# design 1

===== config.mk =====
export PLATFORM = sky130hd
export DESIGN_NAME = systolic_output_collector
export DESIGN_NICKNAME = d
export VERILOG_FILES = /design/src/rtl/systolic_output_collector.sv
export SDC_FILE = /design/constraint.sdc
export NUM_CORES = 1
export LEC_CHECK = 0
export ABC_CLOCK_PERIOD_IN_PS = 4100
export CORE_AREA = 3 3 186 188
export CTS_BUF_LIST = sky130_fd_sc_hd__clkbuf_16
export CTS_CLUSTER_SIZE = 20
export DETAILED_ROUTE_END_ITERATION = 12
export DIE_AREA = 0 0 189 191
export MAX_ROUTING_LAYER = met4
export PLACE_DENSITY = 0.74
export SLEW_MARGIN = 20
export SYNTH_ARGS = -nofsm -noshare
export SYNTH_HDL_FRONTEND = slang
export SYNTH_SLANG_ARGS = --single-unit

===== constraint.sdc =====
create_clock -name clk -period 4.1 [get_ports clk]
set_clock_uncertainty 0.05 [all_clocks]
set_input_delay 1.025 -clock clk [delete_from_list [all_inputs] [get_ports clk]]
set_output_delay 1.025 -clock clk [all_outputs]
set_load 0.01 [all_outputs]

===== src/rtl/systolic_output_collector.sv =====
// Collects skewed per-column systolic outputs into a ROWS x COLS buffer and writes
// the buffer out one row per memory transaction, handshaking with the matmul FSM.
module systolic_output_collector #(
  parameter int          ROWS               = 4,
  parameter int          COLS               = 4,
  parameter int          WORD_SIZE          = 16,
  parameter int          MEM_PORT_WIDTH     = 64,
  parameter int          MEM_ACCESS_LATENCY = 2,
  parameter logic [31:0] OUT_BASE_ADDR      = 32'h200,
  parameter int          ADDR_INCR          = 4
) (
  input  logic                      clk,
  input  logic                      rst_n,
  input  logic [COLS*WORD_SIZE-1:0] matmul_output,
  input  logic [COLS-1:0]           output_col_valid,
  input  logic                      fsm_done,
  output logic                      wr_output_rdy,
  output logic                      wr_output_done,
  output logic [31:0]               mem_addr,
  output logic                      mem_wr_en,
  output logic [MEM_PORT_WIDTH-1:0] mem_wr_data,
  output logic                      busy,
  output logic                      err_incomplete
);
  localparam int CW = $clog2(ROWS) + 1;
  localparam int RW = (ROWS > 1) ? $clog2(ROWS) : 1;
  localparam int DW = (MEM_ACCESS_LATENCY > 1) ? $clog2(MEM_ACCESS_LATENCY) : 1;
  localparam int RD = COLS * WORD_SIZE;

  typedef enum logic [2:0] {S_IDLE, S_CAPTURE, S_WRITE, S_WAIT, S_DONE} state_t;

  state_t                                   state_q, state_d;
  logic [ROWS-1:0][COLS-1:0][WORD_SIZE-1:0] rbuf_q, rbuf_d;
  logic [COLS-1:0][CW-1:0]                  cnt_q, cnt_d;
  logic [RW-1:0]                            row_q, row_d;
  logic [DW-1:0]                            dly_q, dly_d;
  logic                                     done_seen_q, done_seen_d;
  logic                                     idle_q, idle_d;
  logic                                     err_q, err_d;
  logic [31:0]                              addr_q, addr_d;
  logic [MEM_PORT_WIDTH-1:0]                data_q, data_d;
  logic                                     cap_en, all_full, any_vld, done_now, adv;

  always_comb begin
    state_d     = state_q;
    rbuf_d      = rbuf_q;
    cnt_d       = cnt_q;
    row_d       = row_q;
    dly_d       = dly_q;
    done_seen_d = done_seen_q;
    idle_d      = idle_q;
    err_d       = err_q;
    addr_d      = addr_q;
    data_d      = data_q;
    adv         = 1'b0;
    cap_en      = (state_q == S_IDLE) || (state_q == S_CAPTURE);
    any_vld     = |output_col_valid;
    done_now    = done_seen_q | fsm_done;

    // Columns fill independently, so any input skew lands in the right row.
    for (int c = 0; c < COLS; c++) begin
      if (cap_en && output_col_valid[c] && (cnt_q[c] < CW'(ROWS))) begin
        rbuf_d[cnt_q[c][RW-1:0]][c] = matmul_output[c*WORD_SIZE +: WORD_SIZE];
        cnt_d[c] = cnt_q[c] + CW'(1);
      end
    end
    all_full = 1'b1;
    for (int c = 0; c < COLS; c++) begin
      if (cnt_d[c] != CW'(ROWS)) all_full = 1'b0;
    end

    case (state_q)
      S_IDLE: if (any_vld) state_d = S_CAPTURE;
      S_CAPTURE: begin
        if (fsm_done) done_seen_d = 1'b1;
        idle_d = done_now & ~any_vld;
        if (all_full && done_now) begin
          state_d = S_WRITE;
          row_d   = '0;
        end else if (done_now && !any_vld && idle_q) begin
          err_d   = 1'b1;
          state_d = S_WRITE;
          row_d   = '0;
        end
      end
      S_WRITE: begin
        dly_d = DW'(MEM_ACCESS_LATENCY - 1);
        if (MEM_ACCESS_LATENCY == 1) adv = 1'b1;
        else state_d = S_WAIT;
      end
      // dly counts the remaining access cycles; the last one hands off to the next row.
      S_WAIT: begin
        if (dly_q == DW'(1)) adv = 1'b1;
        else dly_d = dly_q - DW'(1);
      end
      S_DONE: begin
        rbuf_d      = '0;
        cnt_d       = '0;
        done_seen_d = 1'b0;
        idle_d      = 1'b0;
        state_d     = S_IDLE;
      end
      default: state_d = S_IDLE;
    endcase

    if (adv) begin
      if (row_q == RW'(ROWS - 1)) state_d = S_DONE;
      else begin
        row_d   = row_q + RW'(1);
        state_d = S_WRITE;
      end
    end

    // Address/data are loaded on entry to WRITE from the post-capture buffer and held.
    if (state_d == S_WRITE) begin
      addr_d         = OUT_BASE_ADDR + 32'(row_d) * 32'(ADDR_INCR);
      data_d         = '0;
      data_d[RD-1:0] = rbuf_d[row_d];
    end
  end

  always_ff @(posedge clk) begin
    if (!rst_n) begin
      state_q     <= S_IDLE;
      rbuf_q      <= '0;
      cnt_q       <= '0;
      row_q       <= '0;
      dly_q       <= '0;
      done_seen_q <= 1'b0;
      idle_q      <= 1'b0;
      err_q       <= 1'b0;
      addr_q      <= '0;
      data_q      <= '0;
    end else begin
      state_q     <= state_d;
      rbuf_q      <= rbuf_d;
      cnt_q       <= cnt_d;
      row_q       <= row_d;
      dly_q       <= dly_d;
      done_seen_q <= done_seen_d;
      idle_q      <= idle_d;
      err_q       <= err_d;
      addr_q      <= addr_d;
      data_q      <= data_d;
    end
  end

  assign wr_output_rdy  = (state_q == S_IDLE);
  assign wr_output_done = (state_q == S_DONE);
  assign mem_wr_en      = (state_q == S_WRITE);
  assign busy           = (state_q != S_IDLE);
  assign mem_addr       = addr_q;
  assign mem_wr_data    = data_q;
  assign err_incomplete = err_q;

endmodule


# design 2

==> src/rtl/alu_pkg.sv <==
// Shared ALU opcode encoding and datapath widths for decoder, ID/EX stage and ALU.
// No logic here; widths are the defaults the pipeline blocks are built around.
package alu_pkg;
    localparam int DATA_W = 32;
    localparam int REG_AW = 5;
    localparam int OP_W   = 4;

    localparam logic [OP_W-1:0] ADD  = 4'd0;
    localparam logic [OP_W-1:0] SUB  = 4'd1;
    localparam logic [OP_W-1:0] AND  = 4'd2;
    localparam logic [OP_W-1:0] OR   = 4'd3;
    localparam logic [OP_W-1:0] XOR  = 4'd4;
    localparam logic [OP_W-1:0] NOR  = 4'd5;
    localparam logic [OP_W-1:0] SLT  = 4'd6;
    localparam logic [OP_W-1:0] SLTU = 4'd7;
    localparam logic [OP_W-1:0] SLL  = 4'd8;
    localparam logic [OP_W-1:0] SRL  = 4'd9;
    localparam logic [OP_W-1:0] SRA  = 4'd10;
endpackage

==> src/rtl/fwd_select.sv <==
// Operand forwarding priority mux: r0 -> 0, then EX, EX/MEM, MEM/WB, register file.
// Purely combinational, no latency; no flow control of its own.
module fwd_select #(
    parameter int DATA_W = 32,
    parameter int REG_AW = 5
) (
    input  logic [REG_AW-1:0] addr,
    input  logic [DATA_W-1:0] rf_data,
    input  logic              ex_write,
    input  logic [REG_AW-1:0] ex_addr,
    input  logic [DATA_W-1:0] ex_data,
    input  logic              exm_write,
    input  logic [REG_AW-1:0] exm_addr,
    input  logic [DATA_W-1:0] exm_data,
    input  logic              mwb_write,
    input  logic [REG_AW-1:0] mwb_addr,
    input  logic [DATA_W-1:0] mwb_data,
    output logic [DATA_W-1:0] data
);
    always_comb begin
        data = rf_data;
        if (addr == '0)
            data = '0;
        else if (ex_write && ex_addr == addr)
            data = ex_data;
        else if (exm_write && exm_addr == addr)
            data = exm_data;
        else if (mwb_write && mwb_addr == addr)
            data = mwb_data;
    end
endmodule

==> src/rtl/id_ex_stage.sv <==
// ID/EX register feeding the ALU; operands resolved by forwarding at capture time.
// Latency 1 cycle; holds all outputs while ex_ready is low, flush drops held and incoming.
module id_ex_stage #(
    parameter int DATA_W = 32,
    parameter int REG_AW = 5,
    parameter int OP_W   = 4
) (
    input  logic              clk,
    input  logic              reset,
    input  logic              id_valid,
    output logic              id_ready,
    input  logic [OP_W-1:0]   id_op,
    input  logic [REG_AW-1:0] id_rs_addr,
    input  logic [REG_AW-1:0] id_rt_addr,
    input  logic [DATA_W-1:0] id_rs_data,
    input  logic [DATA_W-1:0] id_rt_data,
    input  logic [DATA_W-1:0] id_imm,
    input  logic [4:0]        id_shamt,
    input  logic              id_use_imm,
    input  logic              id_use_shamt,
    input  logic [REG_AW-1:0] id_rd_addr,
    input  logic              id_reg_write,
    input  logic              flush,
    input  logic              ex_ready,
    input  logic [DATA_W-1:0] ex_result,
    input  logic              exm_reg_write,
    input  logic [REG_AW-1:0] exm_rd_addr,
    input  logic [DATA_W-1:0] exm_result,
    input  logic              mwb_reg_write,
    input  logic [REG_AW-1:0] mwb_rd_addr,
    input  logic [DATA_W-1:0] mwb_result,
    output logic              ex_valid,
    output logic [DATA_W-1:0] ex_in1,
    output logic [DATA_W-1:0] ex_in2,
    output logic [OP_W-1:0]   ex_op,
    output logic [REG_AW-1:0] ex_rd_addr,
    output logic              ex_reg_write,
    output logic [31:0]       stall_cycles
);
    import alu_pkg::ADD;

    logic              valid_q;
    logic [DATA_W-1:0] in1_q;
    logic [DATA_W-1:0] in2_q;
    logic [OP_W-1:0]   op_q;
    logic [REG_AW-1:0] rd_q;
    logic              rw_q;
    logic [31:0]       stall_q;

    logic              fire;
    logic              capture;
    logic              ex_fwd;
    logic [DATA_W-1:0] rs_fwd;
    logic [DATA_W-1:0] rt_fwd;

    assign id_ready = !valid_q || ex_ready;
    assign fire     = valid_q && ex_ready;
    assign capture  = id_valid && id_ready;
    // The held instruction's result is only forwardable in the cycle it leaves.
    assign ex_fwd   = fire && rw_q;

    fwd_select #(.DATA_W(DATA_W), .REG_AW(REG_AW)) u_fwd_rs (
        .addr(id_rs_addr), .rf_data(id_rs_data),
        .ex_write(ex_fwd), .ex_addr(rd_q), .ex_data(ex_result),
        .exm_write(exm_reg_write), .exm_addr(exm_rd_addr), .exm_data(exm_result),
        .mwb_write(mwb_reg_write), .mwb_addr(mwb_rd_addr), .mwb_data(mwb_result),
        .data(rs_fwd)
    );

    fwd_select #(.DATA_W(DATA_W), .REG_AW(REG_AW)) u_fwd_rt (
        .addr(id_rt_addr), .rf_data(id_rt_data),
        .ex_write(ex_fwd), .ex_addr(rd_q), .ex_data(ex_result),
        .exm_write(exm_reg_write), .exm_addr(exm_rd_addr), .exm_data(exm_result),
        .mwb_write(mwb_reg_write), .mwb_addr(mwb_rd_addr), .mwb_data(mwb_result),
        .data(rt_fwd)
    );

    always_ff @(posedge clk) begin
        if (reset) begin
            valid_q <= 1'b0;
            in1_q   <= '0;
            in2_q   <= '0;
            op_q    <= ADD;
            rd_q    <= '0;
            rw_q    <= 1'b0;
        end else if (flush) begin
            valid_q <= 1'b0;
        end else if (capture) begin
            valid_q <= 1'b1;
            in1_q   <= id_use_shamt ? DATA_W'(id_shamt) : rs_fwd;
            in2_q   <= id_use_imm ? id_imm : rt_fwd;
            op_q    <= id_op;
            rd_q    <= id_rd_addr;
            rw_q    <= id_reg_write;
        end else if (fire) begin
            valid_q <= 1'b0;
        end
    end

    always_ff @(posedge clk) begin
        if (reset)
            stall_q <= '0;
        else if (valid_q && !ex_ready && stall_q != 32'hFFFF_FFFF)
            stall_q <= stall_q + 32'd1;
    end

    assign ex_valid     = valid_q;
    assign ex_in1       = in1_q;
    assign ex_in2       = in2_q;
    assign ex_op        = op_q;
    assign ex_rd_addr   = rd_q;
    assign ex_reg_write = rw_q && valid_q;
    assign stall_cycles = stall_q;
endmodule

==> config.mk <==
export PLATFORM = sky130hd
export DESIGN_NAME = id_ex_stage
export DESIGN_NICKNAME = d
export VERILOG_FILES = /design/src/rtl/alu_pkg.sv /design/src/rtl/fwd_select.sv /design/src/rtl/id_ex_stage.sv
export SDC_FILE = /design/constraint.sdc
export NUM_CORES = 1
export LEC_CHECK = 0
export CORE_UTILIZATION = 40
export CTS_CLUSTER_DIAMETER = 30
export DETAILED_ROUTE_END_ITERATION = 16
export PLACE_DENSITY = 0.8
export SLEW_MARGIN = 10
export SYNTH_ARGS = -nofsm -noshare
export SYNTH_HDL_FRONTEND = slang
export SYNTH_SLANG_ARGS = --single-unit
==> constraint.sdc <==
create_clock -name clk -period 5.1 [get_ports clk]
set_clock_uncertainty 0.15 [all_clocks]
set_input_delay 1.53 -clock clk [delete_from_list [all_inputs] [get_ports clk]]
set_output_delay 1.53 -clock clk [all_outputs]
set_load 0.01 [all_outputs]

==> screenshots <==
Routing congestion map.
shot_01.png
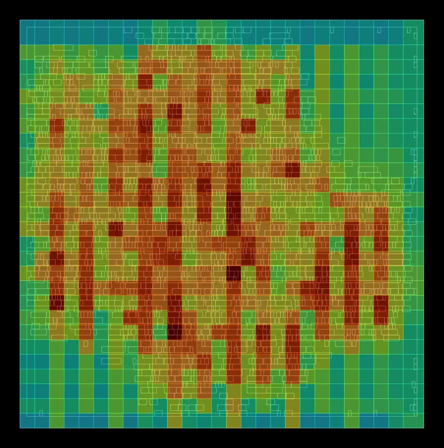
shot_02.png
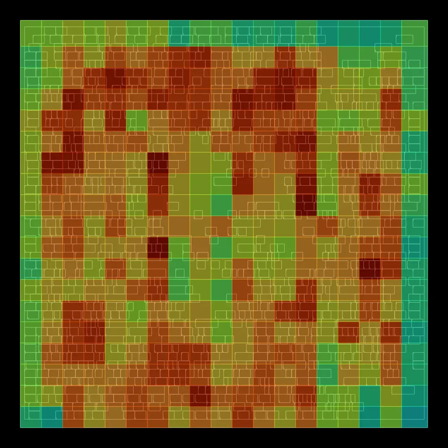
shot_02.png comes from design 2.
shot_01.png comes from design 1.

Figure 1. M2 wires (design 2).
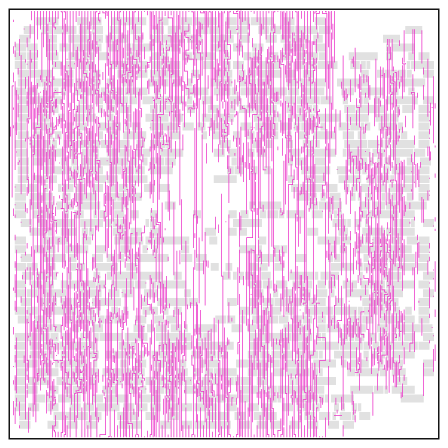
nets with wire on the layer: 1211
main direction: vertical

==> impl_metrics.ini, design 2 <==
; implementation run metrics
[outcome]
status = finished clean

[power]
p_per_area_nw_per_um2 = 203
cellLeakagePower_nw = 3.85
pg_comb_mw = 0.566
p_clk_share_pct = 32.7
seqPwrFrac_pct = 41.3

[cells_and_area]
fin_area_um2 = 10700
inverters = 34

[yosys]
ys_cells = 850
floorplan.nets = 1087
adder_share_pct = 0.183
syn_area_um2 = 6830
yosys-top-cells-count = 107 x dfxtp_1, 102 x o21ai_0, 66 x and3_1, 61 x a221oi_1, 56 x clkbuf_1
xor_share_pct = 3.98

[drt]
drc_errors = 0
num_vias = 8600

[placement]
place_ws_ns = 0.684

[clock_network]
holdBufCountCts = 0
cts_root_buffer = clkbuf_16
post_cts_buffers = 0

[global_route]
gr-usage-met1_pct = 41.0
grtUsageMet2_pct = 56.6
grt_start_max_net_pins = 50

[final_timing]
worst_slew_pin_slew_ns = 0.996
layout_setup_ws_ns = 0.665

[setup_path]
r2r-start = ex_rd_addr[0]$_SDFFE_PP0P_
r2r_end = ex_in1[24]$_SDFFE_PP0P_
cp-start-kind = input port

[die]
nWellTaps = 220

[flow_run]
openroad.warnings = 26
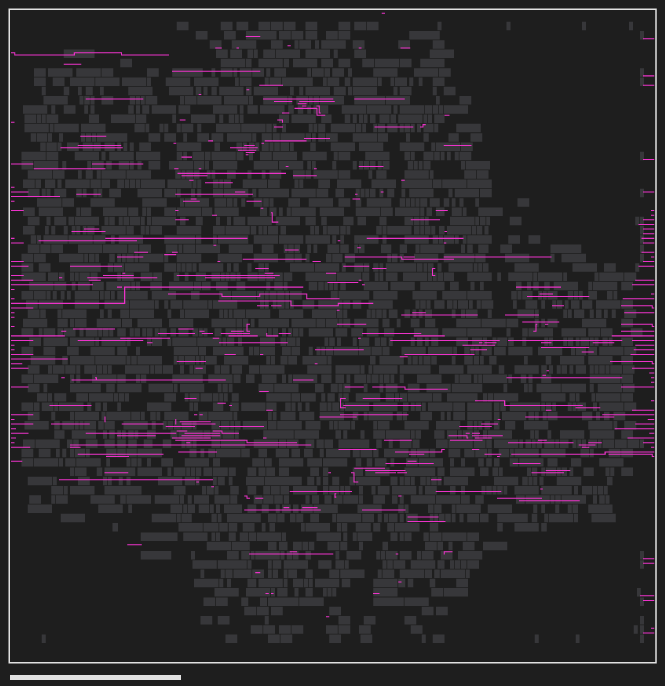
Figure 2: design 1, M3 wires.
The bar under the picture is 50 um long.
longest straight run: 70.4 um
nets with wire on the layer: 246
main direction: horizontal

==> impl_metrics.ini, design 1 <==
; implementation run metrics
[yosys]
yosysTopAreaCellShare_pct = 46.2
adder_share_pct = 1.43
ys_cells = 1784
edf_count = 0
yosys-top-cells-area = dfxtp_1 46%, nand2_1 10%, mux2i_1 8.7%
simple_gate_area_share_pct = 21.0
yosys-top-cells-count = 412 x nand2_1, 344 x dfxtp_1, 180 x nor2_1, 165 x a21oi_1, 130 x mux2i_1

[setup_path]
critical_path_arrival_ns = 3.91
required_ns = 4.46
reg2regPathDepth = 9
r2r-start = state_q[1]$_SDFF_PN0_
cp_top_family = AND-OR/OR-AND gates

[power]
p_clk_share_pct = 43.0
internal_power_mw = 5.57

[drt]
met2_length_mm = 21.4
wl_met3_mm = 2.87

[final_timing]
worst_slew_pin_slew_ns = 0.953
maxClockFrequency_mhz = 282
finalClockPeriodUsage_pct = 86.4

[cells_and_area]
layoutNonFillerInstCount = 2393
comb_area_share_pct = 40.2
buf_share_pct = 12.3
fin_area_um2 = 18200
antenna_cells = 1
layout_top_cells = 411 x nand2_1, 344 x dfxtp_1, 178 x nor2_1
largest_reg_flops = 256

[hold_path]
whs_path_depth = 2

[die]
pin_count = 172

[flow_run]
openroad.warnings = 38

[global_route]
first_global_vias = 13312

[clock_network]
clk_pin_slew_ns = 0.06
clockBufferDepth = 3
cts_tree = yes

[placement]
place_ws_ns = 0.0537

[outcome]
status = finished clean

# design 3

Figure 3. Clock network drawn from the DEF (design 3).
The bar under the picture is 20 um long.
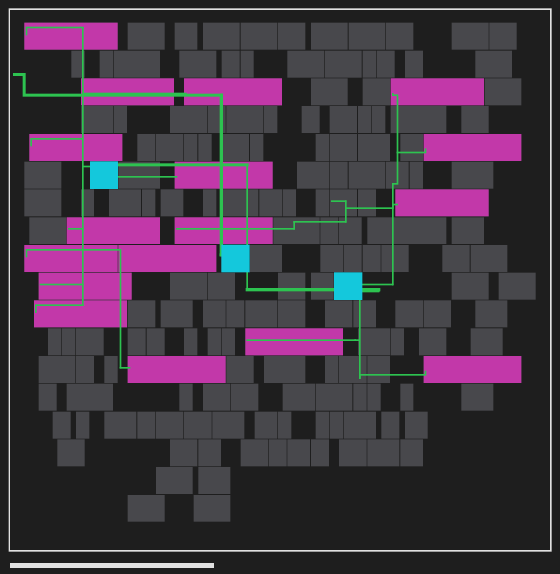

## src/rtl/bcd_scan_counter.sv

```systemverilog
// Two-digit BCD counter (00-99) with step prescaler, time-multiplexed onto a single digit bus.
// Optional LEADING_ZERO_BLANK_EN: blank a zero tens digit with code 4'b1111.
module bcd_scan_counter #(
  parameter int TICK_DIV = 4,
  parameter int SCAN_DIV = 2
) (
  input  logic       clk,
  input  logic       rst_n,
  input  logic       en,
  input  logic       up_dn,
  input  logic       load,
  input  logic [7:0] load_val,
  output logic [7:0] count_bcd,
  output logic [0:3] digit,
  output logic [1:0] dig_sel,
  output logic       carry
);

  localparam int PW = (TICK_DIV > 1) ? $clog2(TICK_DIV) : 1;
  localparam int SW = (SCAN_DIV > 1) ? $clog2(SCAN_DIV) : 1;
  localparam logic [PW-1:0] PRE_LAST  = PW'(TICK_DIV - 1);
  localparam logic [SW-1:0] SCAN_LAST = SW'(SCAN_DIV - 1);

  function automatic logic [3:0] clamp9(input logic [3:0] n);
    return (n > 4'd9) ? 4'd9 : n;
  endfunction

  logic [PW-1:0] pre, pre_nxt;
  logic [3:0]    tens, units, tens_nxt, units_nxt;
  logic          carry_nxt;
  logic          step;
  logic [SW-1:0] scan_cnt, scan_nxt;
  logic          sel_tens, sel_nxt;
  logic [3:0]    digit_nxt;

  // Count path: load beats step; carry only ever pulses on a wrapping step.
  always_comb begin
    pre_nxt   = pre;
    tens_nxt  = tens;
    units_nxt = units;
    carry_nxt = 1'b0;
    step      = en && (pre == PRE_LAST);
    if (load) begin
      tens_nxt  = clamp9(load_val[7:4]);
      units_nxt = clamp9(load_val[3:0]);
      pre_nxt   = '0;
    end else if (step) begin
      pre_nxt = '0;
      if (up_dn) begin
        if (units == 4'd9) begin
          units_nxt = 4'd0;
          if (tens == 4'd9) begin
            tens_nxt  = 4'd0;
            carry_nxt = 1'b1;
          end else begin
            tens_nxt = tens + 4'd1;
          end
        end else begin
          units_nxt = units + 4'd1;
        end
      end else begin
        if (units == 4'd0) begin
          units_nxt = 4'd9;
          if (tens == 4'd0) begin
            tens_nxt  = 4'd9;
            carry_nxt = 1'b1;
          end else begin
            tens_nxt = tens - 4'd1;
          end
        end else begin
          units_nxt = units - 4'd1;
        end
      end
    end else if (en) begin
      pre_nxt = pre + PW'(1);
    end
  end

  // digit is built from next-cycle count and select so it never lags dig_sel.
  always_comb begin
    scan_nxt  = (scan_cnt == SCAN_LAST) ? '0 : scan_cnt + SW'(1);
    sel_nxt   = (scan_cnt == SCAN_LAST) ? ~sel_tens : sel_tens;
    digit_nxt = sel_nxt ? tens_nxt : units_nxt;
`ifdef LEADING_ZERO_BLANK_EN
    if (sel_nxt && (tens_nxt == 4'd0)) digit_nxt = 4'b1111;
`endif
  end

  always_ff @(posedge clk or negedge rst_n) begin
    if (!rst_n) begin
      pre      <= '0;
      tens     <= 4'd0;
      units    <= 4'd0;
      carry    <= 1'b0;
      scan_cnt <= '0;
      sel_tens <= 1'b0;
      digit    <= 4'b0000;
    end else begin
      pre      <= pre_nxt;
      tens     <= tens_nxt;
      units    <= units_nxt;
      carry    <= carry_nxt;
      scan_cnt <= scan_nxt;
      sel_tens <= sel_nxt;
      digit    <= digit_nxt;
    end
  end

  assign count_bcd = {tens, units};
  assign dig_sel   = sel_tens ? 2'b10 : 2'b01;

endmodule

```

## config.mk

```make
export PLATFORM = sky130hd
export DESIGN_NAME = bcd_scan_counter
export DESIGN_NICKNAME = d
export VERILOG_FILES = /design/src/rtl/bcd_scan_counter.sv
export SDC_FILE = /design/constraint.sdc
export NUM_CORES = 1
export LEC_CHECK = 0
export CORE_UTILIZATION = 44
export DETAILED_ROUTE_END_ITERATION = 10
export PLACE_DENSITY = 0.74
export SLEW_MARGIN = 10
export SYNTH_ARGS = -nofsm -noshare
export SYNTH_HDL_FRONTEND = slang
export SYNTH_SLANG_ARGS = --single-unit
```

## constraint.sdc

```tcl
create_clock -name clk -period 1.8 [get_ports clk]
set_input_delay 0.45 -clock clk [delete_from_list [all_inputs] [get_ports clk]]
set_output_delay 0.45 -clock clk [all_outputs]
set_load 0.01 [all_outputs]
```

# design 4

$ cat config.mk
export PLATFORM = sky130hd
export DESIGN_NAME = udc_sequencer
export DESIGN_NICKNAME = d
export VERILOG_FILES = /design/src/rtl/udc_pkg.sv /design/src/rtl/btn_conditioner.sv /design/src/rtl/udc_sequencer.sv
export SDC_FILE = /design/constraint.sdc
export NUM_CORES = 1
export LEC_CHECK = 0
export CORE_ASPECT_RATIO = 0.8
export CORE_MARGIN = 2
export CORE_UTILIZATION = 35
export CTS_BUF_LIST = sky130_fd_sc_hd__clkbuf_16
export DETAILED_ROUTE_END_ITERATION = 7
export PLACE_DENSITY = 0.59
export SLEW_MARGIN = 10
export SYNTH_ARGS = -nofsm -noshare
export SYNTH_HDL_FRONTEND = slang
export SYNTH_SLANG_ARGS = --single-unit
$ cat constraint.sdc
create_clock -name clock -period 3.1 [get_ports clock]
set_input_delay 0.775 -clock clock [delete_from_list [all_inputs] [get_ports clock]]
set_output_delay 0.775 -clock clock [all_outputs]
set_load 0.02 [all_outputs]
$ cat src/rtl/udc_pkg.sv
// Shared encodings for the up/down counter sequencer: FSM state codes and limit modes.
package udc_pkg;

  localparam logic [1:0] ST_IDLE  = 2'b00;
  localparam logic [1:0] ST_RUN   = 2'b01;
  localparam logic [1:0] ST_PAUSE = 2'b10;
  localparam logic [1:0] ST_DONE  = 2'b11;

  localparam logic [1:0] MODE_WRAP   = 2'b00;
  localparam logic [1:0] MODE_BOUNCE = 2'b01;
  localparam logic [1:0] MODE_STOP   = 2'b10;

  typedef enum logic [1:0] {
    IDLE  = ST_IDLE,
    RUN   = ST_RUN,
    PAUSE = ST_PAUSE,
    DONE  = ST_DONE
  } state_e;

endpackage

$ cat src/rtl/btn_conditioner.sv
// Raw push-button to one-cycle press pulse: 2-FF synchronizer, stability debouncer,
// rising-edge detector on the debounced level.
module btn_conditioner #(
  parameter int DEB_CYCLES = 1000000
) (
  input  logic clk,
  input  logic rst,
  input  logic btn_raw,
  output logic press
);

  localparam int CW = $clog2(DEB_CYCLES + 1);

  logic          sync1_q, sync1_d;
  logic          sync2_q, sync2_d;
  logic          stable_q, stable_d;
  logic          prev_q, prev_d;
  logic [CW-1:0] cnt_q, cnt_d;

  always_comb begin
    sync1_d  = btn_raw;
    sync2_d  = sync1_q;
    prev_d   = stable_q;
    stable_d = stable_q;
    cnt_d    = cnt_q;
    // cnt_q counts consecutive synced samples that disagree with the accepted level
    if (sync2_q == stable_q) begin
      cnt_d = '0;
    end else if (cnt_q == CW'(DEB_CYCLES - 1)) begin
      stable_d = sync2_q;
      cnt_d    = '0;
    end else begin
      cnt_d = cnt_q + CW'(1);
    end
  end

  assign press = stable_q & ~prev_q;

  always_ff @(posedge clk or posedge rst) begin
    if (rst) begin
      sync1_q  <= 1'b0;
      sync2_q  <= 1'b0;
      stable_q <= 1'b0;
      prev_q   <= 1'b0;
      cnt_q    <= '0;
    end else begin
      sync1_q  <= sync1_d;
      sync2_q  <= sync2_d;
      stable_q <= stable_d;
      prev_q   <= prev_d;
      cnt_q    <= cnt_d;
    end
  end

endmodule

$ cat src/rtl/udc_sequencer.sv
// Run/pause/direction controller for a WIDTH-bit up/down counter: button conditioning,
// step-tick prescaler and the IDLE/RUN/PAUSE/DONE sequencer with wrap/bounce/stop limits.
module udc_sequencer
  import udc_pkg::*;
#(
  parameter int WIDTH      = 4,
  parameter int TICK_DIV   = 50000000,
  parameter int DEB_CYCLES = 1000000
) (
  input  logic             clock,
  input  logic             reset,
  input  logic             btn_run,
  input  logic             btn_dir,
  input  logic [1:0]       mode,
  input  logic [WIDTH-1:0] count_val,
  output logic             step,
  output logic             up,
  output logic             clear,
  output logic             busy,
  output logic [1:0]       state_o
);

  localparam int PW = $clog2(TICK_DIV);

  logic run_p, dir_p;

  btn_conditioner #(.DEB_CYCLES(DEB_CYCLES)) u_run_btn (
    .clk     (clock),
    .rst     (reset),
    .btn_raw (btn_run),
    .press   (run_p)
  );

  btn_conditioner #(.DEB_CYCLES(DEB_CYCLES)) u_dir_btn (
    .clk     (clock),
    .rst     (reset),
    .btn_raw (btn_dir),
    .press   (dir_p)
  );

  state_e          state_q, state_d;
  logic [PW-1:0]   presc_q, presc_d;
  logic            dir_q, dir_d;
  logic            step_q, step_d;
  logic            up_q, up_d;
  logic            clear_q, clear_d;

  logic            tick;
  logic            at_limit;
  logic            step_dir;
  logic [1:0]      mode_eff;

  always_comb begin
    mode_eff = (mode == MODE_BOUNCE || mode == MODE_STOP) ? mode : MODE_WRAP;
    at_limit = (count_val == {WIDTH{dir_q}});
    tick     = (state_q == RUN) && (presc_q == PW'(TICK_DIV - 1));

    state_d  = state_q;
    presc_d  = presc_q;
    step_d   = 1'b0;
    clear_d  = 1'b0;
    step_dir = dir_q;
    dir_d    = dir_q ^ (dir_p && (state_q != DONE));

    if (state_q == RUN) begin
      presc_d = tick ? '0 : presc_q + PW'(1);
    end

    case (state_q)
      IDLE: begin
        if (run_p) begin
          state_d = RUN;
          presc_d = '0;
        end
      end
      RUN: begin
        if (run_p) begin
          state_d = PAUSE;
        end else if (tick) begin
          if (mode_eff == MODE_BOUNCE && at_limit) begin
            // Reversal wins over a same-cycle direction press: both leave us reversed.
            dir_d    = ~dir_q;
            step_dir = ~dir_q;
            step_d   = 1'b1;
          end else if (mode_eff == MODE_STOP && at_limit) begin
            state_d = DONE;
          end else begin
            step_d = 1'b1;
          end
        end
      end
      PAUSE: begin
        if (run_p) begin
          state_d = RUN;
          presc_d = '0;
        end
      end
      DONE: begin
        if (run_p) begin
          state_d = IDLE;
          clear_d = 1'b1;
          dir_d   = 1'b1;
        end
      end
      default: state_d = IDLE;
    endcase

    // While stepping, `up` shows the direction of that step; otherwise the live direction.
    up_d = step_d ? step_dir : dir_d;
  end

  always_ff @(posedge clock or posedge reset) begin
    if (reset) begin
      state_q <= IDLE;
      presc_q <= '0;
      dir_q   <= 1'b1;
      step_q  <= 1'b0;
      up_q    <= 1'b1;
      clear_q <= 1'b0;
    end else begin
      state_q <= state_d;
      presc_q <= presc_d;
      dir_q   <= dir_d;
      step_q  <= step_d;
      up_q    <= up_d;
      clear_q <= clear_d;
    end
  end

  assign step    = step_q;
  assign up      = up_q;
  assign clear   = clear_q;
  assign busy    = (state_q == RUN);
  assign state_o = state_q;

endmodule
# design 5

--- config.mk ---
export PLATFORM = sky130hd
export DESIGN_NAME = bcd_updown_counter
export DESIGN_NICKNAME = d
export VERILOG_FILES = /design/src/rtl/bcd_updown_counter.sv
export SDC_FILE = /design/constraint.sdc
export NUM_CORES = 1
export LEC_CHECK = 0
export ABC_CLOCK_PERIOD_IN_PS = 5600
export CAP_MARGIN = 20
export CORE_MARGIN = 1.5
export CORE_UTILIZATION = 50
export CTS_CLUSTER_SIZE = 28
export DETAILED_ROUTE_END_ITERATION = 10
export GPL_ROUTABILITY_DRIVEN = 0
export GPL_TIMING_DRIVEN = 0
export PLACE_DENSITY_LB_ADDON = 0.15
export SYNTH_ARGS = -nofsm -noshare
export SYNTH_HDL_FRONTEND = slang
export SYNTH_SLANG_ARGS = --single-unit
--- constraint.sdc ---
create_clock -name clk -period 5.6 [get_ports clk]
set_clock_uncertainty 0.15 [all_clocks]
set_input_delay 1.68 -clock clk [delete_from_list [all_inputs] [get_ports clk]]
set_output_delay 1.68 -clock clk [all_outputs]
set_load 0.01 [all_outputs]
--- src/rtl/bcd_updown_counter.sv ---
// bcd_updown_counter: multi-digit BCD up/down counter with prescaled stepping,
// synchronous clear/load, wrap-or-saturate limits, a terminal-count pulse and a
// parallel binary copy of the count.
// Optional compare output is built only when BCD_COUNTER_CMP_EN is defined.
// Interface timing: there is no valid/ready handshake. All control inputs are
// sampled on every rising clk edge, and every output is a register that is
// valid in every cycle.
module bcd_updown_counter #(
  parameter int DIGITS    = 4,
  parameter int MAX_VALUE = 9999,
  parameter int BIN_W     = 14,
  parameter int PRESCALE  = 1,
  parameter int WRAP      = 1
) (
  input  logic                  clk,
  input  logic                  rst,
  input  logic                  en,
  input  logic                  dir,
  input  logic                  clear,
  input  logic                  load,
  input  logic [4*DIGITS-1:0]   load_val,
`ifdef BCD_COUNTER_CMP_EN
  input  logic [4*DIGITS-1:0]   cmp_val,
  output logic                  match,
`endif
  output logic [4*DIGITS-1:0]   count_bcd,
  output logic [BIN_W-1:0]      count_bin,
  output logic                  tc,
  output logic                  load_err
);

  localparam int BW    = 4 * DIGITS;
  localparam int PRE_W = (PRESCALE > 1) ? $clog2(PRESCALE) : 1;

  function automatic logic [BW-1:0] int_to_bcd(input int v);
    logic [BW-1:0] res;
    int r;
    res = '0;
    r   = v;
    for (int i = 0; i < DIGITS; i++) begin
      res[4*i +: 4] = 4'(r % 10);
      r = r / 10;
    end
    return res;
  endfunction

  localparam logic [PRE_W-1:0] PRE_LAST = PRE_W'(PRESCALE - 1);
  localparam logic [BW-1:0]    MAX_BCD  = int_to_bcd(MAX_VALUE);
  localparam logic [BIN_W-1:0] MAX_BIN  = BIN_W'(MAX_VALUE);
  localparam logic [BW-1:0]    MAX_DEC  = BW'(MAX_VALUE);

  logic [PRE_W-1:0] pre, pre_nxt;
  logic [BW-1:0]    bcd_nxt, bcd_inc, bcd_dec;
  logic [BIN_W-1:0] bin_nxt, load_bin;
  logic [BW-1:0]    load_dec;
  logic             tc_nxt, err_nxt;
  logic             tick, at_max, at_zero, load_bad, load_nib_bad;

  assign tick    = en && (pre == PRE_LAST);
  assign at_max  = (count_bin == MAX_BIN);
  assign at_zero = (count_bin == '0);

  // Digit-wise BCD increment: a 9 rolls to 0 and carries into the next digit.
  always_comb begin
    logic carry;
    bcd_inc = count_bcd;
    carry   = 1'b1;
    for (int i = 0; i < DIGITS; i++) begin
      if (carry) begin
        if (count_bcd[4*i +: 4] == 4'd9) begin
          bcd_inc[4*i +: 4] = 4'd0;
        end else begin
          bcd_inc[4*i +: 4] = count_bcd[4*i +: 4] + 4'd1;
          carry = 1'b0;
        end
      end
    end
  end

  // Digit-wise BCD decrement: a 0 rolls to 9 and borrows from the next digit.
  always_comb begin
    logic borrow;
    bcd_dec = count_bcd;
    borrow  = 1'b1;
    for (int i = 0; i < DIGITS; i++) begin
      if (borrow) begin
        if (count_bcd[4*i +: 4] == 4'd0) begin
          bcd_dec[4*i +: 4] = 4'd9;
        end else begin
          bcd_dec[4*i +: 4] = count_bcd[4*i +: 4] - 4'd1;
          borrow = 1'b0;
        end
      end
    end
  end

  // Validate load_val: every nibble must be a decimal digit and the value must
  // not exceed the limit. The decimal value doubles as the binary load value.
  always_comb begin
    load_dec     = '0;
    load_nib_bad = 1'b0;
    for (int i = DIGITS - 1; i >= 0; i--) begin
      load_dec     = load_dec * BW'(10) + BW'(load_val[4*i +: 4]);
      load_nib_bad = load_nib_bad | (load_val[4*i +: 4] > 4'd9);
    end
    load_bad = load_nib_bad || (load_dec > MAX_DEC);
    load_bin = BIN_W'(load_dec);
  end

  // Next-state selection with priority clear > load > step.
  always_comb begin
    bcd_nxt = count_bcd;
    bin_nxt = count_bin;
    pre_nxt = pre;
    tc_nxt  = 1'b0;
    err_nxt = 1'b0;
    if (clear) begin
      bcd_nxt = '0;
      bin_nxt = '0;
      pre_nxt = '0;
    end else if (load) begin
      pre_nxt = '0;
      if (load_bad) begin
        bcd_nxt = MAX_BCD;
        bin_nxt = MAX_BIN;
        err_nxt = 1'b1;
      end else begin
        bcd_nxt = load_val;
        bin_nxt = load_bin;
      end
    end else if (tick) begin
      pre_nxt = '0;
      if (dir) begin
        if (at_max) begin
          tc_nxt = 1'b1;
          if (WRAP != 0) begin
            bcd_nxt = '0;
            bin_nxt = '0;
          end
        end else begin
          bcd_nxt = bcd_inc;
          bin_nxt = count_bin + BIN_W'(1);
        end
      end else begin
        if (at_zero) begin
          tc_nxt = 1'b1;
          if (WRAP != 0) begin
            bcd_nxt = MAX_BCD;
            bin_nxt = MAX_BIN;
          end
        end else begin
          bcd_nxt = bcd_dec;
          bin_nxt = count_bin - BIN_W'(1);
        end
      end
    end else if (en) begin
      pre_nxt = pre + PRE_W'(1);
    end
  end

  // Count, prescaler and pulse registers.
  always_ff @(posedge clk or posedge rst) begin
    if (rst) begin
      count_bcd <= '0;
      count_bin <= '0;
      pre       <= '0;
      tc        <= 1'b0;
      load_err  <= 1'b0;
    end else begin
      count_bcd <= bcd_nxt;
      count_bin <= bin_nxt;
      pre       <= pre_nxt;
      tc        <= tc_nxt;
      load_err  <= err_nxt;
    end
  end

`ifdef BCD_COUNTER_CMP_EN
  // Compare the registered count; match therefore trails the count by one clk.
  always_ff @(posedge clk or posedge rst) begin
    if (rst) begin
      match <= 1'b0;
    end else begin
      match <= (count_bcd == cmp_val);
    end
  end
`endif

endmodule

# design 6

$ cat src/rtl/display_mode_ctrl.sv
// Mode selector and VIP-page BCD fields for the 8-digit display mux.
// Holds a per-second BCD countdown while a VIP session runs.
module display_mode_ctrl #(
  parameter int unsigned TICK_CYCLES    = 100000000,
  parameter logic [7:0]  DEFAULT_REMAIN = 8'h30
) (
  input  logic       clk,
  input  logic       rst,
  input  logic       btn_next,
  input  logic       btn_vip,
  input  logic [7:0] sw_id,
  input  logic [7:0] sw_time,
  output logic [1:0] mode,
  output logic [3:0] id1,
  output logic [3:0] id0,
  output logic [3:0] remain1,
  output logic [3:0] remain0,
  output logic       expired
);

  localparam int TW = (TICK_CYCLES > 1) ? $clog2(TICK_CYCLES) : 1;
  localparam logic [TW-1:0] TICK_LAST = TW'(TICK_CYCLES - 1);

  typedef enum logic [1:0] {
    S_OFF    = 2'b00,
    S_FLOW   = 2'b01,
    S_VIP    = 2'b10,
    S_STATIC = 2'b11
  } state_e;

  state_e        state_q;
  logic [TW-1:0] tick_q;
  logic [3:0]    id1_q, id0_q, remain1_q, remain0_q;
  logic          expired_q;

  logic [3:0]    load_id1_d, load_id0_d;
  logic [7:0]    load_remain_d;
  logic          time_ok;

  assign load_id1_d    = (sw_id[7:4] > 4'd9) ? 4'd9 : sw_id[7:4];
  assign load_id0_d    = (sw_id[3:0] > 4'd9) ? 4'd9 : sw_id[3:0];
  assign time_ok       = (sw_time != 8'h00) && (sw_time[7:4] <= 4'd9) && (sw_time[3:0] <= 4'd9);
  assign load_remain_d = time_ok ? sw_time : DEFAULT_REMAIN;

  always_ff @(posedge clk or negedge rst) begin
    if (!rst) begin
      state_q   <= S_OFF;
      tick_q    <= '0;
      id1_q     <= '0;
      id0_q     <= '0;
      remain1_q <= '0;
      remain0_q <= '0;
      expired_q <= 1'b0;
    end else begin
      expired_q <= 1'b0;
      case (state_q)
        S_OFF: begin
          if (btn_next || btn_vip) state_q <= S_FLOW;
        end
        S_FLOW, S_STATIC: begin
          if (btn_next) begin
            state_q <= (state_q == S_FLOW) ? S_STATIC : S_FLOW;
          end else if (btn_vip) begin
            state_q   <= S_VIP;
            id1_q     <= load_id1_d;
            id0_q     <= load_id0_d;
            remain1_q <= load_remain_d[7:4];
            remain0_q <= load_remain_d[3:0];
            tick_q    <= '0;
          end
        end
        S_VIP: begin
          // Buttons take precedence over a coincident wrap.
          if (btn_next) begin
            state_q   <= S_FLOW;
            id1_q     <= '0;
            id0_q     <= '0;
            remain1_q <= '0;
            remain0_q <= '0;
            tick_q    <= '0;
          end else if (btn_vip) begin
            id1_q     <= load_id1_d;
            id0_q     <= load_id0_d;
            remain1_q <= load_remain_d[7:4];
            remain0_q <= load_remain_d[3:0];
            tick_q    <= '0;
          end else if (tick_q == TICK_LAST) begin
            tick_q <= '0;
            if (remain1_q == 4'd0 && remain0_q == 4'd1) begin
              state_q   <= S_FLOW;
              remain0_q <= '0;
              id1_q     <= '0;
              id0_q     <= '0;
              expired_q <= 1'b1;
            end else if (remain0_q != 4'd0) begin
              remain0_q <= remain0_q - 4'd1;
            end else begin
              remain0_q <= 4'd9;
              remain1_q <= remain1_q - 4'd1;
            end
          end else begin
            tick_q <= tick_q + 1'b1;
          end
        end
        default: state_q <= S_OFF;
      endcase
    end
  end

  assign mode    = state_q;
  assign id1     = id1_q;
  assign id0     = id0_q;
  assign remain1 = remain1_q;
  assign remain0 = remain0_q;
  assign expired = expired_q;

endmodule
$ cat config.mk
export PLATFORM = sky130hd
export DESIGN_NAME = display_mode_ctrl
export DESIGN_NICKNAME = d
export VERILOG_FILES = /design/src/rtl/display_mode_ctrl.sv
export SDC_FILE = /design/constraint.sdc
export NUM_CORES = 1
export LEC_CHECK = 0
export CELL_PAD_IN_SITES_DETAIL_PLACEMENT = 1
export CELL_PAD_IN_SITES_GLOBAL_PLACEMENT = 2
export CORE_ASPECT_RATIO = 2
export CORE_MARGIN = 4
export CORE_UTILIZATION = 30
export CTS_BUF_LIST = sky130_fd_sc_hd__clkbuf_4 sky130_fd_sc_hd__clkbuf_8 sky130_fd_sc_hd__clkbuf_16
export DETAILED_ROUTE_END_ITERATION = 10
export GPL_ROUTABILITY_DRIVEN = 0
export HOLD_SLACK_MARGIN = 0.03
export PLACE_DENSITY = 0.85
export SETUP_SLACK_MARGIN = 0.5
export SKIP_LAST_GASP = 1
export SLEW_MARGIN = 0
export SYNTH_ARGS = -nofsm -noshare
export SYNTH_HDL_FRONTEND = slang
export SYNTH_SLANG_ARGS = --single-unit
$ cat constraint.sdc
create_clock -name clk -period 3.7 [get_ports clk]
set_input_delay 0.925 -clock clk [delete_from_list [all_inputs] [get_ports clk]]
set_output_delay 0.925 -clock clk [all_outputs]
set_load 0.005 [all_outputs]
# design 7

File: config.mk
export PLATFORM = sky130hd
export DESIGN_NAME = cdp1802_loader
export DESIGN_NICKNAME = d
export VERILOG_FILES = /design/src/rtl/cdp1802_loader.sv
export SDC_FILE = /design/constraint.sdc
export NUM_CORES = 1
export LEC_CHECK = 0
export CORE_MARGIN = 5
export CORE_UTILIZATION = 30
export CTS_BUF_LIST = sky130_fd_sc_hd__clkbuf_16
export DETAILED_ROUTE_END_ITERATION = 6
export PLACE_DENSITY = 0.59
export SLEW_MARGIN = 10
export SYNTH_ARGS = -nofsm -noshare
export SYNTH_HDL_FRONTEND = slang
export SYNTH_SLANG_ARGS = --single-unit
File: constraint.sdc
create_clock -name clock -period 2.99 [get_ports clock]
set_input_delay 0.7475 -clock clock [delete_from_list [all_inputs] [get_ports clock]]
set_output_delay 0.7475 -clock clock [all_outputs]
set_load 0.01 [all_outputs]
File: src/rtl/cdp1802_loader.sv
`default_nettype none
// ============================================================================
// Module   : cdp1802_loader
// Purpose  : Boot sequencer and RAM-port owner for the cdp1802 core.
//            Holds the CPU in reset while a host streams a big-endian header
//            (load address, byte count) followed by program bytes over a
//            valid/ready byte channel. Each byte is written to the shared RAM.
//            A fixed hold interval follows, and then the CPU is released.
//            Once the CPU runs, the RAM port passes straight through to it.
//            A reload pulse in any state returns the block to load mode.
// Ports    : clock, reset          - clock / async active-high reset
//            in_data/in_valid/in_ready - host byte stream
//            reload                - restart load sequence, halt CPU
//            cpu_resetq, running   - CPU reset (active low) / CPU owns RAM
//            cpu_ram_*             - CPU side of the RAM port
//            mem_*                 - physical RAM port
// Revision : 1.0 - initial release
// ============================================================================
module cdp1802_loader #(
  parameter int unsigned RELEASE_CYCLES = 4
) (
  input  logic        clock,
  input  logic        reset,
  input  logic [7:0]  in_data,
  input  logic        in_valid,
  output logic        in_ready,
  input  logic        reload,
  output logic        cpu_resetq,
  output logic        running,
  input  logic        cpu_ram_rd,
  input  logic        cpu_ram_wr,
  input  logic [15:0] cpu_ram_a,
  input  logic [7:0]  cpu_ram_d,
  output logic [7:0]  cpu_ram_q,
  output logic        mem_rd,
  output logic        mem_wr,
  output logic [15:0] mem_a,
  output logic [7:0]  mem_d,
  input  logic [7:0]  mem_q
);

  // The hold counter counts down to zero inclusive, so it starts one short.
  localparam logic [7:0] c_HOLD_INIT = 8'(RELEASE_CYCLES - 1);

  typedef enum logic [2:0] {
    S_ADDR_HI = 3'd0,
    S_ADDR_LO = 3'd1,
    S_LEN_HI  = 3'd2,
    S_LEN_LO  = 3'd3,
    S_DATA    = 3'd4,
    S_HOLD    = 3'd5,
    S_RUN     = 3'd6
  } state_t;

  state_t      r_state, w_state_nxt;
  logic [15:0] r_addr,  w_addr_nxt;
  logic [15:0] r_len,   w_len_nxt;
  logic [7:0]  r_cnt,   w_cnt_nxt;
  logic        r_cpu_resetq, w_cpu_resetq_nxt;

  logic w_loading;
  logic w_accept;

  // Byte channel is open in the header and data states, but a reload in the
  // same cycle wins so that an aborted load never writes another byte.
  assign w_loading = (r_state == S_ADDR_HI) || (r_state == S_ADDR_LO) ||
                     (r_state == S_LEN_HI)  || (r_state == S_LEN_LO)  ||
                     (r_state == S_DATA);
  assign in_ready  = w_loading & ~reload;
  assign w_accept  = in_valid & in_ready;

  always_ff @(posedge clock or posedge reset) begin
    if (reset) begin
      r_state      <= S_ADDR_HI;
      r_addr       <= 16'h0000;
      r_len        <= 16'h0000;
      r_cnt        <= 8'h00;
      r_cpu_resetq <= 1'b0;
    end else begin
      r_state      <= w_state_nxt;
      r_addr       <= w_addr_nxt;
      r_len        <= w_len_nxt;
      r_cnt        <= w_cnt_nxt;
      r_cpu_resetq <= w_cpu_resetq_nxt;
    end
  end

  always_comb begin
    w_state_nxt      = r_state;
    w_addr_nxt       = r_addr;
    w_len_nxt        = r_len;
    w_cnt_nxt        = r_cnt;
    w_cpu_resetq_nxt = r_cpu_resetq;

    if (reload) begin
      // addr/len/counter deliberately keep their values.
      w_state_nxt      = S_ADDR_HI;
      w_cpu_resetq_nxt = 1'b0;
    end else begin
      unique case (r_state)
        S_ADDR_HI: if (w_accept) begin
          w_addr_nxt[15:8] = in_data;
          w_state_nxt      = S_ADDR_LO;
        end
        S_ADDR_LO: if (w_accept) begin
          w_addr_nxt[7:0] = in_data;
          w_state_nxt     = S_LEN_HI;
        end
        S_LEN_HI: if (w_accept) begin
          w_len_nxt[15:8] = in_data;
          w_state_nxt     = S_LEN_LO;
        end
        S_LEN_LO: if (w_accept) begin
          w_len_nxt[7:0] = in_data;
          // An empty program skips straight to the hold interval.
          if ({r_len[15:8], in_data} == 16'h0000) begin
            w_state_nxt = S_HOLD;
            w_cnt_nxt   = c_HOLD_INIT;
          end else begin
            w_state_nxt = S_DATA;
          end
        end
        S_DATA: if (w_accept) begin
          w_addr_nxt = r_addr + 16'h0001;
          w_len_nxt  = r_len - 16'h0001;
          if (r_len == 16'h0001) begin
            w_state_nxt = S_HOLD;
            w_cnt_nxt   = c_HOLD_INIT;
          end
        end
        S_HOLD: begin
          if (r_cnt == 8'h00) begin
            w_state_nxt      = S_RUN;
            w_cpu_resetq_nxt = 1'b1;
          end else begin
            w_cnt_nxt = r_cnt - 8'h01;
          end
        end
        S_RUN: begin
          w_state_nxt = S_RUN;
        end
        default: begin
          w_state_nxt = S_ADDR_HI;
        end
      endcase
    end
  end

  // RAM port mux: the loader owns RAM until RUN, then the CPU does.
  always_comb begin
    mem_rd = 1'b0;
    mem_wr = w_accept & (r_state == S_DATA);
    mem_a  = r_addr;
    mem_d  = in_data;
    if (r_state == S_RUN) begin
      mem_rd = cpu_ram_rd;
      mem_wr = cpu_ram_wr;
      mem_a  = cpu_ram_a;
      mem_d  = cpu_ram_d;
    end
  end

  assign cpu_ram_q  = mem_q;
  assign running    = (r_state == S_RUN);
  assign cpu_resetq = r_cpu_resetq;

endmodule
`default_nettype wire

Figure 4. Clock network drawn from the DEF (design 5).
The bar under the picture is 20 um long.
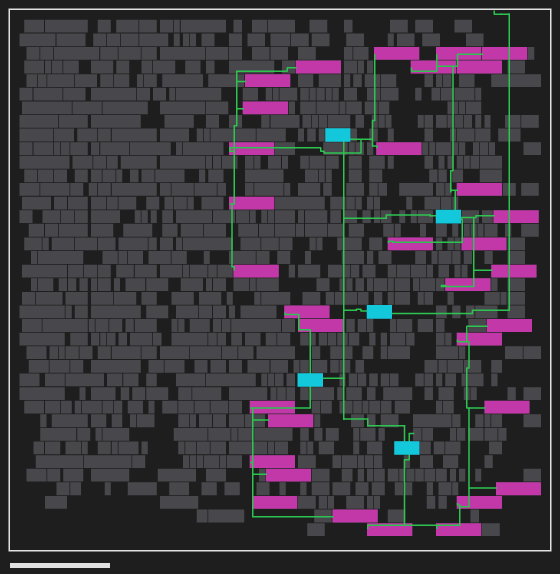
[flip-flops] magenta | count: 33
[clock wires] green | length: 614 um
[clock-net drivers] cyan | count: 5
routed clock nets: 6

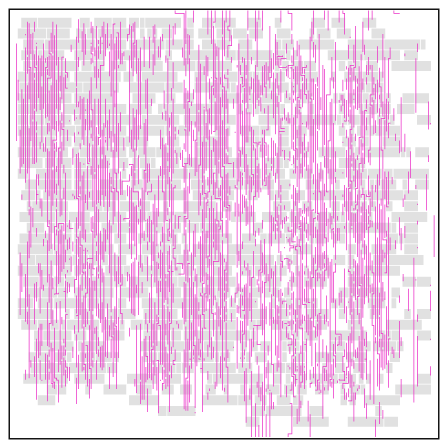
Figure 5: design 5, M2 wires.
main direction: vertical
nets with wire on the layer: 811
wire length on this layer: 9540 um

==> impl_metrics.ini, design 5 <==
; implementation run metrics
[final_timing]
finalSetupViolCount = 31
layout_setup_ws_ns = -1.77
worst_slew_pin_slew_ns = 0.835

[cells_and_area]
drive_gt1_share_pct = 27.8
largest-register = count_bcd
layout_top_cells = 62 x nor2_1, 57 x nand2_1, 53 x buf_4
buffers = 157
inverters = 44
lay_top_count = nor2_1

[yosys]
ys_sh_aoi_pct = 29.7
synthTopLogicFamily = AND-OR/OR-AND gates
synth_top_cell_by_area = dfrtp_1
ys_async_sr_fraction_pct = 100
yosysTopAreaCellShare_pct = 15.0
flop_cell = dfrtp_1

[outcome]
status = finished with violations
violations = setup timing

[placement]
hpwlAfterDp_mm = 12.6

[drt]
postRouteAntennaNets = 0
drc_errors = 0
num_vias = 6049
wl_met1_mm = 7.54

[clock_network]
clockBufferDepth = 2
cts_htree_levels = 2
cts_buffers = 5
cts_tree = yes

[global_route]
gr-usage-met1_pct = 37.2
grt_usage_pct = 30.6
grt_start_max_net_pins = 23
top_usage_layer = met2

[setup_path]
reg2regPathDepth = 11
critPathSlowestCell = fa_2
path_common_cell = ha_4
cp-start-kind = input port

[die]
die_area_um2 = 11700
rows = 38
nWellTaps = 140
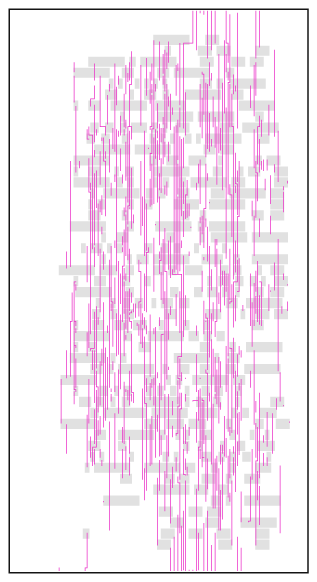
Figure 6: design 6, M2 wires.
wire length on this layer: 4400 um
nets with wire on the layer: 314

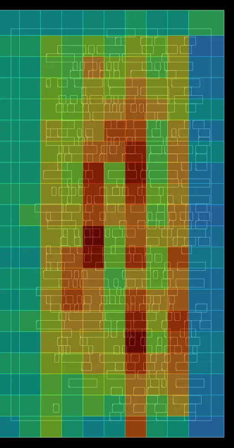
Figure 7: design 6, routing congestion map.
GRT met1 Usage: 15.8%
post-DR wirelength/cell: 18.1 um

==> impl_metrics.ini, design 6 <==
; implementation run metrics
[yosys]
yosysTopAreaCellShare_pct = 44.5
xor_share_pct = 6.10
syn_inst = 277
yosys-stat-area_um2 = 2590
most_common_cell = dfrtp_1
synthTopLogicFamily = simple AND/OR/NAND/NOR gates

[cells_and_area]
largest-register = tick_q
nClkBuffers = 6
nNetsFinal = 343
n_fill_cell = 989
flops = 46
seq_share_pct = 35.5

[clock_network]
clockBufferDepth = 2
post_cts_resized = 0

[setup_path]
r2r-start = tick_q[0]$_DFFE_PN0P_
cp_top_family = simple AND/OR/NAND/NOR gates
setup.worst_path.end_class = flip-flop
crit_start = btn_next

[drt]
drt_iter0_drc = 61
dr.max_layer_used = met4
drt-vias-per-instance = 5.52

[outcome]
status = finished clean

[hold_path]
worstHoldStart = id1[3]$_DFFE_PN0P_

[final_timing]
whs_ns = 0.508
setup_tns_ns = 0

[placement]
place_inst = 408
hpwlAfterDp_mm = 5.74

[die]
pin_count = 39
fp_util_pct = 31.0

[global_route]
antenna_found_initial = 0
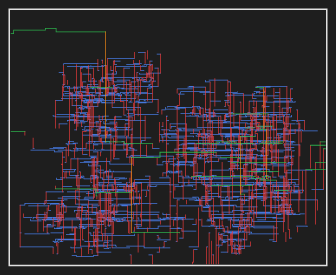
Figure 8: design 4, metal layers overlaid.
[M2] red | wire length: 3510 um
[M4] orange | wire length: 129 um
[M3] green | wire length: 361 um
[M1] blue | wire length: 3870 um

==> impl_metrics.ini, design 4 <==
; implementation run metrics
[final_timing]
whs_ns = 0.351
finClkSkew_ns = 0.00287

[cells_and_area]
reg_top3 = presc_q (26), u_dir_btn.cnt_q (20), u_run_btn.cnt_q (20)
fin_util_pct = 41.7
lay_top_count = dfrtp_1
nNetsFinal = 442
layout_top_cells = 78 x dfrtp_1, 74 x nor2_1, 39 x nand2_1
seqCellArea_um2 = 2000
fin_area_um2 = 4570
flops = 80
seq_share_pct = 43.8

[drt]
drc_errors = 0
wl_met3_um = 361
drt-total-wl_mm = 7.87

[clock_network]
clockBufferDepth = 2
holdBufCountCts = 0

[setup_path]
crit_chain = nand2b_1 -> inv_1 -> clkdlybuf4s50_1
cp-start-kind = flip-flop
cp_top_family = buffers and inverters
path_depth = 3

[outcome]
status = finished clean

[yosys]
simple_gate_area_share_pct = 28.4
syn_area_um2 = 3970
ys_sh_aoi_pct = 3.97

[global_route]
grt_start_max_net_pins = 45
grt_overflow = 0

[placement]
place_ws_ns = 0.355

[flow_run]
openroad.warnings = 26

[die]
die_h_um = 99.3
die_area_um2 = 12200
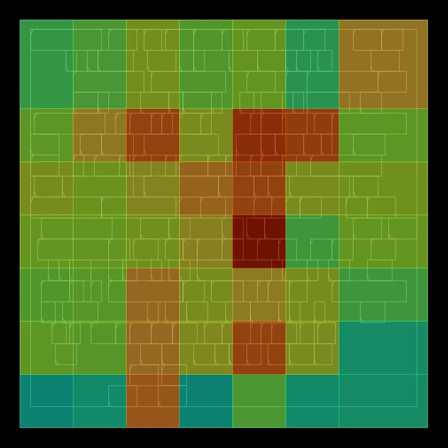
Figure 9: design 3, routing congestion map.
Tot GR Track Use: 22.9%
share of the core filled with cells: 65.4%
met2 Use GR: 35.2%
GR peak layer: met2

## Picture notes: Figure 3
[clock-net drivers] cyan | count: 3
[flip-flops] magenta | count: 17
[clock wires] green | length: 254 um
routed clock nets: 4

==> impl_metrics.ini, design 3 <==
; implementation run metrics
[outcome]
status = finished clean

[cells_and_area]
clk_share_pct = 1.87
drive_gt1_share_pct = 25.6
seqCellArea_um2 = 435
nClkBuffers = 3
comb_area_share_pct = 39.2
seq_share_pct = 27.1
layout_top_cells = 23 x buf_4, 22 x clkdlybuf4s50_1, 14 x nor2_1

[clock_network]
cts_htree_levels = 1
clk_latency_ns = 0.31
cts_tree = yes

[yosys]
ys_warn_count = 0
ys_cells = 131
syn_area_um2 = 1140
adder_share_pct = 1.10

[final_timing]
whs_ns = 0.453
layout_setup_ws_ns = 0.0465
slew_headroom_pct = 79.1

[drt]
num_vias = 1107
wl_per_cell_um = 14.3
drt-total-wl_mm = 2.95

[setup_path]
crit_start = units[3]$_DFF_PN0_
crit_chain = clkdlybuf4s50_1
cpPeakStageDelay_ns = 0.55
critPathSlowestCell = clkdlybuf4s50_1
required_ns = 1.35
critical_path.endpoint = count_bcd[3]

[flow_run]
openroad.warnings = 26

[die]
die_h_um = 52.9
die_x_um = 52.9
rows = 18

[global_route]
antenna_found_initial = 0
met3_usage_pct = 5.17
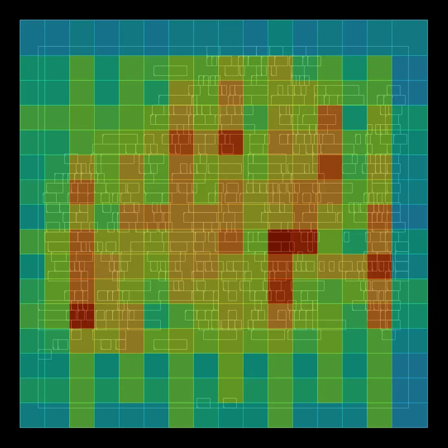
Figure 10: design 7, routing congestion map.
Tot GR Track Use: 14.6%
share of the core filled with cells: 39.9%

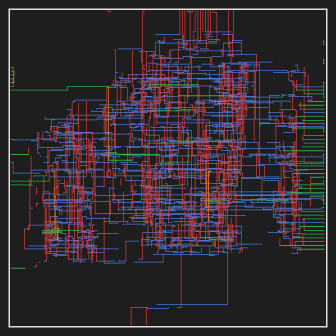
Figure 11: design 7, metal layers overlaid.
[M3] green | wire length: 606 um
[M4] orange | wire length: 98.6 um
[M2] red | wire length: 4310 um
[M1] blue | wire length: 4460 um

==> impl_metrics.ini, design 7 <==
; implementation run metrics
[final_timing]
worst_slew_pin_slew_ns = 0.829
finClkSkew_ns = 0.00932

[clock_network]
clk_pin_slew_ns = 0.06
cts_buffers = 5
cts_tree = yes

[cells_and_area]
lay_top_count = nand2_1

[yosys]
syn_inst = 418
ys_async_sr_fraction_pct = 100

[global_route]
grt_start_max_net_pins = 45
gr-usage-met1_pct = 20.2

[placement]
port_buffers = 66

[setup_path]
reg2regPathDepth = 5

[hold_path]
worstHoldStart = r_cnt[7]$_DFFE_PP0P_
whs_path_depth = 1

[outcome]
status = finished clean

==> notes/layouts.md <==
Pictures saved along the way, in no particular order.

M3 wires.
The bar under the picture is 20 um long.
(a)
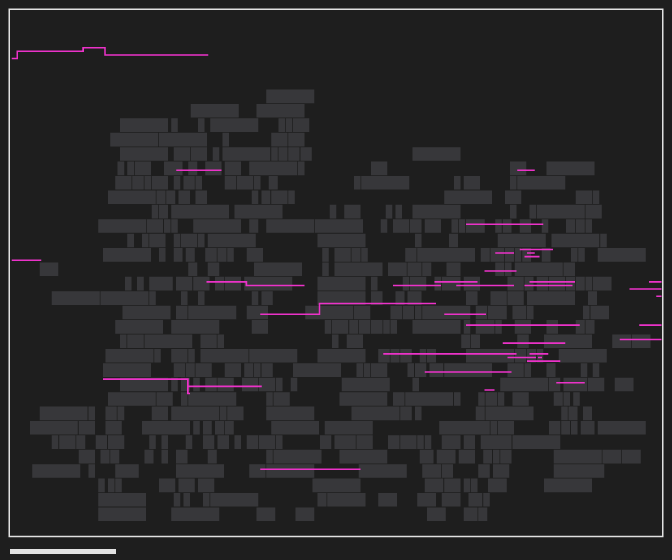
(b)
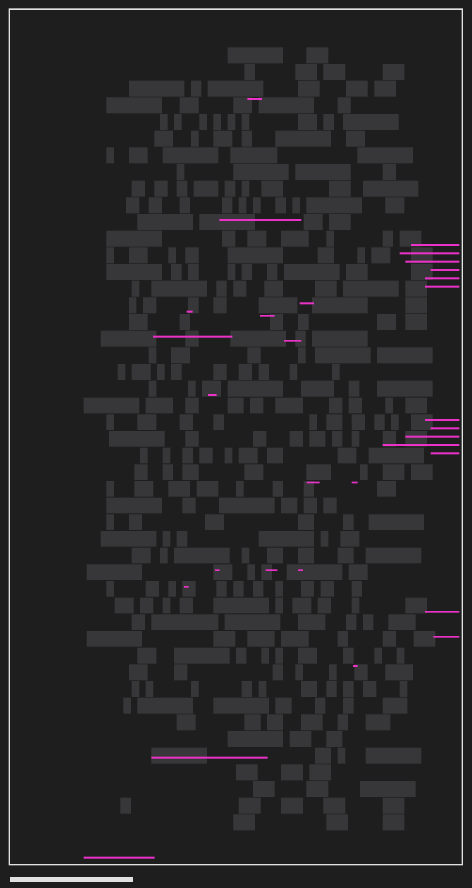
(c)
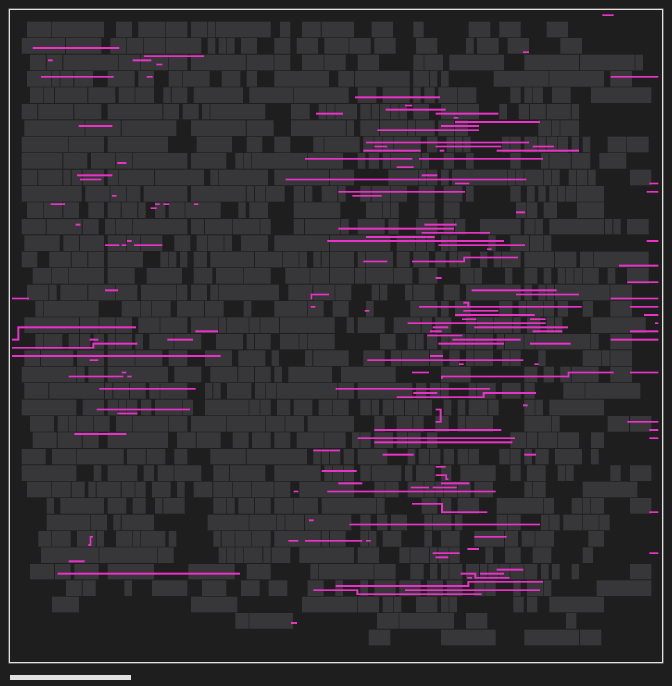
(d)
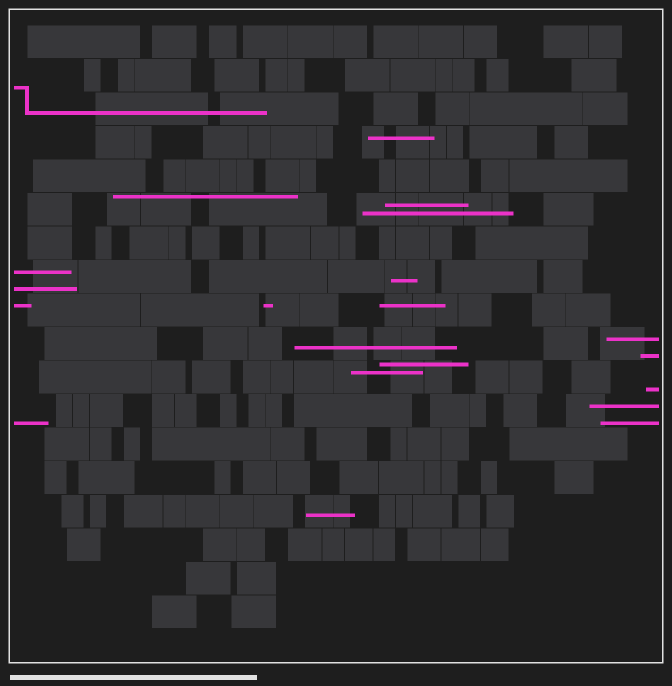
(e)
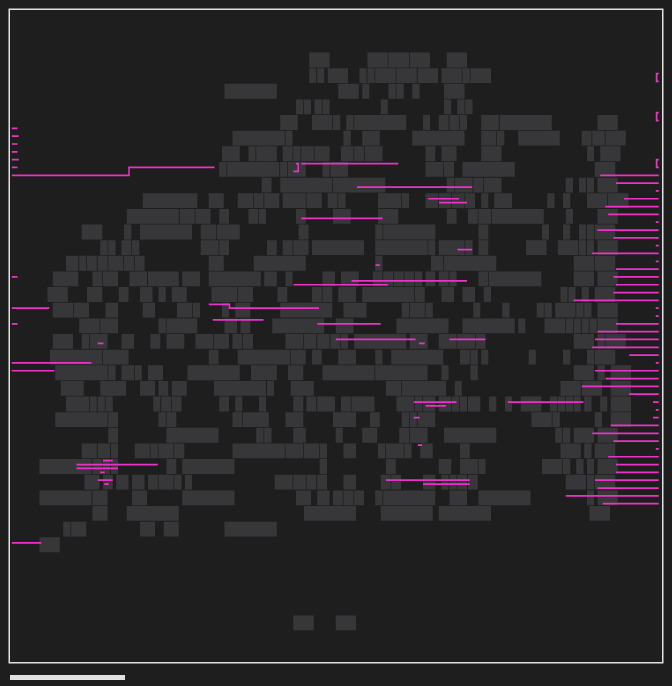
- (e) = design 7
- (d) = design 3
- (a) = design 4
- (c) = design 5
- (b) = design 6


# design 8

`config.mk`:
```
export PLATFORM = sky130hd
export DESIGN_NAME = led_pattern_sequencer
export DESIGN_NICKNAME = d
export VERILOG_FILES = /design/src/rtl/led_pkg.sv /design/src/rtl/led_tick_gen.sv /design/src/rtl/led_pattern_sequencer.sv
export SDC_FILE = /design/constraint.sdc
export NUM_CORES = 1
export LEC_CHECK = 0
export ABC_CLOCK_PERIOD_IN_PS = 6300
export CORE_MARGIN = 3
export CORE_UTILIZATION = 50
export CTS_CLUSTER_SIZE = 30
export DETAILED_ROUTE_END_ITERATION = 10
export PLACE_DENSITY = 0.78
export SLEW_MARGIN = 10
export SYNTH_ARGS = -nofsm -noshare
export SYNTH_HDL_FRONTEND = slang
export SYNTH_SLANG_ARGS = --single-unit
```
`constraint.sdc`:
```
create_clock -name iCE_CLK -period 6.3 [get_ports iCE_CLK]
set_clock_uncertainty 0.15 [all_clocks]
set_input_delay 0.945 -clock iCE_CLK [delete_from_list [all_inputs] [get_ports iCE_CLK]]
set_output_delay 0.945 -clock iCE_CLK [all_outputs]
set_load 0.05 [all_outputs]
```
`src/rtl/led_pkg.sv`:
```
// Shared types and constants for the LED pattern sequencer.
// Latency: n/a (types only).
// Backpressure: n/a (types only).
//
// Contents: pattern mode encoding, sequencer FSM states, bounce direction constants.
package led_pkg;

  // Encoding matches the cmd_mode port values.
  typedef enum logic [1:0] {
    CHASE  = 2'd0,
    BOUNCE = 2'd1,
    BLINK  = 2'd2,
    STATIC = 2'd3
  } mode_e;

  typedef enum logic {
    LOAD = 1'b0,
    RUN  = 1'b1
  } state_e;

  localparam logic DIR_LEFT  = 1'b0;
  localparam logic DIR_RIGHT = 1'b1;

endpackage

```
`src/rtl/led_tick_gen.sv`:
```
// Programmable prescaler: emits one tick per (period+1) enabled clocks.
// Latency: tick is combinational from the counter; the counter wraps in the tick cycle.
// Backpressure: enable=0 freezes the counter; clear forces it back to 0.
//
// Ports:
//   iCE_CLK, iCE_RST_N - clock, async active-low reset
//   period             - tick period, compared unsigned against the counter
//   enable             - counter advances only while high
//   clear              - synchronous restart from 0 (takes priority over enable)
//   tick               - high in the enabled cycle where counter >= period
module led_tick_gen #(
  parameter int CNT_W = 32
) (
  input  logic             iCE_CLK,
  input  logic             iCE_RST_N,
  input  logic [CNT_W-1:0] period,
  input  logic             enable,
  input  logic             clear,
  output logic             tick
);

  localparam logic [CNT_W-1:0] CNT_ONE = {{(CNT_W-1){1'b0}}, 1'b1};

  logic [CNT_W-1:0] counter;

  // counter never exceeds period, so the increment cannot overflow.
  assign tick = enable && (counter >= period);

  always_ff @(posedge iCE_CLK or negedge iCE_RST_N) begin
    if (!iCE_RST_N) begin
      counter <= '0;
    end else if (clear) begin
      counter <= '0;
    end else if (enable) begin
      if (tick) counter <= '0;
      else      counter <= counter + CNT_ONE;
    end
  end

endmodule

```
`src/rtl/led_pattern_sequencer.sv`:
```
// Command-driven sequencer for the LED bank: chase, bounce, blink or static patterns.
// Latency: leds shows the new mode's initial value one clock after the accept edge (LOAD).
// Backpressure: cmd_ready is low for the single LOAD cycle after each accepted command.
//
// Ports:
//   iCE_CLK, iCE_RST_N            - clock, async active-low reset
//   cmd_valid/cmd_ready           - command handshake
//   cmd_mode/cmd_period/cmd_pattern - command payload, sampled only on accept
//   pause                         - level, freezes prescaler and pattern
//   leds                          - registered LED drive
//   step_pulse                    - registered strobe, high when leds takes a stepped value
module led_pattern_sequencer
  import led_pkg::*;
#(
  parameter int          NUM_LEDS       = 8,
  parameter int          CNT_W          = 32,
  parameter int unsigned DEFAULT_PERIOD = 600000
) (
  input  logic                iCE_CLK,
  input  logic                iCE_RST_N,
  input  logic                cmd_valid,
  output logic                cmd_ready,
  input  logic [1:0]          cmd_mode,
  input  logic [CNT_W-1:0]    cmd_period,
  input  logic [NUM_LEDS-1:0] cmd_pattern,
  input  logic                pause,
  output logic [NUM_LEDS-1:0] leds,
  output logic                step_pulse
);

  localparam logic [NUM_LEDS-1:0] LED_BIT0 = {{(NUM_LEDS-1){1'b0}}, 1'b1};

  state_e              state_q, state_d;
  mode_e               mode_q;
  logic [CNT_W-1:0]    period_q;
  logic [NUM_LEDS-1:0] pattern_q;
  logic                dir_q, dir_d;
  logic [NUM_LEDS-1:0] leds_d;
  logic                step_d;

  logic                accept;
  logic                tick_en;
  logic                tick;
  logic                step;
  logic [NUM_LEDS-1:0] init_val;
  logic [NUM_LEDS-1:0] shifted;

  assign accept  = cmd_valid && cmd_ready;
  assign tick_en = (state_q == RUN) && !pause;
  // A command in the same cycle as a tick wins; the tick is simply lost.
  assign step    = tick && !accept;

  led_tick_gen #(
    .CNT_W (CNT_W)
  ) u_tick_gen (
    .iCE_CLK   (iCE_CLK),
    .iCE_RST_N (iCE_RST_N),
    .period    (period_q),
    .enable    (tick_en),
    .clear     (state_q == LOAD),
    .tick      (tick)
  );

  // ---------------- FSM: state register ----------------
  always_ff @(posedge iCE_CLK or negedge iCE_RST_N) begin
    if (!iCE_RST_N) state_q <= LOAD;
    else            state_q <= state_d;
  end

  // ---------------- FSM: next state ----------------
  always_comb begin
    state_d = state_q;
    case (state_q)
      LOAD:    state_d = RUN;
      RUN:     if (accept) state_d = LOAD;
      default: state_d = LOAD;
    endcase
  end

  // ---------------- FSM: outputs ----------------
  always_comb begin
    cmd_ready = 1'b0;
    case (state_q)
      RUN:     cmd_ready = 1'b1;
      default: cmd_ready = 1'b0;
    endcase
  end

  // Value shown in the LOAD cycle; a zero chase seed would show nothing, so it becomes bit0.
  always_comb begin
    init_val = pattern_q;
    case (mode_q)
      CHASE:   init_val = (pattern_q == '0) ? LED_BIT0 : pattern_q;
      BOUNCE:  init_val = LED_BIT0;
      BLINK:   init_val = pattern_q;
      STATIC:  init_val = pattern_q;
      default: init_val = pattern_q;
    endcase
  end

  // Pattern stepping.
  always_comb begin
    leds_d  = leds;
    dir_d   = dir_q;
    step_d  = 1'b0;
    shifted = '0;
    if (state_q == LOAD) begin
      leds_d = init_val;
      dir_d  = DIR_LEFT;
    end else if (step) begin
      step_d = 1'b1;
      case (mode_q)
        CHASE: leds_d = {leds[NUM_LEDS-2:0], leds[NUM_LEDS-1]};
        BOUNCE: begin
          // Turn around as soon as an endpoint is reached so it is shown only once.
          if (dir_q == DIR_LEFT) begin
            shifted = leds << 1;
            if (shifted[NUM_LEDS-1]) dir_d = DIR_RIGHT;
          end else begin
            shifted = leds >> 1;
            if (shifted[0]) dir_d = DIR_LEFT;
          end
          leds_d = shifted;
        end
        BLINK:   leds_d = (leds != '0) ? '0 : pattern_q;
        STATIC:  leds_d = leds;
        default: leds_d = leds;
      endcase
    end
  end

  // ---------------- datapath registers ----------------
  always_ff @(posedge iCE_CLK or negedge iCE_RST_N) begin
    if (!iCE_RST_N) begin
      mode_q     <= CHASE;
      period_q   <= CNT_W'(DEFAULT_PERIOD);
      pattern_q  <= LED_BIT0;
      dir_q      <= DIR_LEFT;
      leds       <= '0;
      step_pulse <= 1'b0;
    end else begin
      if (accept) begin
        mode_q    <= mode_e'(cmd_mode);
        period_q  <= cmd_period;
        pattern_q <= cmd_pattern;
      end
      dir_q      <= dir_d;
      leds       <= leds_d;
      step_pulse <= step_d;
    end
  end

endmodule

```
# design 9

==> config.mk <==
export PLATFORM = sky130hd
export DESIGN_NAME = router_pkt_fifo
export DESIGN_NICKNAME = d
export VERILOG_FILES = /design/src/rtl/router_pkg.sv /design/src/rtl/router_fifo_mem.sv /design/src/rtl/router_pkt_fifo.sv
export SDC_FILE = /design/constraint.sdc
export NUM_CORES = 1
export LEC_CHECK = 0
export CAP_MARGIN = 10
export CORE_ASPECT_RATIO = 1.1
export CORE_MARGIN = 1
export CORE_UTILIZATION = 30
export CTS_BUF_LIST = sky130_fd_sc_hd__clkbuf_2
export CTS_CLUSTER_SIZE = 16
export DETAILED_ROUTE_END_ITERATION = 8
export GPL_TIMING_DRIVEN = 0
export PLACE_DENSITY = 0.47
export SLEW_MARGIN = 5
export SYNTH_ARGS = -nofsm -noshare
export SYNTH_HDL_FRONTEND = slang
export SYNTH_SLANG_ARGS = --single-unit
==> constraint.sdc <==
create_clock -name clock -period 4.7 [get_ports clock]
set_clock_uncertainty 0.15 [all_clocks]
set_input_delay 0.94 -clock clock [delete_from_list [all_inputs] [get_ports clock]]
set_output_delay 0.94 -clock clock [all_outputs]
set_load 0.05 [all_outputs]
==> src/rtl/router_pkg.sv <==
// Shared defaults and helpers for the router packet FIFO.
package router_pkg;

    localparam int DATA_W_DEF  = 8;
    localparam int LEN_MSB_DEF = 7;
    localparam int LEN_LSB_DEF = 2;
    localparam int TAG_BIT     = DATA_W_DEF;

    // Address width for a given depth, never below 1 bit.
    function automatic int clog2_safe(input int n);
        int r;
        r = 0;
        for (int i = 0; i < 31; i++) begin
            if ((1 << i) < n) r = i + 1;
        end
        return (r < 1) ? 1 : r;
    endfunction

endpackage

==> src/rtl/router_fifo_mem.sv <==
// Tagged word storage: one synchronous write port, one asynchronous read port, no reset.
module router_fifo_mem #(
    parameter int WIDTH = 9,
    parameter int DEPTH = 16,
    parameter int AW    = 4
) (
    input  logic             clock,
    input  logic             we,
    input  logic [AW-1:0]    waddr,
    input  logic [WIDTH-1:0] wdata,
    input  logic [AW-1:0]    raddr,
    output logic [WIDTH-1:0] rdata
);

    logic [WIDTH-1:0] mem [DEPTH];

    always_ff @(posedge clock) begin
        if (we) mem[waddr] <= wdata;
    end

    assign rdata = mem[raddr];

endmodule

==> src/rtl/router_pkt_fifo.sv <==
// Packet-aware destination FIFO: pointers, occupancy flags, header counting and
// read-side framing that discards words popped outside a packet.
module router_pkt_fifo
    import router_pkg::*;
#(
    parameter int DATA_W   = DATA_W_DEF,
    parameter int DEPTH    = 16,
    parameter int LEN_MSB  = LEN_MSB_DEF,
    parameter int LEN_LSB  = LEN_LSB_DEF,
    parameter int AF_LEVEL = 12,
    parameter int AE_LEVEL = 2,
    localparam int AW      = clog2_safe(DEPTH)
) (
    input  logic              clock,
    input  logic              resetn,
    input  logic              soft_reset,
    input  logic              write_en,
    input  logic              lfd_state,
    input  logic [DATA_W-1:0] data_in,
    input  logic              read_en,
    output logic [DATA_W-1:0] data_out,
    output logic              data_valid,
    output logic              empty,
    output logic              full,
    output logic              almost_full,
    output logic              almost_empty,
    output logic [AW:0]       occupancy,
    output logic [AW:0]       pkt_count,
    output logic              orphan_err
);

    localparam int RW = LEN_MSB - LEN_LSB + 2;

    logic [AW:0]     wr_ptr;
    logic [AW:0]     rd_ptr;
    logic [RW-1:0]   remaining;
    logic            lfd_d;
    logic [DATA_W:0] rd_word;
    logic            wr_acc;
    logic            rd_acc;
    logic            rd_hdr;

    assign empty        = (wr_ptr == rd_ptr);
    assign full         = (wr_ptr[AW] != rd_ptr[AW]) && (wr_ptr[AW-1:0] == rd_ptr[AW-1:0]);
    assign occupancy    = wr_ptr - rd_ptr;
    assign almost_full  = (occupancy >= (AW+1)'(AF_LEVEL));
    assign almost_empty = (occupancy <= (AW+1)'(AE_LEVEL));

    assign wr_acc = write_en & ~full;
    assign rd_acc = read_en & ~empty;
    assign rd_hdr = rd_word[DATA_W];

    router_fifo_mem #(
        .WIDTH (DATA_W + 1),
        .DEPTH (DEPTH),
        .AW    (AW)
    ) u_mem (
        .clock (clock),
        .we    (wr_acc & ~soft_reset),
        .waddr (wr_ptr[AW-1:0]),
        .wdata ({lfd_d, data_in}),
        .raddr (rd_ptr[AW-1:0]),
        .rdata (rd_word)
    );

    always_ff @(posedge clock or negedge resetn) begin
        if (!resetn) begin
            wr_ptr    <= '0;
            rd_ptr    <= '0;
            lfd_d     <= 1'b0;
            pkt_count <= '0;
        end else if (soft_reset) begin
            wr_ptr    <= '0;
            rd_ptr    <= '0;
            lfd_d     <= 1'b0;
            pkt_count <= '0;
        end else begin
            lfd_d <= lfd_state;
            if (wr_acc) wr_ptr <= wr_ptr + (AW+1)'(1);
            if (rd_acc) rd_ptr <= rd_ptr + (AW+1)'(1);
            case ({wr_acc & lfd_d, rd_acc & rd_hdr})
                2'b10:   pkt_count <= pkt_count + (AW+1)'(1);
                2'b01:   pkt_count <= pkt_count - (AW+1)'(1);
                default: pkt_count <= pkt_count;
            endcase
        end
    end

    // Header load counts the parity word too, hence the +1 on the length field.
    always_ff @(posedge clock or negedge resetn) begin
        if (!resetn) begin
            data_out   <= '0;
            data_valid <= 1'b0;
            orphan_err <= 1'b0;
            remaining  <= '0;
        end else if (soft_reset) begin
            data_out   <= '0;
            data_valid <= 1'b0;
            orphan_err <= 1'b0;
            remaining  <= '0;
        end else begin
            data_valid <= 1'b0;
            orphan_err <= 1'b0;
            if (rd_acc) begin
                if (rd_hdr) begin
                    data_out   <= rd_word[DATA_W-1:0];
                    remaining  <= RW'(rd_word[LEN_MSB:LEN_LSB]) + RW'(1);
                    data_valid <= 1'b1;
                end else if (remaining != '0) begin
                    data_out   <= rd_word[DATA_W-1:0];
                    remaining  <= remaining - RW'(1);
                    data_valid <= 1'b1;
                end else begin
                    orphan_err <= 1'b1;
                end
            end
        end
    end

endmodule


==> notes/layouts.md <==
Pictures saved along the way, in no particular order.

M2 wires.
panel A
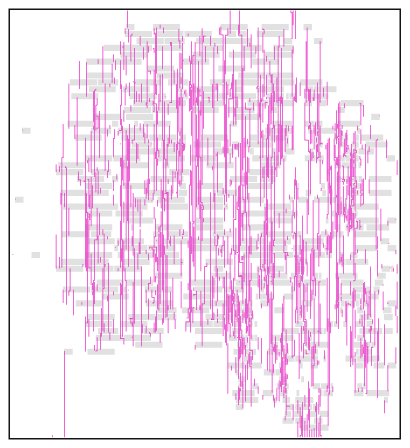
panel B
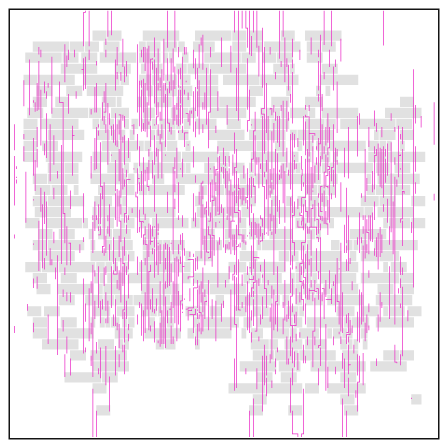
Design 9 is panel A.
Design 8 is panel B.

Figure 12. Routing congestion map (design 9).
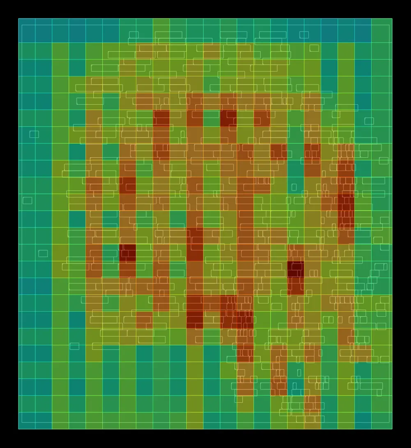
grt met3 use: 3.02%
post-DR wirelength/cell: 20.9 um
GR peak layer: met2
GRT met1 Usage: 17.1%

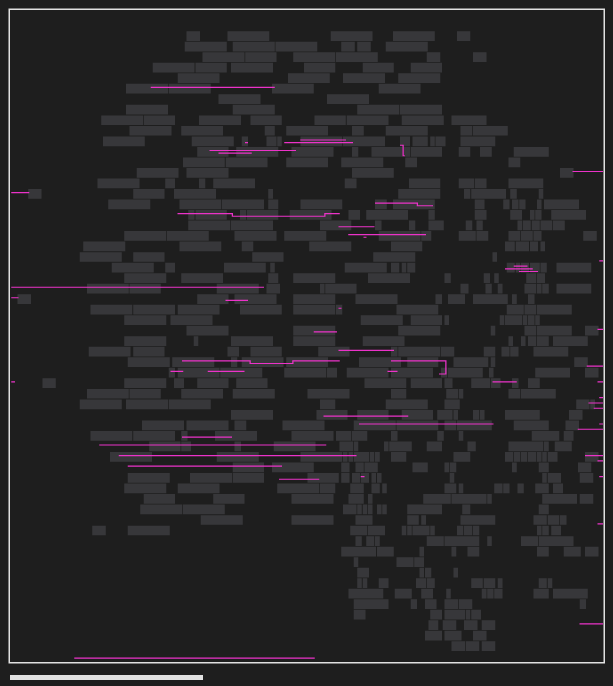
Figure 13: design 9, M3 wires.
The bar under the picture is 50 um long.
nets with wire on the layer: 41
main direction: horizontal

==> impl_metrics.ini, design 9 <==
; implementation run metrics
[power]
p_per_area_nw_per_um2 = 421
clk-power_mw = 0.869

[setup_path]
crit_type = flip-flop to output pin
rrSetupSlack_ns = 0.76
critical_path_arrival_ns = 3.36
crit_start = rd_ptr[2]$_DFFE_PN0P_
critical_path.endpoint = almost_empty
r2r_end = pkt_count[4]$_DFFE_PN0P_
reg2regPathDepth = 15

[global_route]
grt_start_max_net_pins = 34
grt_overflow = 0
grt_pass1_wl_mm = 26.1

[die]
die_h_um = 169

[cells_and_area]
reg_top3 = u_mem.mem (144), data_out (8), remaining (7)
dominant_cells = registers
nNetsFinal = 542

[yosys]
ys_sh_aoi_pct = 5.57
xor_share_pct = 2.08
ys_async_sr_fraction_pct = 18.6

[drt]
drt-vias-per-instance = 4.96
met2_length_mm = 9.31
drt_iter0_drc = 368

[placement]
globalplace.congestion = 0.813
place_inst = 804

[final_timing]
layout_setup_ws_ns = 0.249

[outcome]
status = finished clean
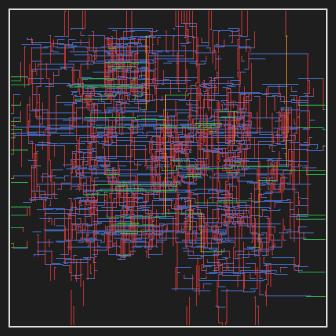
Figure 14: design 8, metal layers overlaid.
[M3] green | wire length: 620 um
[M2] red | wire length: 5100 um
[M4] orange | wire length: 163 um
[M1] blue | wire length: 4800 um

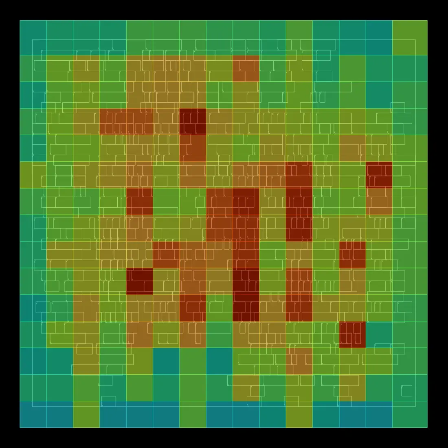
Figure 15: design 8, routing congestion map.
met2 Use GR: 31.3%
GRT met1 Usage: 26.6%
grt met3 use: 4.90%

==> impl_metrics.ini, design 8 <==
; implementation run metrics
[outcome]
status = finished clean

[yosys]
flop_cell = dfrtp_1
yosys-stat-area_um2 = 4960
synth_top_cell_by_area = dfrtp_1
ys_cells = 490
floorplan.nets = 573
ys.flops = 85
simple_gate_area_share_pct = 15.2
adder_share_pct = 9.33
syn_area_um2 = 4960
yosysTopAreaCellShare_pct = 38.3

[die]
die_area_um2 = 11200
pin_count = 56
fp_util_pct = 52.5

[cells_and_area]
area_growth_pct = 15.9
nClkBuffers = 11
comb_cells = 344
clk_share_pct = 3.31

[drt]
postRouteAntennaNets = 0
dr.pass1.iters = 4
num_vias = 3931
drt-vias-per-instance = 5.87
drc_errors = 0
met2_length_mm = 5.10

[hold_path]
worstHoldStart = period_q[25]$_DFFE_PN0P_

[clock_network]
clk_latency_ns = 0.36
cts_htree_levels = 3
cts.sinks = 85

[global_route]
grt_overflow = 0

[power]
cellLeakagePower_nw = 2.56
seqPwrFrac_pct = 47.5
peakVddDrop_mv = 0.144
pwr-share-comb_pct = 26.1

[placement]
globalplace.congestion = 0.812
place_inst = 654
place_ws_ns = 2.78

[final_timing]
finalClockPeriodUsage_pct = 56.6
slew_viol_final = 0
grt_setup_unrepaired = no
setup_tns_ns = 0

[setup_path]
setup.worst_path.end_class = flip-flop
cpPeakStageDelay_ns = 0.57

[flow_run]
maxCapViolCount = 0

# design 10

[config.mk]
export PLATFORM = sky130hd
export DESIGN_NAME = bus_peripheral_timer
export DESIGN_NICKNAME = d
export VERILOG_FILES = /design/src/rtl/bus_peripheral_timer.sv
export SDC_FILE = /design/constraint.sdc
export NUM_CORES = 1
export LEC_CHECK = 0
export ABC_AREA = 0
export CAP_MARGIN = 5
export CORE_AREA = 2 2 125 127
export CTS_BUF_LIST = sky130_fd_sc_hd__clkbuf_16
export DETAILED_ROUTE_END_ITERATION = 12
export DIE_AREA = 0 0 127 129
export PLACE_DENSITY = 0.77
export SETUP_SLACK_MARGIN = 0.1
export SLEW_MARGIN = 15
export SYNTH_ARGS = -nofsm -noshare
export SYNTH_HDL_FRONTEND = slang
export SYNTH_SLANG_ARGS = --single-unit
export TNS_END_PERCENT = 20
[constraint.sdc]
create_clock -name clk -period 2.61 [get_ports clk]
set_input_delay 0.522 -clock clk [delete_from_list [all_inputs] [get_ports clk]]
set_output_delay 0.522 -clock clk [all_outputs]
set_load 0.02 [all_outputs]
[src/rtl/bus_peripheral_timer.sv]
// -----------------------------------------------------------------------------
// bus_peripheral_timer
//
// Memory-mapped peripheral on the core's data-memory bus. It holds a reloadable
// 32-bit up-counter with a level interrupt, an LED register, a 7-segment digit
// register, a two-flop synchronized switch input and a free-running systick.
//
// Register map (byte offsets from BASE_ADDR, full 32-bit compare):
//   0x00 TH      RW  reload value
//   0x04 TL      RW  count
//   0x08 TCON    RW  [0] enable, [1] irq enable, [2] irq status
//   0x0C LED     RW  zero-extended on read
//   0x10 SWITCH  RO  synchronized switch levels, zero-extended
//   0x14 DIGI    RW  [11:8] anode select, [7:0] segments
//   0x18 SYSTICK RO  free-running cycle counter
//   Any other address (including misaligned ones) reads 0 and ignores writes.
//
// Ports:
//   clk            system clock, all state updates on posedge
//   reset          asynchronous active-low reset
//   iMemAddr       byte address from the core
//   iMemRead       read strobe
//   iMemWrite      write strobe
//   iMemWriteData  write data
//   oMemReadData   combinational read data (0 unless a read hits a register)
//   iSwitch        asynchronous switch levels
//   oLed           LED register contents
//   oDigi          7-segment register contents
//   oInterrupt     timer interrupt status (TCON[2])
// -----------------------------------------------------------------------------
module bus_peripheral_timer #(
  parameter logic [31:0] BASE_ADDR = 32'h4000_0000,
  parameter int          LED_WIDTH = 8,
  parameter int          SW_WIDTH  = 8
) (
  input  logic                 clk,
  input  logic                 reset,
  input  logic [31:0]          iMemAddr,
  input  logic                 iMemRead,
  input  logic                 iMemWrite,
  input  logic [31:0]          iMemWriteData,
  output logic [31:0]          oMemReadData,
  input  logic [SW_WIDTH-1:0]  iSwitch,
  output logic [LED_WIDTH-1:0] oLed,
  output logic [11:0]          oDigi,
  output logic                 oInterrupt
);

  localparam int NUM_REGS    = 7;
  localparam int IDX_TH      = 0;
  localparam int IDX_TL      = 1;
  localparam int IDX_TCON    = 2;
  localparam int IDX_LED     = 3;
  localparam int IDX_SWITCH  = 4;
  localparam int IDX_DIGI    = 5;
  localparam int IDX_SYSTICK = 6;

  // ---------------------------------------------------------------------------
  // State
  // ---------------------------------------------------------------------------
  logic [31:0]          thReg;
  logic [31:0]          tlReg;
  logic [2:0]           tconReg;
  logic [LED_WIDTH-1:0] ledReg;
  logic [11:0]          digiReg;
  logic [31:0]          systickReg;
  logic [SW_WIDTH-1:0]  swMetaReg;
  logic [SW_WIDTH-1:0]  swSyncReg;

  logic [31:0]          thNext;
  logic [31:0]          tlNext;
  logic [2:0]           tconNext;
  logic [LED_WIDTH-1:0] ledNext;
  logic [11:0]          digiNext;

  // ---------------------------------------------------------------------------
  // Address decode: one exact-match comparator per word register, so any
  // misaligned or out-of-window address simply hits nothing.
  // ---------------------------------------------------------------------------
  logic [NUM_REGS-1:0] regHit;
  logic [NUM_REGS-1:0] regWrite;

  generate
    for (genvar gi = 0; gi < NUM_REGS; gi++) begin : gDecode
      assign regHit[gi]   = (iMemAddr == (BASE_ADDR + 32'(gi * 4)));
      assign regWrite[gi] = iMemWrite & regHit[gi];
    end
  endgenerate

  // ---------------------------------------------------------------------------
  // Read path: registers presented as a word array, selected by the decode.
  // Reads see pre-edge state, so a same-cycle write is not visible yet.
  // ---------------------------------------------------------------------------
  logic [31:0] regView [NUM_REGS];

  assign regView[IDX_TH]      = thReg;
  assign regView[IDX_TL]      = tlReg;
  assign regView[IDX_TCON]    = {29'd0, tconReg};
  assign regView[IDX_LED]     = 32'(ledReg);
  assign regView[IDX_SWITCH]  = 32'(swSyncReg);
  assign regView[IDX_DIGI]    = {20'd0, digiReg};
  assign regView[IDX_SYSTICK] = systickReg;

  always_comb begin
    oMemReadData = 32'h0;
    if (iMemRead) begin
      for (int i = 0; i < NUM_REGS; i++) begin
        if (regHit[i]) begin
          oMemReadData = regView[i];
        end
      end
    end
  end

  // ---------------------------------------------------------------------------
  // Timer next-state
  // ---------------------------------------------------------------------------
  logic tlAtMax;
  logic overflowSet;

  assign tlAtMax     = (tlReg == 32'hFFFF_FFFF);
  // Interrupt request is judged on pre-edge enable bits, so a same-cycle TCON
  // write cannot suppress or invent an overflow event.
  assign overflowSet = tconReg[0] & tconReg[1] & tlAtMax;

  always_comb begin
    tlNext = tlReg;
    if (tconReg[0]) begin
      tlNext = tlAtMax ? thReg : (tlReg + 32'd1);
    end
    // A CPU write wins over both counting and reload.
    if (regWrite[IDX_TL]) begin
      tlNext = iMemWriteData;
    end
  end

  always_comb begin
    tconNext = {tconReg[2] | overflowSet, tconReg[1:0]};
    // Status is OR-ed with the overflow event so software clearing the flag
    // in the overflow cycle never loses that interrupt.
    if (regWrite[IDX_TCON]) begin
      tconNext = {iMemWriteData[2] | overflowSet, iMemWriteData[1:0]};
    end
  end

  // ---------------------------------------------------------------------------
  // Plain RW registers
  // ---------------------------------------------------------------------------
  always_comb begin
    thNext   = thReg;
    ledNext  = ledReg;
    digiNext = digiReg;
    if (regWrite[IDX_TH]) begin
      thNext = iMemWriteData;
    end
    if (regWrite[IDX_LED]) begin
      ledNext = iMemWriteData[LED_WIDTH-1:0];
    end
    if (regWrite[IDX_DIGI]) begin
      digiNext = iMemWriteData[11:0];
    end
  end

  // ---------------------------------------------------------------------------
  // Sequential state. SWITCH and SYSTICK have no write path: writes to them
  // fall through the decode without effect.
  // ---------------------------------------------------------------------------
  always_ff @(posedge clk or negedge reset) begin
    if (!reset) begin
      thReg      <= '0;
      tlReg      <= '0;
      tconReg    <= '0;
      ledReg     <= '0;
      digiReg    <= '0;
      systickReg <= '0;
    end else begin
      thReg      <= thNext;
      tlReg      <= tlNext;
      tconReg    <= tconNext;
      ledReg     <= ledNext;
      digiReg    <= digiNext;
      systickReg <= systickReg + 32'd1;
    end
  end

  // Two-flop synchronizer, one chain per switch bit.
  generate
    for (genvar gi = 0; gi < SW_WIDTH; gi++) begin : gSwSync
      always_ff @(posedge clk or negedge reset) begin
        if (!reset) begin
          swMetaReg[gi] <= 1'b0;
          swSyncReg[gi] <= 1'b0;
        end else begin
          swMetaReg[gi] <= iSwitch[gi];
          swSyncReg[gi] <= swMetaReg[gi];
        end
      end
    end
  endgenerate

  // ---------------------------------------------------------------------------
  // Outputs
  // ---------------------------------------------------------------------------
  assign oLed       = ledReg;
  assign oDigi      = digiReg;
  assign oInterrupt = tconReg[2];

endmodule
# design 11

## config.mk

```make
export PLATFORM = sky130hd
export DESIGN_NAME = timebase_gen
export DESIGN_NICKNAME = d
export VERILOG_FILES = /design/src/rtl/timebase_gen.sv
export SDC_FILE = /design/constraint.sdc
export NUM_CORES = 1
export LEC_CHECK = 0
export ABC_AREA = 0
export CAP_MARGIN = 10
export CELL_PAD_IN_SITES_DETAIL_PLACEMENT = 1
export CELL_PAD_IN_SITES_GLOBAL_PLACEMENT = 2
export CORE_MARGIN = 1.5
export CORE_UTILIZATION = 37
export DETAILED_ROUTE_END_ITERATION = 8
export PLACE_DENSITY_LB_ADDON = 0.1
export SYNTH_ARGS = -nofsm -noshare
export SYNTH_HDL_FRONTEND = slang
export SYNTH_SLANG_ARGS = --single-unit
```

## constraint.sdc

```tcl
create_clock -name clock -period 4.4 [get_ports clock]
set_clock_uncertainty 0.1 [all_clocks]
set_input_delay 0.66 -clock clock [delete_from_list [all_inputs] [get_ports clock]]
set_output_delay 0.66 -clock clock [all_outputs]
set_load 0.05 [all_outputs]
```

## src/rtl/timebase_gen.sv

```systemverilog
// timebase_gen: N-channel programmable tick-enable generator; fractional correction enabled by TIMEBASE_FRAC_EN
module timebase_gen #(
  parameter int CHANNELS = 4,
  parameter int CNT_WIDTH = 16,
  parameter int FRAC_WIDTH = 8,
  parameter int DIV_RESET = 25,
  localparam int CW = CHANNELS > 1 ? $clog2(CHANNELS) : 1
) (
  input  logic                  clock,
  input  logic                  reset,
  input  logic                  cfg_valid,
  input  logic [CW-1:0]         cfg_chan,
  input  logic                  cfg_en,
  input  logic [CNT_WIDTH-1:0]  cfg_div,
  input  logic [FRAC_WIDTH-1:0] cfg_frac,
  input  logic                  sync,
  output logic [CHANNELS-1:0]   tick,
  output logic [CNT_WIDTH-1:0]  cfg_rdata
);
  localparam logic [CNT_WIDTH-1:0] ONE = CNT_WIDTH'(1);
  logic [CHANNELS-1:0][CNT_WIDTH-1:0] div_all;
`ifndef TIMEBASE_FRAC_EN
  logic [FRAC_WIDTH-1:0] unused_frac;
  assign unused_frac = cfg_frac;
`endif
  for (genvar i = 0; i < CHANNELS; i++) begin : g_ch
    logic en, t, hit, en_n, restart;
    logic [CNT_WIDTH-1:0] div, cnt, div_n, d_n, d_c, rl;
    assign hit = cfg_valid && cfg_chan == CW'(i);
    assign en_n = hit ? cfg_en : en;
    assign div_n = hit ? cfg_div : div;
    assign d_n = div_n == '0 ? ONE : div_n;
    assign d_c = div == '0 ? ONE : div;
    assign restart = en_n && (sync || !en);
`ifdef TIMEBASE_FRAC_EN
    logic [FRAC_WIDTH-1:0] frac, acc;
    logic [FRAC_WIDTH:0] sum;
    assign sum = {1'b0, acc} + {1'b0, frac};
    assign rl = sum[FRAC_WIDTH] ? d_c : d_c - ONE;
    // fractional accumulator: cleared on start/sync, advanced by frac on every reload
    always_ff @(posedge clock) begin
      if (reset) begin
        frac <= '0;
        acc <= '0;
      end else begin
        if (hit) frac <= cfg_frac;
        if (restart) acc <= '0;
        else if (en_n && cnt == '0) acc <= sum[FRAC_WIDTH-1:0];
      end
    end
`else
    assign rl = d_c - ONE;
`endif
    // channel counter: restart on enable or sync, otherwise count down and tick on reload
    always_ff @(posedge clock) begin
      if (reset) begin
        en <= 1'b0;
        div <= CNT_WIDTH'(DIV_RESET);
        cnt <= '0;
        t <= 1'b0;
      end else begin
        en <= en_n;
        div <= div_n;
        t <= en_n && en && !sync && cnt == '0;
        if (restart) cnt <= d_n - ONE;
        else if (en_n) cnt <= cnt == '0 ? rl : cnt - ONE;
      end
    end
    assign tick[i] = t;
    assign div_all[i] = div;
  end
  // divisor readback, one cycle behind the selected channel's register
  always_ff @(posedge clock) begin
    if (reset) cfg_rdata <= '0;
    else cfg_rdata <= {1'b0, cfg_chan} < (CW + 1)'(CHANNELS) ? div_all[cfg_chan] : '0;
  end
endmodule

```

Figure 16. M3 wires (design 11).
The bar under the picture is 50 um long.
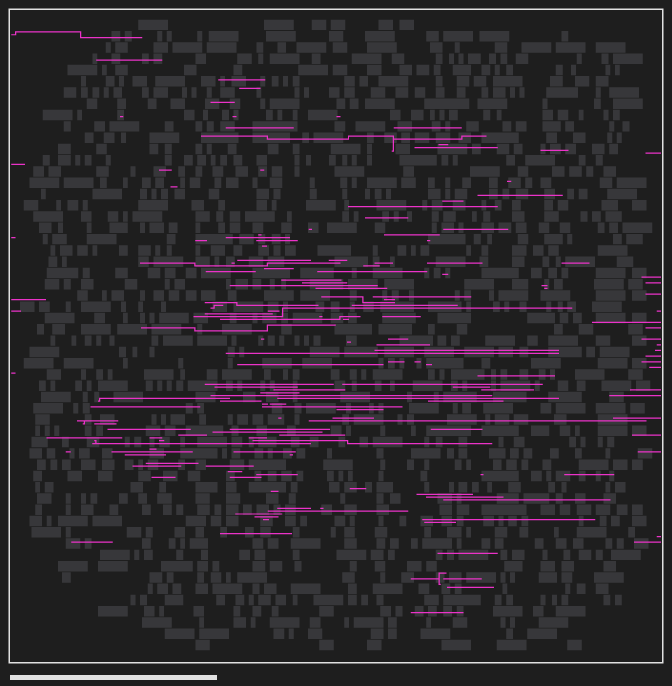
nets with wire on the layer: 112
main direction: horizontal
wire length on this layer: 2340 um

==> impl_metrics.ini, design 11 <==
; implementation run metrics
[outcome]
status = finished clean

[power]
cellLeakagePower_nw = 3.70
internal_power_mw = 3.00
p_per_area_nw_per_um2 = 437

[cells_and_area]
nClkBuffers = 21
reg_top3 = g_ch.cnt (64), g_ch.div (64), cfg_rdata (16)
layout_top_cells = 178 x nand2_1, 152 x dfxtp_1, 83 x a21oi_1
seqCellArea_um2 = 3040
drive_gt1_share_pct = 13.5
antenna_cells = 0
nNetsFinal = 1164
lay_top_count = nand2_1
fin_util_pct = 44.6
flops = 152
layoutNonFillerInstCount = 1460

[final_timing]
grt_setup_unrepaired = no
hold_viol = 0
final.min_clock_period_ns = 3.89

[global_route]
antenna_found_initial = 0
grt_pass1_wl_mm = 54.0
met3_usage_pct = 6.66

[yosys]
yosysTopAreaCellShare_pct = 34.6
ys_seq_share_pct = 34.6
yosys-stat-area_um2 = 8810
adder_share_pct = 0.568
syn_inst = 1075
ys_async_sr_fraction_pct = 0
ys_sh_aoi_pct = 23.1

[clock_network]
clk_latency_ns = 0.44
clockBufferDepth = 2
post_cts_resized = 0
cts_htree_levels = 4

[setup_path]
r2r_end = g_ch[1].cnt[10]$_SDFFE_PP0P_
r2r-start = g_ch[1].cnt[2]$_SDFFE_PP0P_
setup.worst_path.end_class = flip-flop

[hold_path]
whs_path_depth = 2
worstHoldStart = g_ch[1].cnt[14]$_SDFFE_PP0P_

[drt]
wl_met1_mm = 15.5
drt-vias-per-instance = 6.14
wl_per_cell_um = 23.9

[die]
pin_count = 51
rows = 56

[placement]
hpwlAfterDp_mm = 25.5
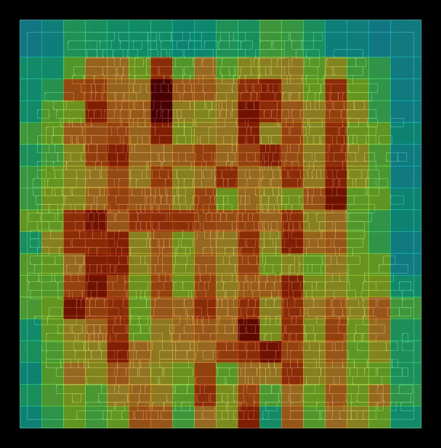
Figure 17: design 10, routing congestion map.
GR peak layer: met2
met2 Use GR: 47.6%

==> impl_metrics.ini, design 10 <==
; implementation run metrics
[final_timing]
finalSetupViolCount = 32
maxClockFrequency_mhz = 341
layout_setup_ws_ns = -0.325

[flow_run]
maxCapViolCount = 0

[setup_path]
reg2regPathDepth = 7
path_depth = 10

[yosys]
synth_top_cell_by_area = dfrtp_1
syn_area_um2 = 7590
most_common_cell = dfrtp_1
adder_share_pct = 0.330
ys.flops = 135
floorplan.nets = 821
mux_area_share_pct = 10.4

[global_route]
met3_usage_pct = 6.61
grt_pass1_wl_mm = 38.1
grt_usage_pct = 30.0

[drt]
dr.pass1.iters = 7

[placement]
place_inst = 1080

[die]
fp_util_pct = 50.7

[outcome]
violations = setup timing
status = finished with violations

[clock_network]
holdBufCountCts = 0

[hold_path]
hold_path_class = input port to async pin

[cells_and_area]
antenna_cells = 0

[power]
seqPwrFrac_pct = 45.7

# design 12

### src/rtl/sobel_stream_out_if.sv
// Pixel stream bundle between sobel_stream_out and its downstream consumer.
// Carries valid/ready handshake, pixel data, position and framing markers.
interface sobel_stream_out_if #(
  parameter int PIX_W = 11,
  parameter int ROW_W = 3,
  parameter int COL_W = 3
);
  logic             m_valid;
  logic             m_ready;
  logic [PIX_W-1:0] m_data;
  logic [ROW_W-1:0] m_row;
  logic [COL_W-1:0] m_col;
  logic             m_sof;
  logic             m_eol;
  logic             m_eof;

  modport master (
    output m_valid, m_data, m_row, m_col, m_sof, m_eol, m_eof,
    input  m_ready
  );

  modport slave (
    input  m_valid, m_data, m_row, m_col, m_sof, m_eol, m_eof,
    output m_ready
  );
endinterface

### src/rtl/sobel_stream_out.sv
// Captures a full Sobel result frame on start and streams it out row-major.
// Optional macro SOBEL_SAT_EN clamps streamed pixels to 255.
module sobel_stream_out #(
  parameter int ROWS  = 6,
  parameter int COLS  = 7,
  parameter int PIX_W = 11
) (
  input  logic                                  clk,
  input  logic                                  rst_n,
  input  logic                                  start,
  input  logic [ROWS-1:0][COLS-1:0][PIX_W-1:0]  frame_in,
  output logic                                  busy,
  output logic                                  done,
  sobel_stream_out_if.master                    m
);
  localparam int ROW_W = (ROWS > 1) ? $clog2(ROWS) : 1;
  localparam int COL_W = (COLS > 1) ? $clog2(COLS) : 1;
  localparam logic [ROW_W-1:0] ROW_LAST = ROW_W'(ROWS - 1);
  localparam logic [COL_W-1:0] COL_LAST = COL_W'(COLS - 1);

  typedef enum logic {IDLE, STREAM} state_t;

  state_t                                state;
  logic [ROW_W-1:0]                      row_p0;
  logic [COL_W-1:0]                      col_p0;
  logic                                  vld_p0;
  logic [ROWS-1:0][COLS-1:0][PIX_W-1:0]  frame_p0;

  function automatic logic [PIX_W-1:0] pix_out(input logic [PIX_W-1:0] v);
`ifdef SOBEL_SAT_EN
    return (v > PIX_W'(255)) ? PIX_W'(255) : v;
`else
    return v;
`endif
  endfunction

  // Stage p0: control FSM, position counters and handshake state
  always_ff @(posedge clk or negedge rst_n) begin
    if (!rst_n) begin
      state  <= IDLE;
      row_p0 <= '0;
      col_p0 <= '0;
      vld_p0 <= 1'b0;
      busy   <= 1'b0;
      done   <= 1'b0;
    end else begin
      done <= 1'b0;
      case (state)
        IDLE: begin
          if (start) begin
            state  <= STREAM;
            row_p0 <= '0;
            col_p0 <= '0;
            vld_p0 <= 1'b1;
            busy   <= 1'b1;
          end
        end
        STREAM: begin
          if (m.m_ready) begin
            if (col_p0 == COL_LAST) begin
              col_p0 <= '0;
              if (row_p0 == ROW_LAST) begin
                // counters wrap to 0 so idle outputs read as zero positions
                row_p0 <= '0;
                state  <= IDLE;
                vld_p0 <= 1'b0;
                busy   <= 1'b0;
                done   <= 1'b1;
              end else begin
                row_p0 <= row_p0 + 1'b1;
              end
            end else begin
              col_p0 <= col_p0 + 1'b1;
            end
          end
        end
        default: state <= IDLE;
      endcase
    end
  end

  // Frame buffer is data only: loaded on an idle start and otherwise held
  always_ff @(posedge clk) begin
    if (state == IDLE && start) frame_p0 <= frame_in;
  end

  // Output: buffer contents are gated so reset and idle show zero data
  assign m.m_valid = vld_p0;
  assign m.m_data  = vld_p0 ? pix_out(frame_p0[row_p0][col_p0]) : '0;
  assign m.m_row   = row_p0;
  assign m.m_col   = col_p0;
  assign m.m_sof   = vld_p0 && (row_p0 == '0) && (col_p0 == '0);
  assign m.m_eol   = vld_p0 && (col_p0 == COL_LAST);
  assign m.m_eof   = vld_p0 && (row_p0 == ROW_LAST) && (col_p0 == COL_LAST);
endmodule
### src/flat_wrapper.sv
// flat-port wrapper written by rule: the top's interface ports become plain ports
module sobel_stream_out_flat 
#(
  parameter int ROWS  = 6,
  parameter int COLS  = 7,
  parameter int PIX_W = 11
)
  (clk, rst_n, start, frame_in, busy, done, m_m_valid, m_m_data, m_m_row, m_m_col, m_m_sof, m_m_eol, m_m_eof, m_m_ready);
  sobel_stream_out_if #(.PIX_W(PIX_W)) m_i ();
  input  logic clk;
  input  logic rst_n;
  input  logic start;
  input  logic [ROWS-1:0][COLS-1:0][PIX_W-1:0] frame_in;
  output logic busy;
  output logic done;
  output wire logic [$bits(m_i.m_valid)-1:0] m_m_valid;
  output wire logic [$bits(m_i.m_data)-1:0] m_m_data;
  output wire logic [$bits(m_i.m_row)-1:0] m_m_row;
  output wire logic [$bits(m_i.m_col)-1:0] m_m_col;
  output wire logic [$bits(m_i.m_sof)-1:0] m_m_sof;
  output wire logic [$bits(m_i.m_eol)-1:0] m_m_eol;
  output wire logic [$bits(m_i.m_eof)-1:0] m_m_eof;
  input wire logic [$bits(m_i.m_ready)-1:0] m_m_ready;
  assign m_m_valid = m_i.m_valid;
  assign m_m_data = m_i.m_data;
  assign m_m_row = m_i.m_row;
  assign m_m_col = m_i.m_col;
  assign m_m_sof = m_i.m_sof;
  assign m_m_eol = m_i.m_eol;
  assign m_m_eof = m_i.m_eof;
  assign m_i.m_ready = m_m_ready;
  sobel_stream_out #(.ROWS(ROWS), .COLS(COLS), .PIX_W(PIX_W)) u_core (.clk(clk), .rst_n(rst_n), .start(start), .frame_in(frame_in), .busy(busy), .done(done), .m(m_i));
endmodule
### config.mk
export PLATFORM = sky130hd
export DESIGN_NAME = sobel_stream_out_flat
export DESIGN_NICKNAME = d
export VERILOG_FILES = /design/src/rtl/sobel_stream_out_if.sv /design/src/rtl/sobel_stream_out.sv /design/src/flat_wrapper.sv
export SDC_FILE = /design/constraint.sdc
export NUM_CORES = 1
export LEC_CHECK = 0
export CORE_MARGIN = 4
export CORE_UTILIZATION = 53
export DETAILED_ROUTE_END_ITERATION = 16
export GPL_TIMING_DRIVEN = 1
export PLACE_DENSITY_LB_ADDON = 0.12
export SYNTH_ARGS = -nofsm -noshare
export SYNTH_HDL_FRONTEND = slang
export SYNTH_SLANG_ARGS = --single-unit
### constraint.sdc
create_clock -name clk -period 27.7 [get_ports clk]
set_input_delay 2.77 -clock clk [delete_from_list [all_inputs] [get_ports clk]]
set_output_delay 2.77 -clock clk [all_outputs]
set_load 0.1 [all_outputs]
# design 13

File: config.mk
export PLATFORM = sky130hd
export DESIGN_NAME = ring_nic
export DESIGN_NICKNAME = d
export VERILOG_FILES = /design/src/rtl/ring_nic.sv
export SDC_FILE = /design/constraint.sdc
export NUM_CORES = 1
export LEC_CHECK = 0
export CAP_MARGIN = 0
export CORE_MARGIN = 10
export CORE_UTILIZATION = 45
export CTS_CLUSTER_DIAMETER = 80
export DETAILED_ROUTE_END_ITERATION = 6
export PLACE_DENSITY = 0.81
export SYNTH_ARGS = -nofsm -noshare
export SYNTH_HDL_FRONTEND = slang
export SYNTH_SLANG_ARGS = --single-unit
File: constraint.sdc
create_clock -name clk -period 1.7 [get_ports clk]
set_input_delay 0.34 -clock clk [delete_from_list [all_inputs] [get_ports clk]]
set_output_delay 0.34 -clock clk [all_outputs]
set_load 0.01 [all_outputs]
File: src/rtl/ring_nic.sv
// Network interface between a processing element and the ring router PE port.
// Holds one packet per direction. The processor reaches it through a small register map.
module ring_nic #(
   parameter int DATA_WIDTH = 64,
   parameter int VC_BIT     = 63
) (
   input  logic                  clk,
   input  logic                  reset,
   input  logic [1:0]            addr,
   input  logic [DATA_WIDTH-1:0] d_in,
   output logic [DATA_WIDTH-1:0] d_out,
   input  logic                  nicEn,
   input  logic                  nicWrEn,
   output logic                  net_so,
   input  logic                  net_ro,
   output logic [DATA_WIDTH-1:0] net_do,
   input  logic                  net_si,
   output logic                  net_ri,
   input  logic [DATA_WIDTH-1:0] net_di,
   input  logic                  net_polarity
);

   // state | meaning (applies to both in_state and out_state)
   // EMPTY | buffer holds no valid packet
   // FULL  | buffer holds a packet awaiting its consumer
   typedef enum logic {EMPTY = 1'b0, FULL = 1'b1} buf_state_t;

   buf_state_t            in_state, in_state_next;
   buf_state_t            out_state, out_state_next;
   logic [DATA_WIDTH-1:0] in_buf, out_buf, read_data;
   logic                  rd_en, rd_in, wr_out, capture;

   assign net_ri = (in_state == EMPTY);
   assign net_do = out_buf;
   assign net_so = (out_state == FULL) & net_ro & (out_buf[VC_BIT] == net_polarity);

   always_comb begin
      rd_en          = nicEn & ~nicWrEn;
      rd_in          = rd_en & (addr == 2'b00);
      wr_out         = nicEn & nicWrEn & (addr == 2'b10) & (out_state == EMPTY);
      capture        = net_si & net_ri;
      in_state_next  = in_state;
      out_state_next = out_state;
      read_data      = '0;

      // capture only happens when EMPTY and the read only clears when FULL, so the two never collide
      if (capture)
         in_state_next = FULL;
      else if (rd_in && in_state == FULL)
         in_state_next = EMPTY;

      if (net_so)
         out_state_next = EMPTY;
      else if (wr_out)
         out_state_next = FULL;

      case (addr)
         2'b00:   read_data = in_buf;
         2'b01:   read_data = DATA_WIDTH'(in_state == FULL);
         2'b11:   read_data = DATA_WIDTH'(out_state == FULL);
         default: read_data = '0;
      endcase
   end

   always_ff @(posedge clk or negedge reset) begin
      if (!reset) begin
         in_state  <= EMPTY;
         out_state <= EMPTY;
         in_buf    <= '0;
         out_buf   <= '0;
         d_out     <= '0;
      end else begin
         in_state  <= in_state_next;
         out_state <= out_state_next;
         if (capture)
            in_buf <= net_di;
         if (wr_out)
            out_buf <= d_in;
         if (rd_en)
            d_out <= read_data;
      end
   end

endmodule
Figure 18. Clock network drawn from the DEF (design 12).
The bar under the picture is 50 um long.
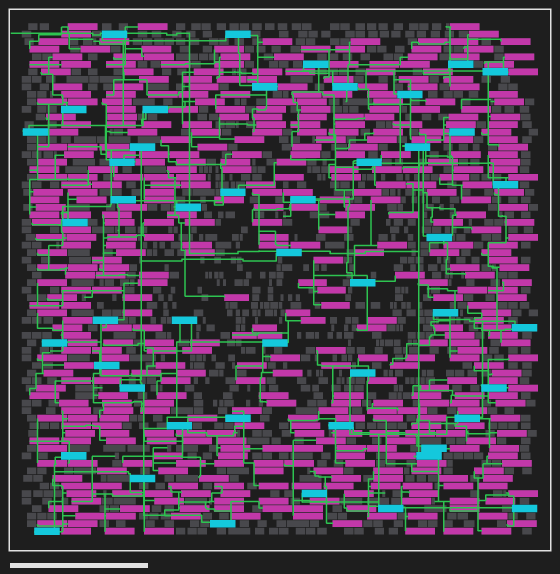
[clock wires] green | length: 5370 um
[flip-flops] magenta | count: 471
[clock-net drivers] cyan | count: 48
flops lie: spread over the die
routed clock nets: 49

==> impl_metrics.ini, design 12 <==
; implementation run metrics
[global_route]
grtUsageMet2_pct = 48.3
top_usage_layer = met2

[cells_and_area]
n_fill_cell = 2235
flops = 471
seq_share_pct = 56.1
inverters = 6
comb_area_share_pct = 16.0

[final_timing]
worst_slew_pin_slew_ns = 1.20
grt_setup_unrepaired = no

[yosys]
yosys-top-cells-area = edfxtp_1 75%, mux2i_1 5.7%, mux4_2 5.5%
most_common_cell = edfxtp_1
syn_avg_cell_area_um2 = 18.5
ys.flops = 471
post_synth_num_cell_types = 56
ys_async_sr_fraction_pct = 1.91

[placement]
hpwlAfterDp_mm = 40.1

[outcome]
status = finished clean

[drt]
drt-vias-per-instance = 5.76
wl_met3_mm = 5.87
drt_iter0_drc = 1156

[power]
clk-power_mw = 0.592
finalPower_mw = 2.24
p_clk_share_pct = 26.4

[setup_path]
cp_top_family = buffers and inverters
crit_type = flip-flop to output pin
r2r_end = u_core.frame_p0[9]$_DFFE_PP_
crit_chain = clkinv_1 -> buf_4 -> a2bb2oi_1 -> nor2_1 -> o21ai_0 -> o22a_1 -> clkdlybuf4s50_1

[hold_path]
worstHoldStart = u_core.state$_DFF_PN0_

[flow_run]
maxCapViolCount = 0

[clock_network]
cts_htree_levels = 2
clk_pin_slew_ns = 0.06

[die]
rows = 68
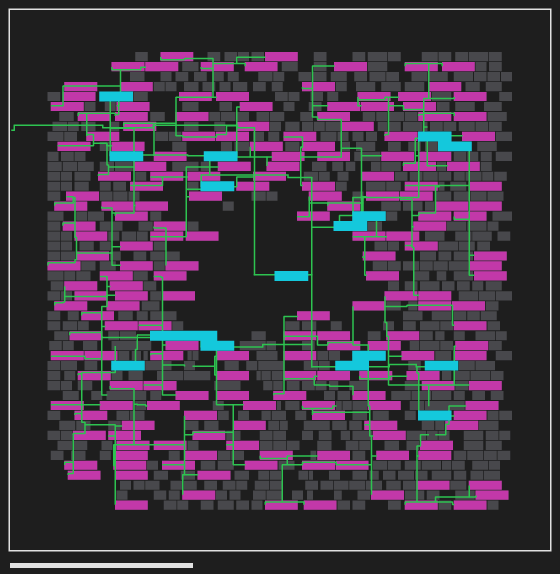
Figure 19: design 13, clock network drawn from the DEF.
The bar under the picture is 50 um long.
[clock wires] green | length: 2150 um
[clock-net drivers] cyan | count: 17
[flip-flops] magenta | count: 194
flops lie: spread over the die

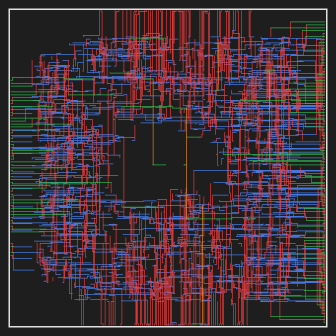
Figure 20: design 13, metal layers overlaid.
[M2] red | wire length: 10600 um
[M3] green | wire length: 1630 um
[M4] orange | wire length: 209 um
[M1] blue | wire length: 8960 um

==> impl_metrics.ini, design 13 <==
; implementation run metrics
[yosys]
ys_sh_aoi_pct = 7.92
ys_seq_share_pct = 66.5
simple_gate_area_share_pct = 0.668
post_synth_num_cell_types = 20
yosys-stat-area_um2 = 7300

[outcome]
status = finished clean

[clock_network]
clk_pin_slew_ns = 0.07
cts_tree = yes
cts_root_buffer = clkbuf_16
cts.sinks = 194

[placement]
place_ws_ns = -0.320
placed_area_um2 = 10400
port_buffers = 266
place_inst = 913

[setup_path]
rrSetupSlack_ns = 0.19
crit_chain = clkdlybuf4s50_1

[final_timing]
finalSetupViolCount = 0
slew_viol_final = 0
hold_viol = 0
setup_tns_ns = 0
whs_ns = 0.431

[cells_and_area]
buf_share_pct = 27.9
layoutNonFillerInstCount = 946
nClkBuffers = 19
comb_area_share_pct = 20.5
inverters = 3
clk_share_pct = 5.39
area_growth_pct = 52.2
fin_util_pct = 70.0

[drt]
drt-vias-per-instance = 5.15
postRouteAntennaNets = 0
dr.pass1.iters = 4
drt-total-wl_mm = 21.4
met2_length_mm = 10.6

[power]
seqPwrFrac_pct = 43.8
cellLeakagePower_nw = 5.89
finalPower_mw = 17.0
clk-power_mw = 4.07

[die]
pin_count = 267
die_x_um = 147
die_h_um = 147

## Gallery

M2 wires.
image #1
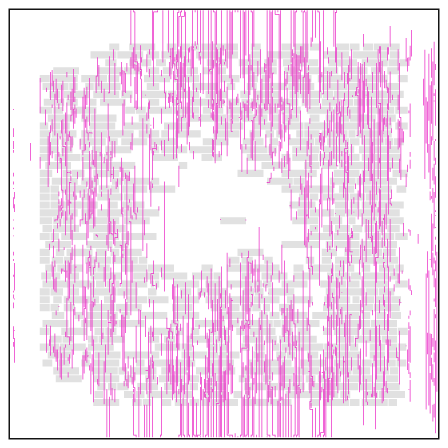
image #2
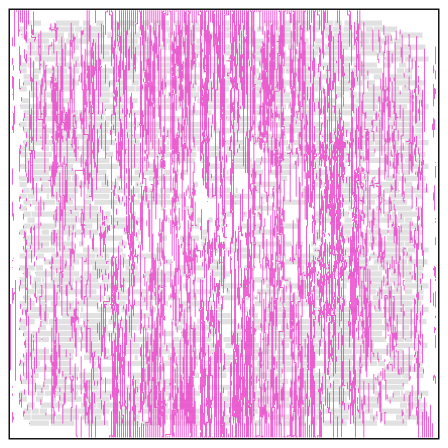
image #1: design 13
image #2: design 12

Key to image #1:
nets with wire on the layer: 824
main direction: vertical
longest straight run: 70.5 um
share of all routed wire: 50%



==> notes/layouts.md <==
Pictures saved along the way, in no particular order.

Routing congestion map.
Plate I
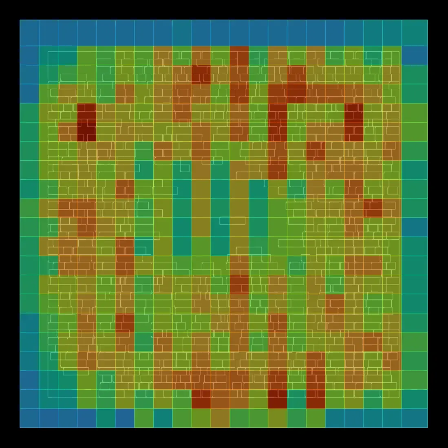
Plate II
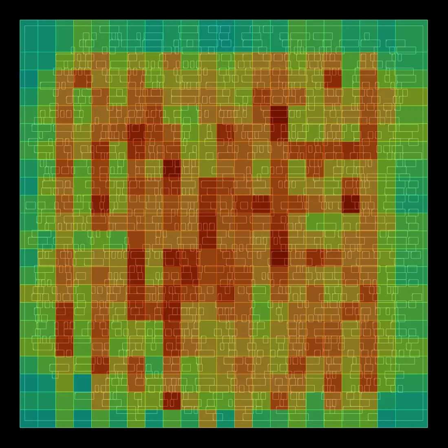
Plate III
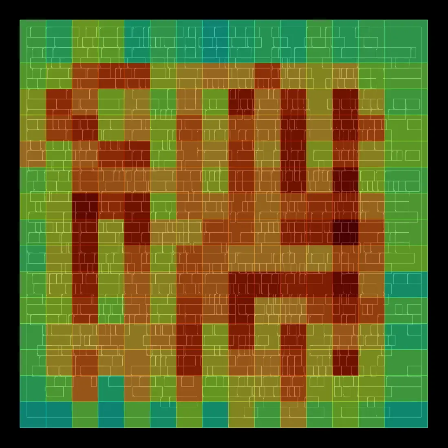
Plate IV
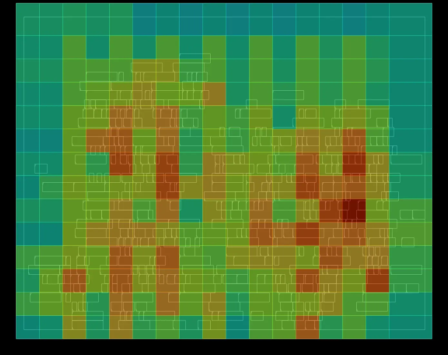
Plate V
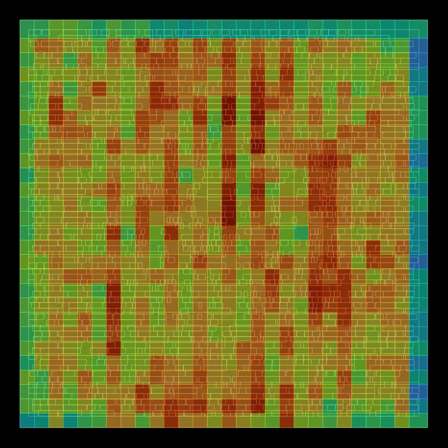
Plate III: design 5
Plate I: design 13
Plate II: design 11
Plate IV: design 4
Plate V: design 12
Of these, most wire per cell: Plate V


==> notes/layouts.md <==
Pictures saved along the way, in no particular order.

Clock network drawn from the DEF.
picture 1
The bar under the picture is 50 um long.
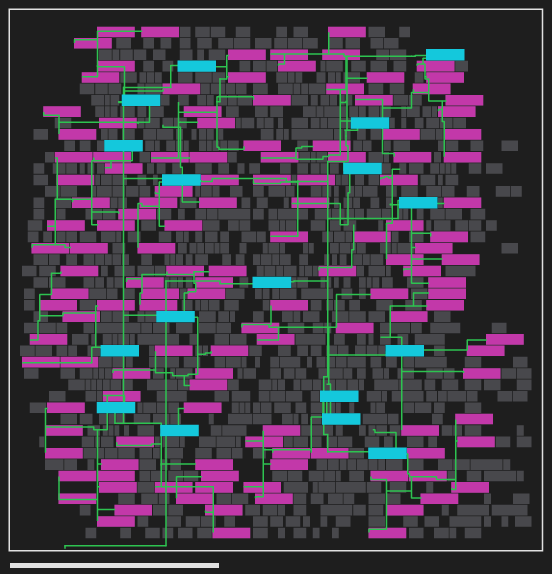
picture 2
The bar under the picture is 20 um long.
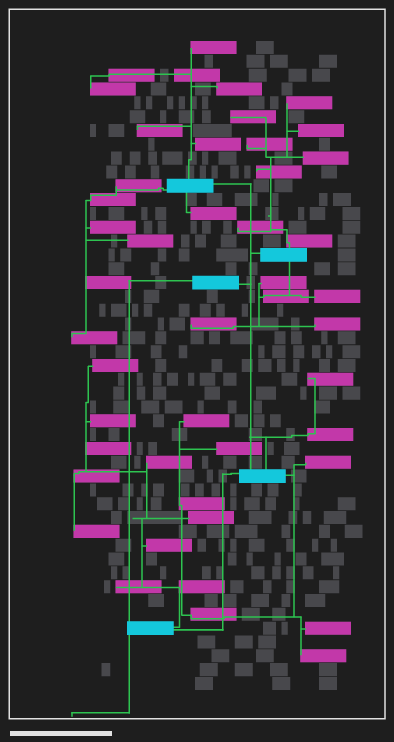
picture 3
The bar under the picture is 50 um long.
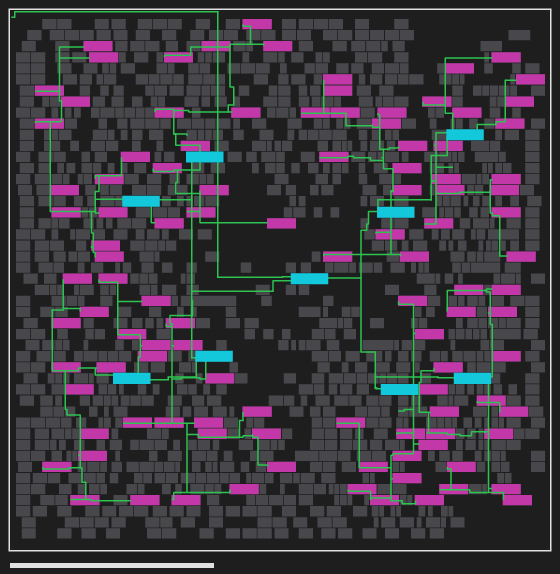
picture 4
The bar under the picture is 20 um long.
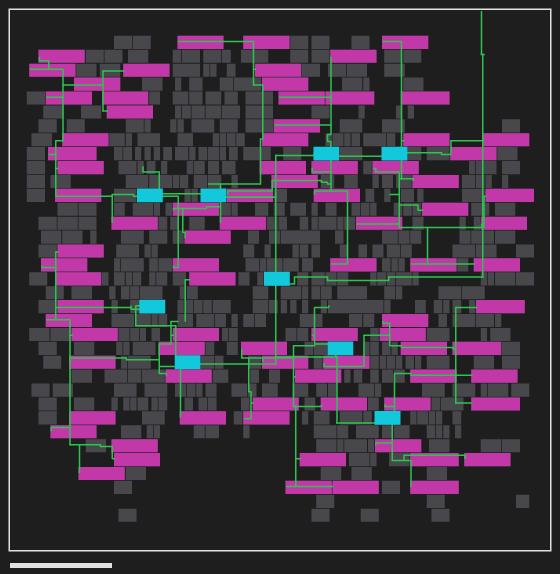
picture 5
The bar under the picture is 20 um long.
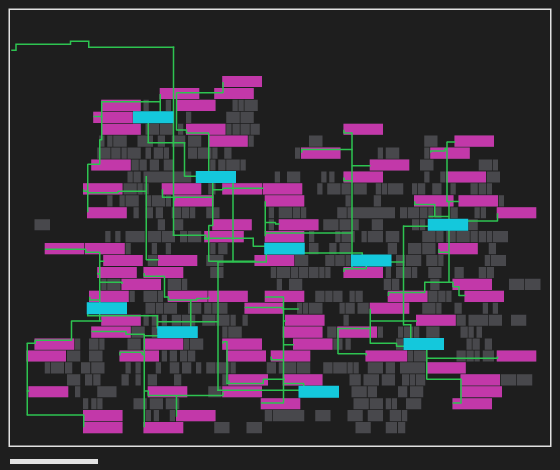
picture 6
The bar under the picture is 50 um long.
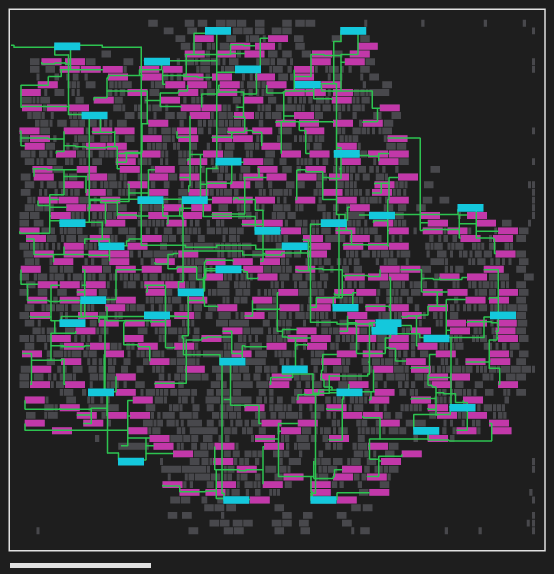
For design 2, see picture 3.
For design 4, see picture 5.
For design 10, see picture 1.
For design 6, see picture 2.
For design 1, see picture 6.
For design 8, see picture 4.

Power and IR drop assume default switching activity.
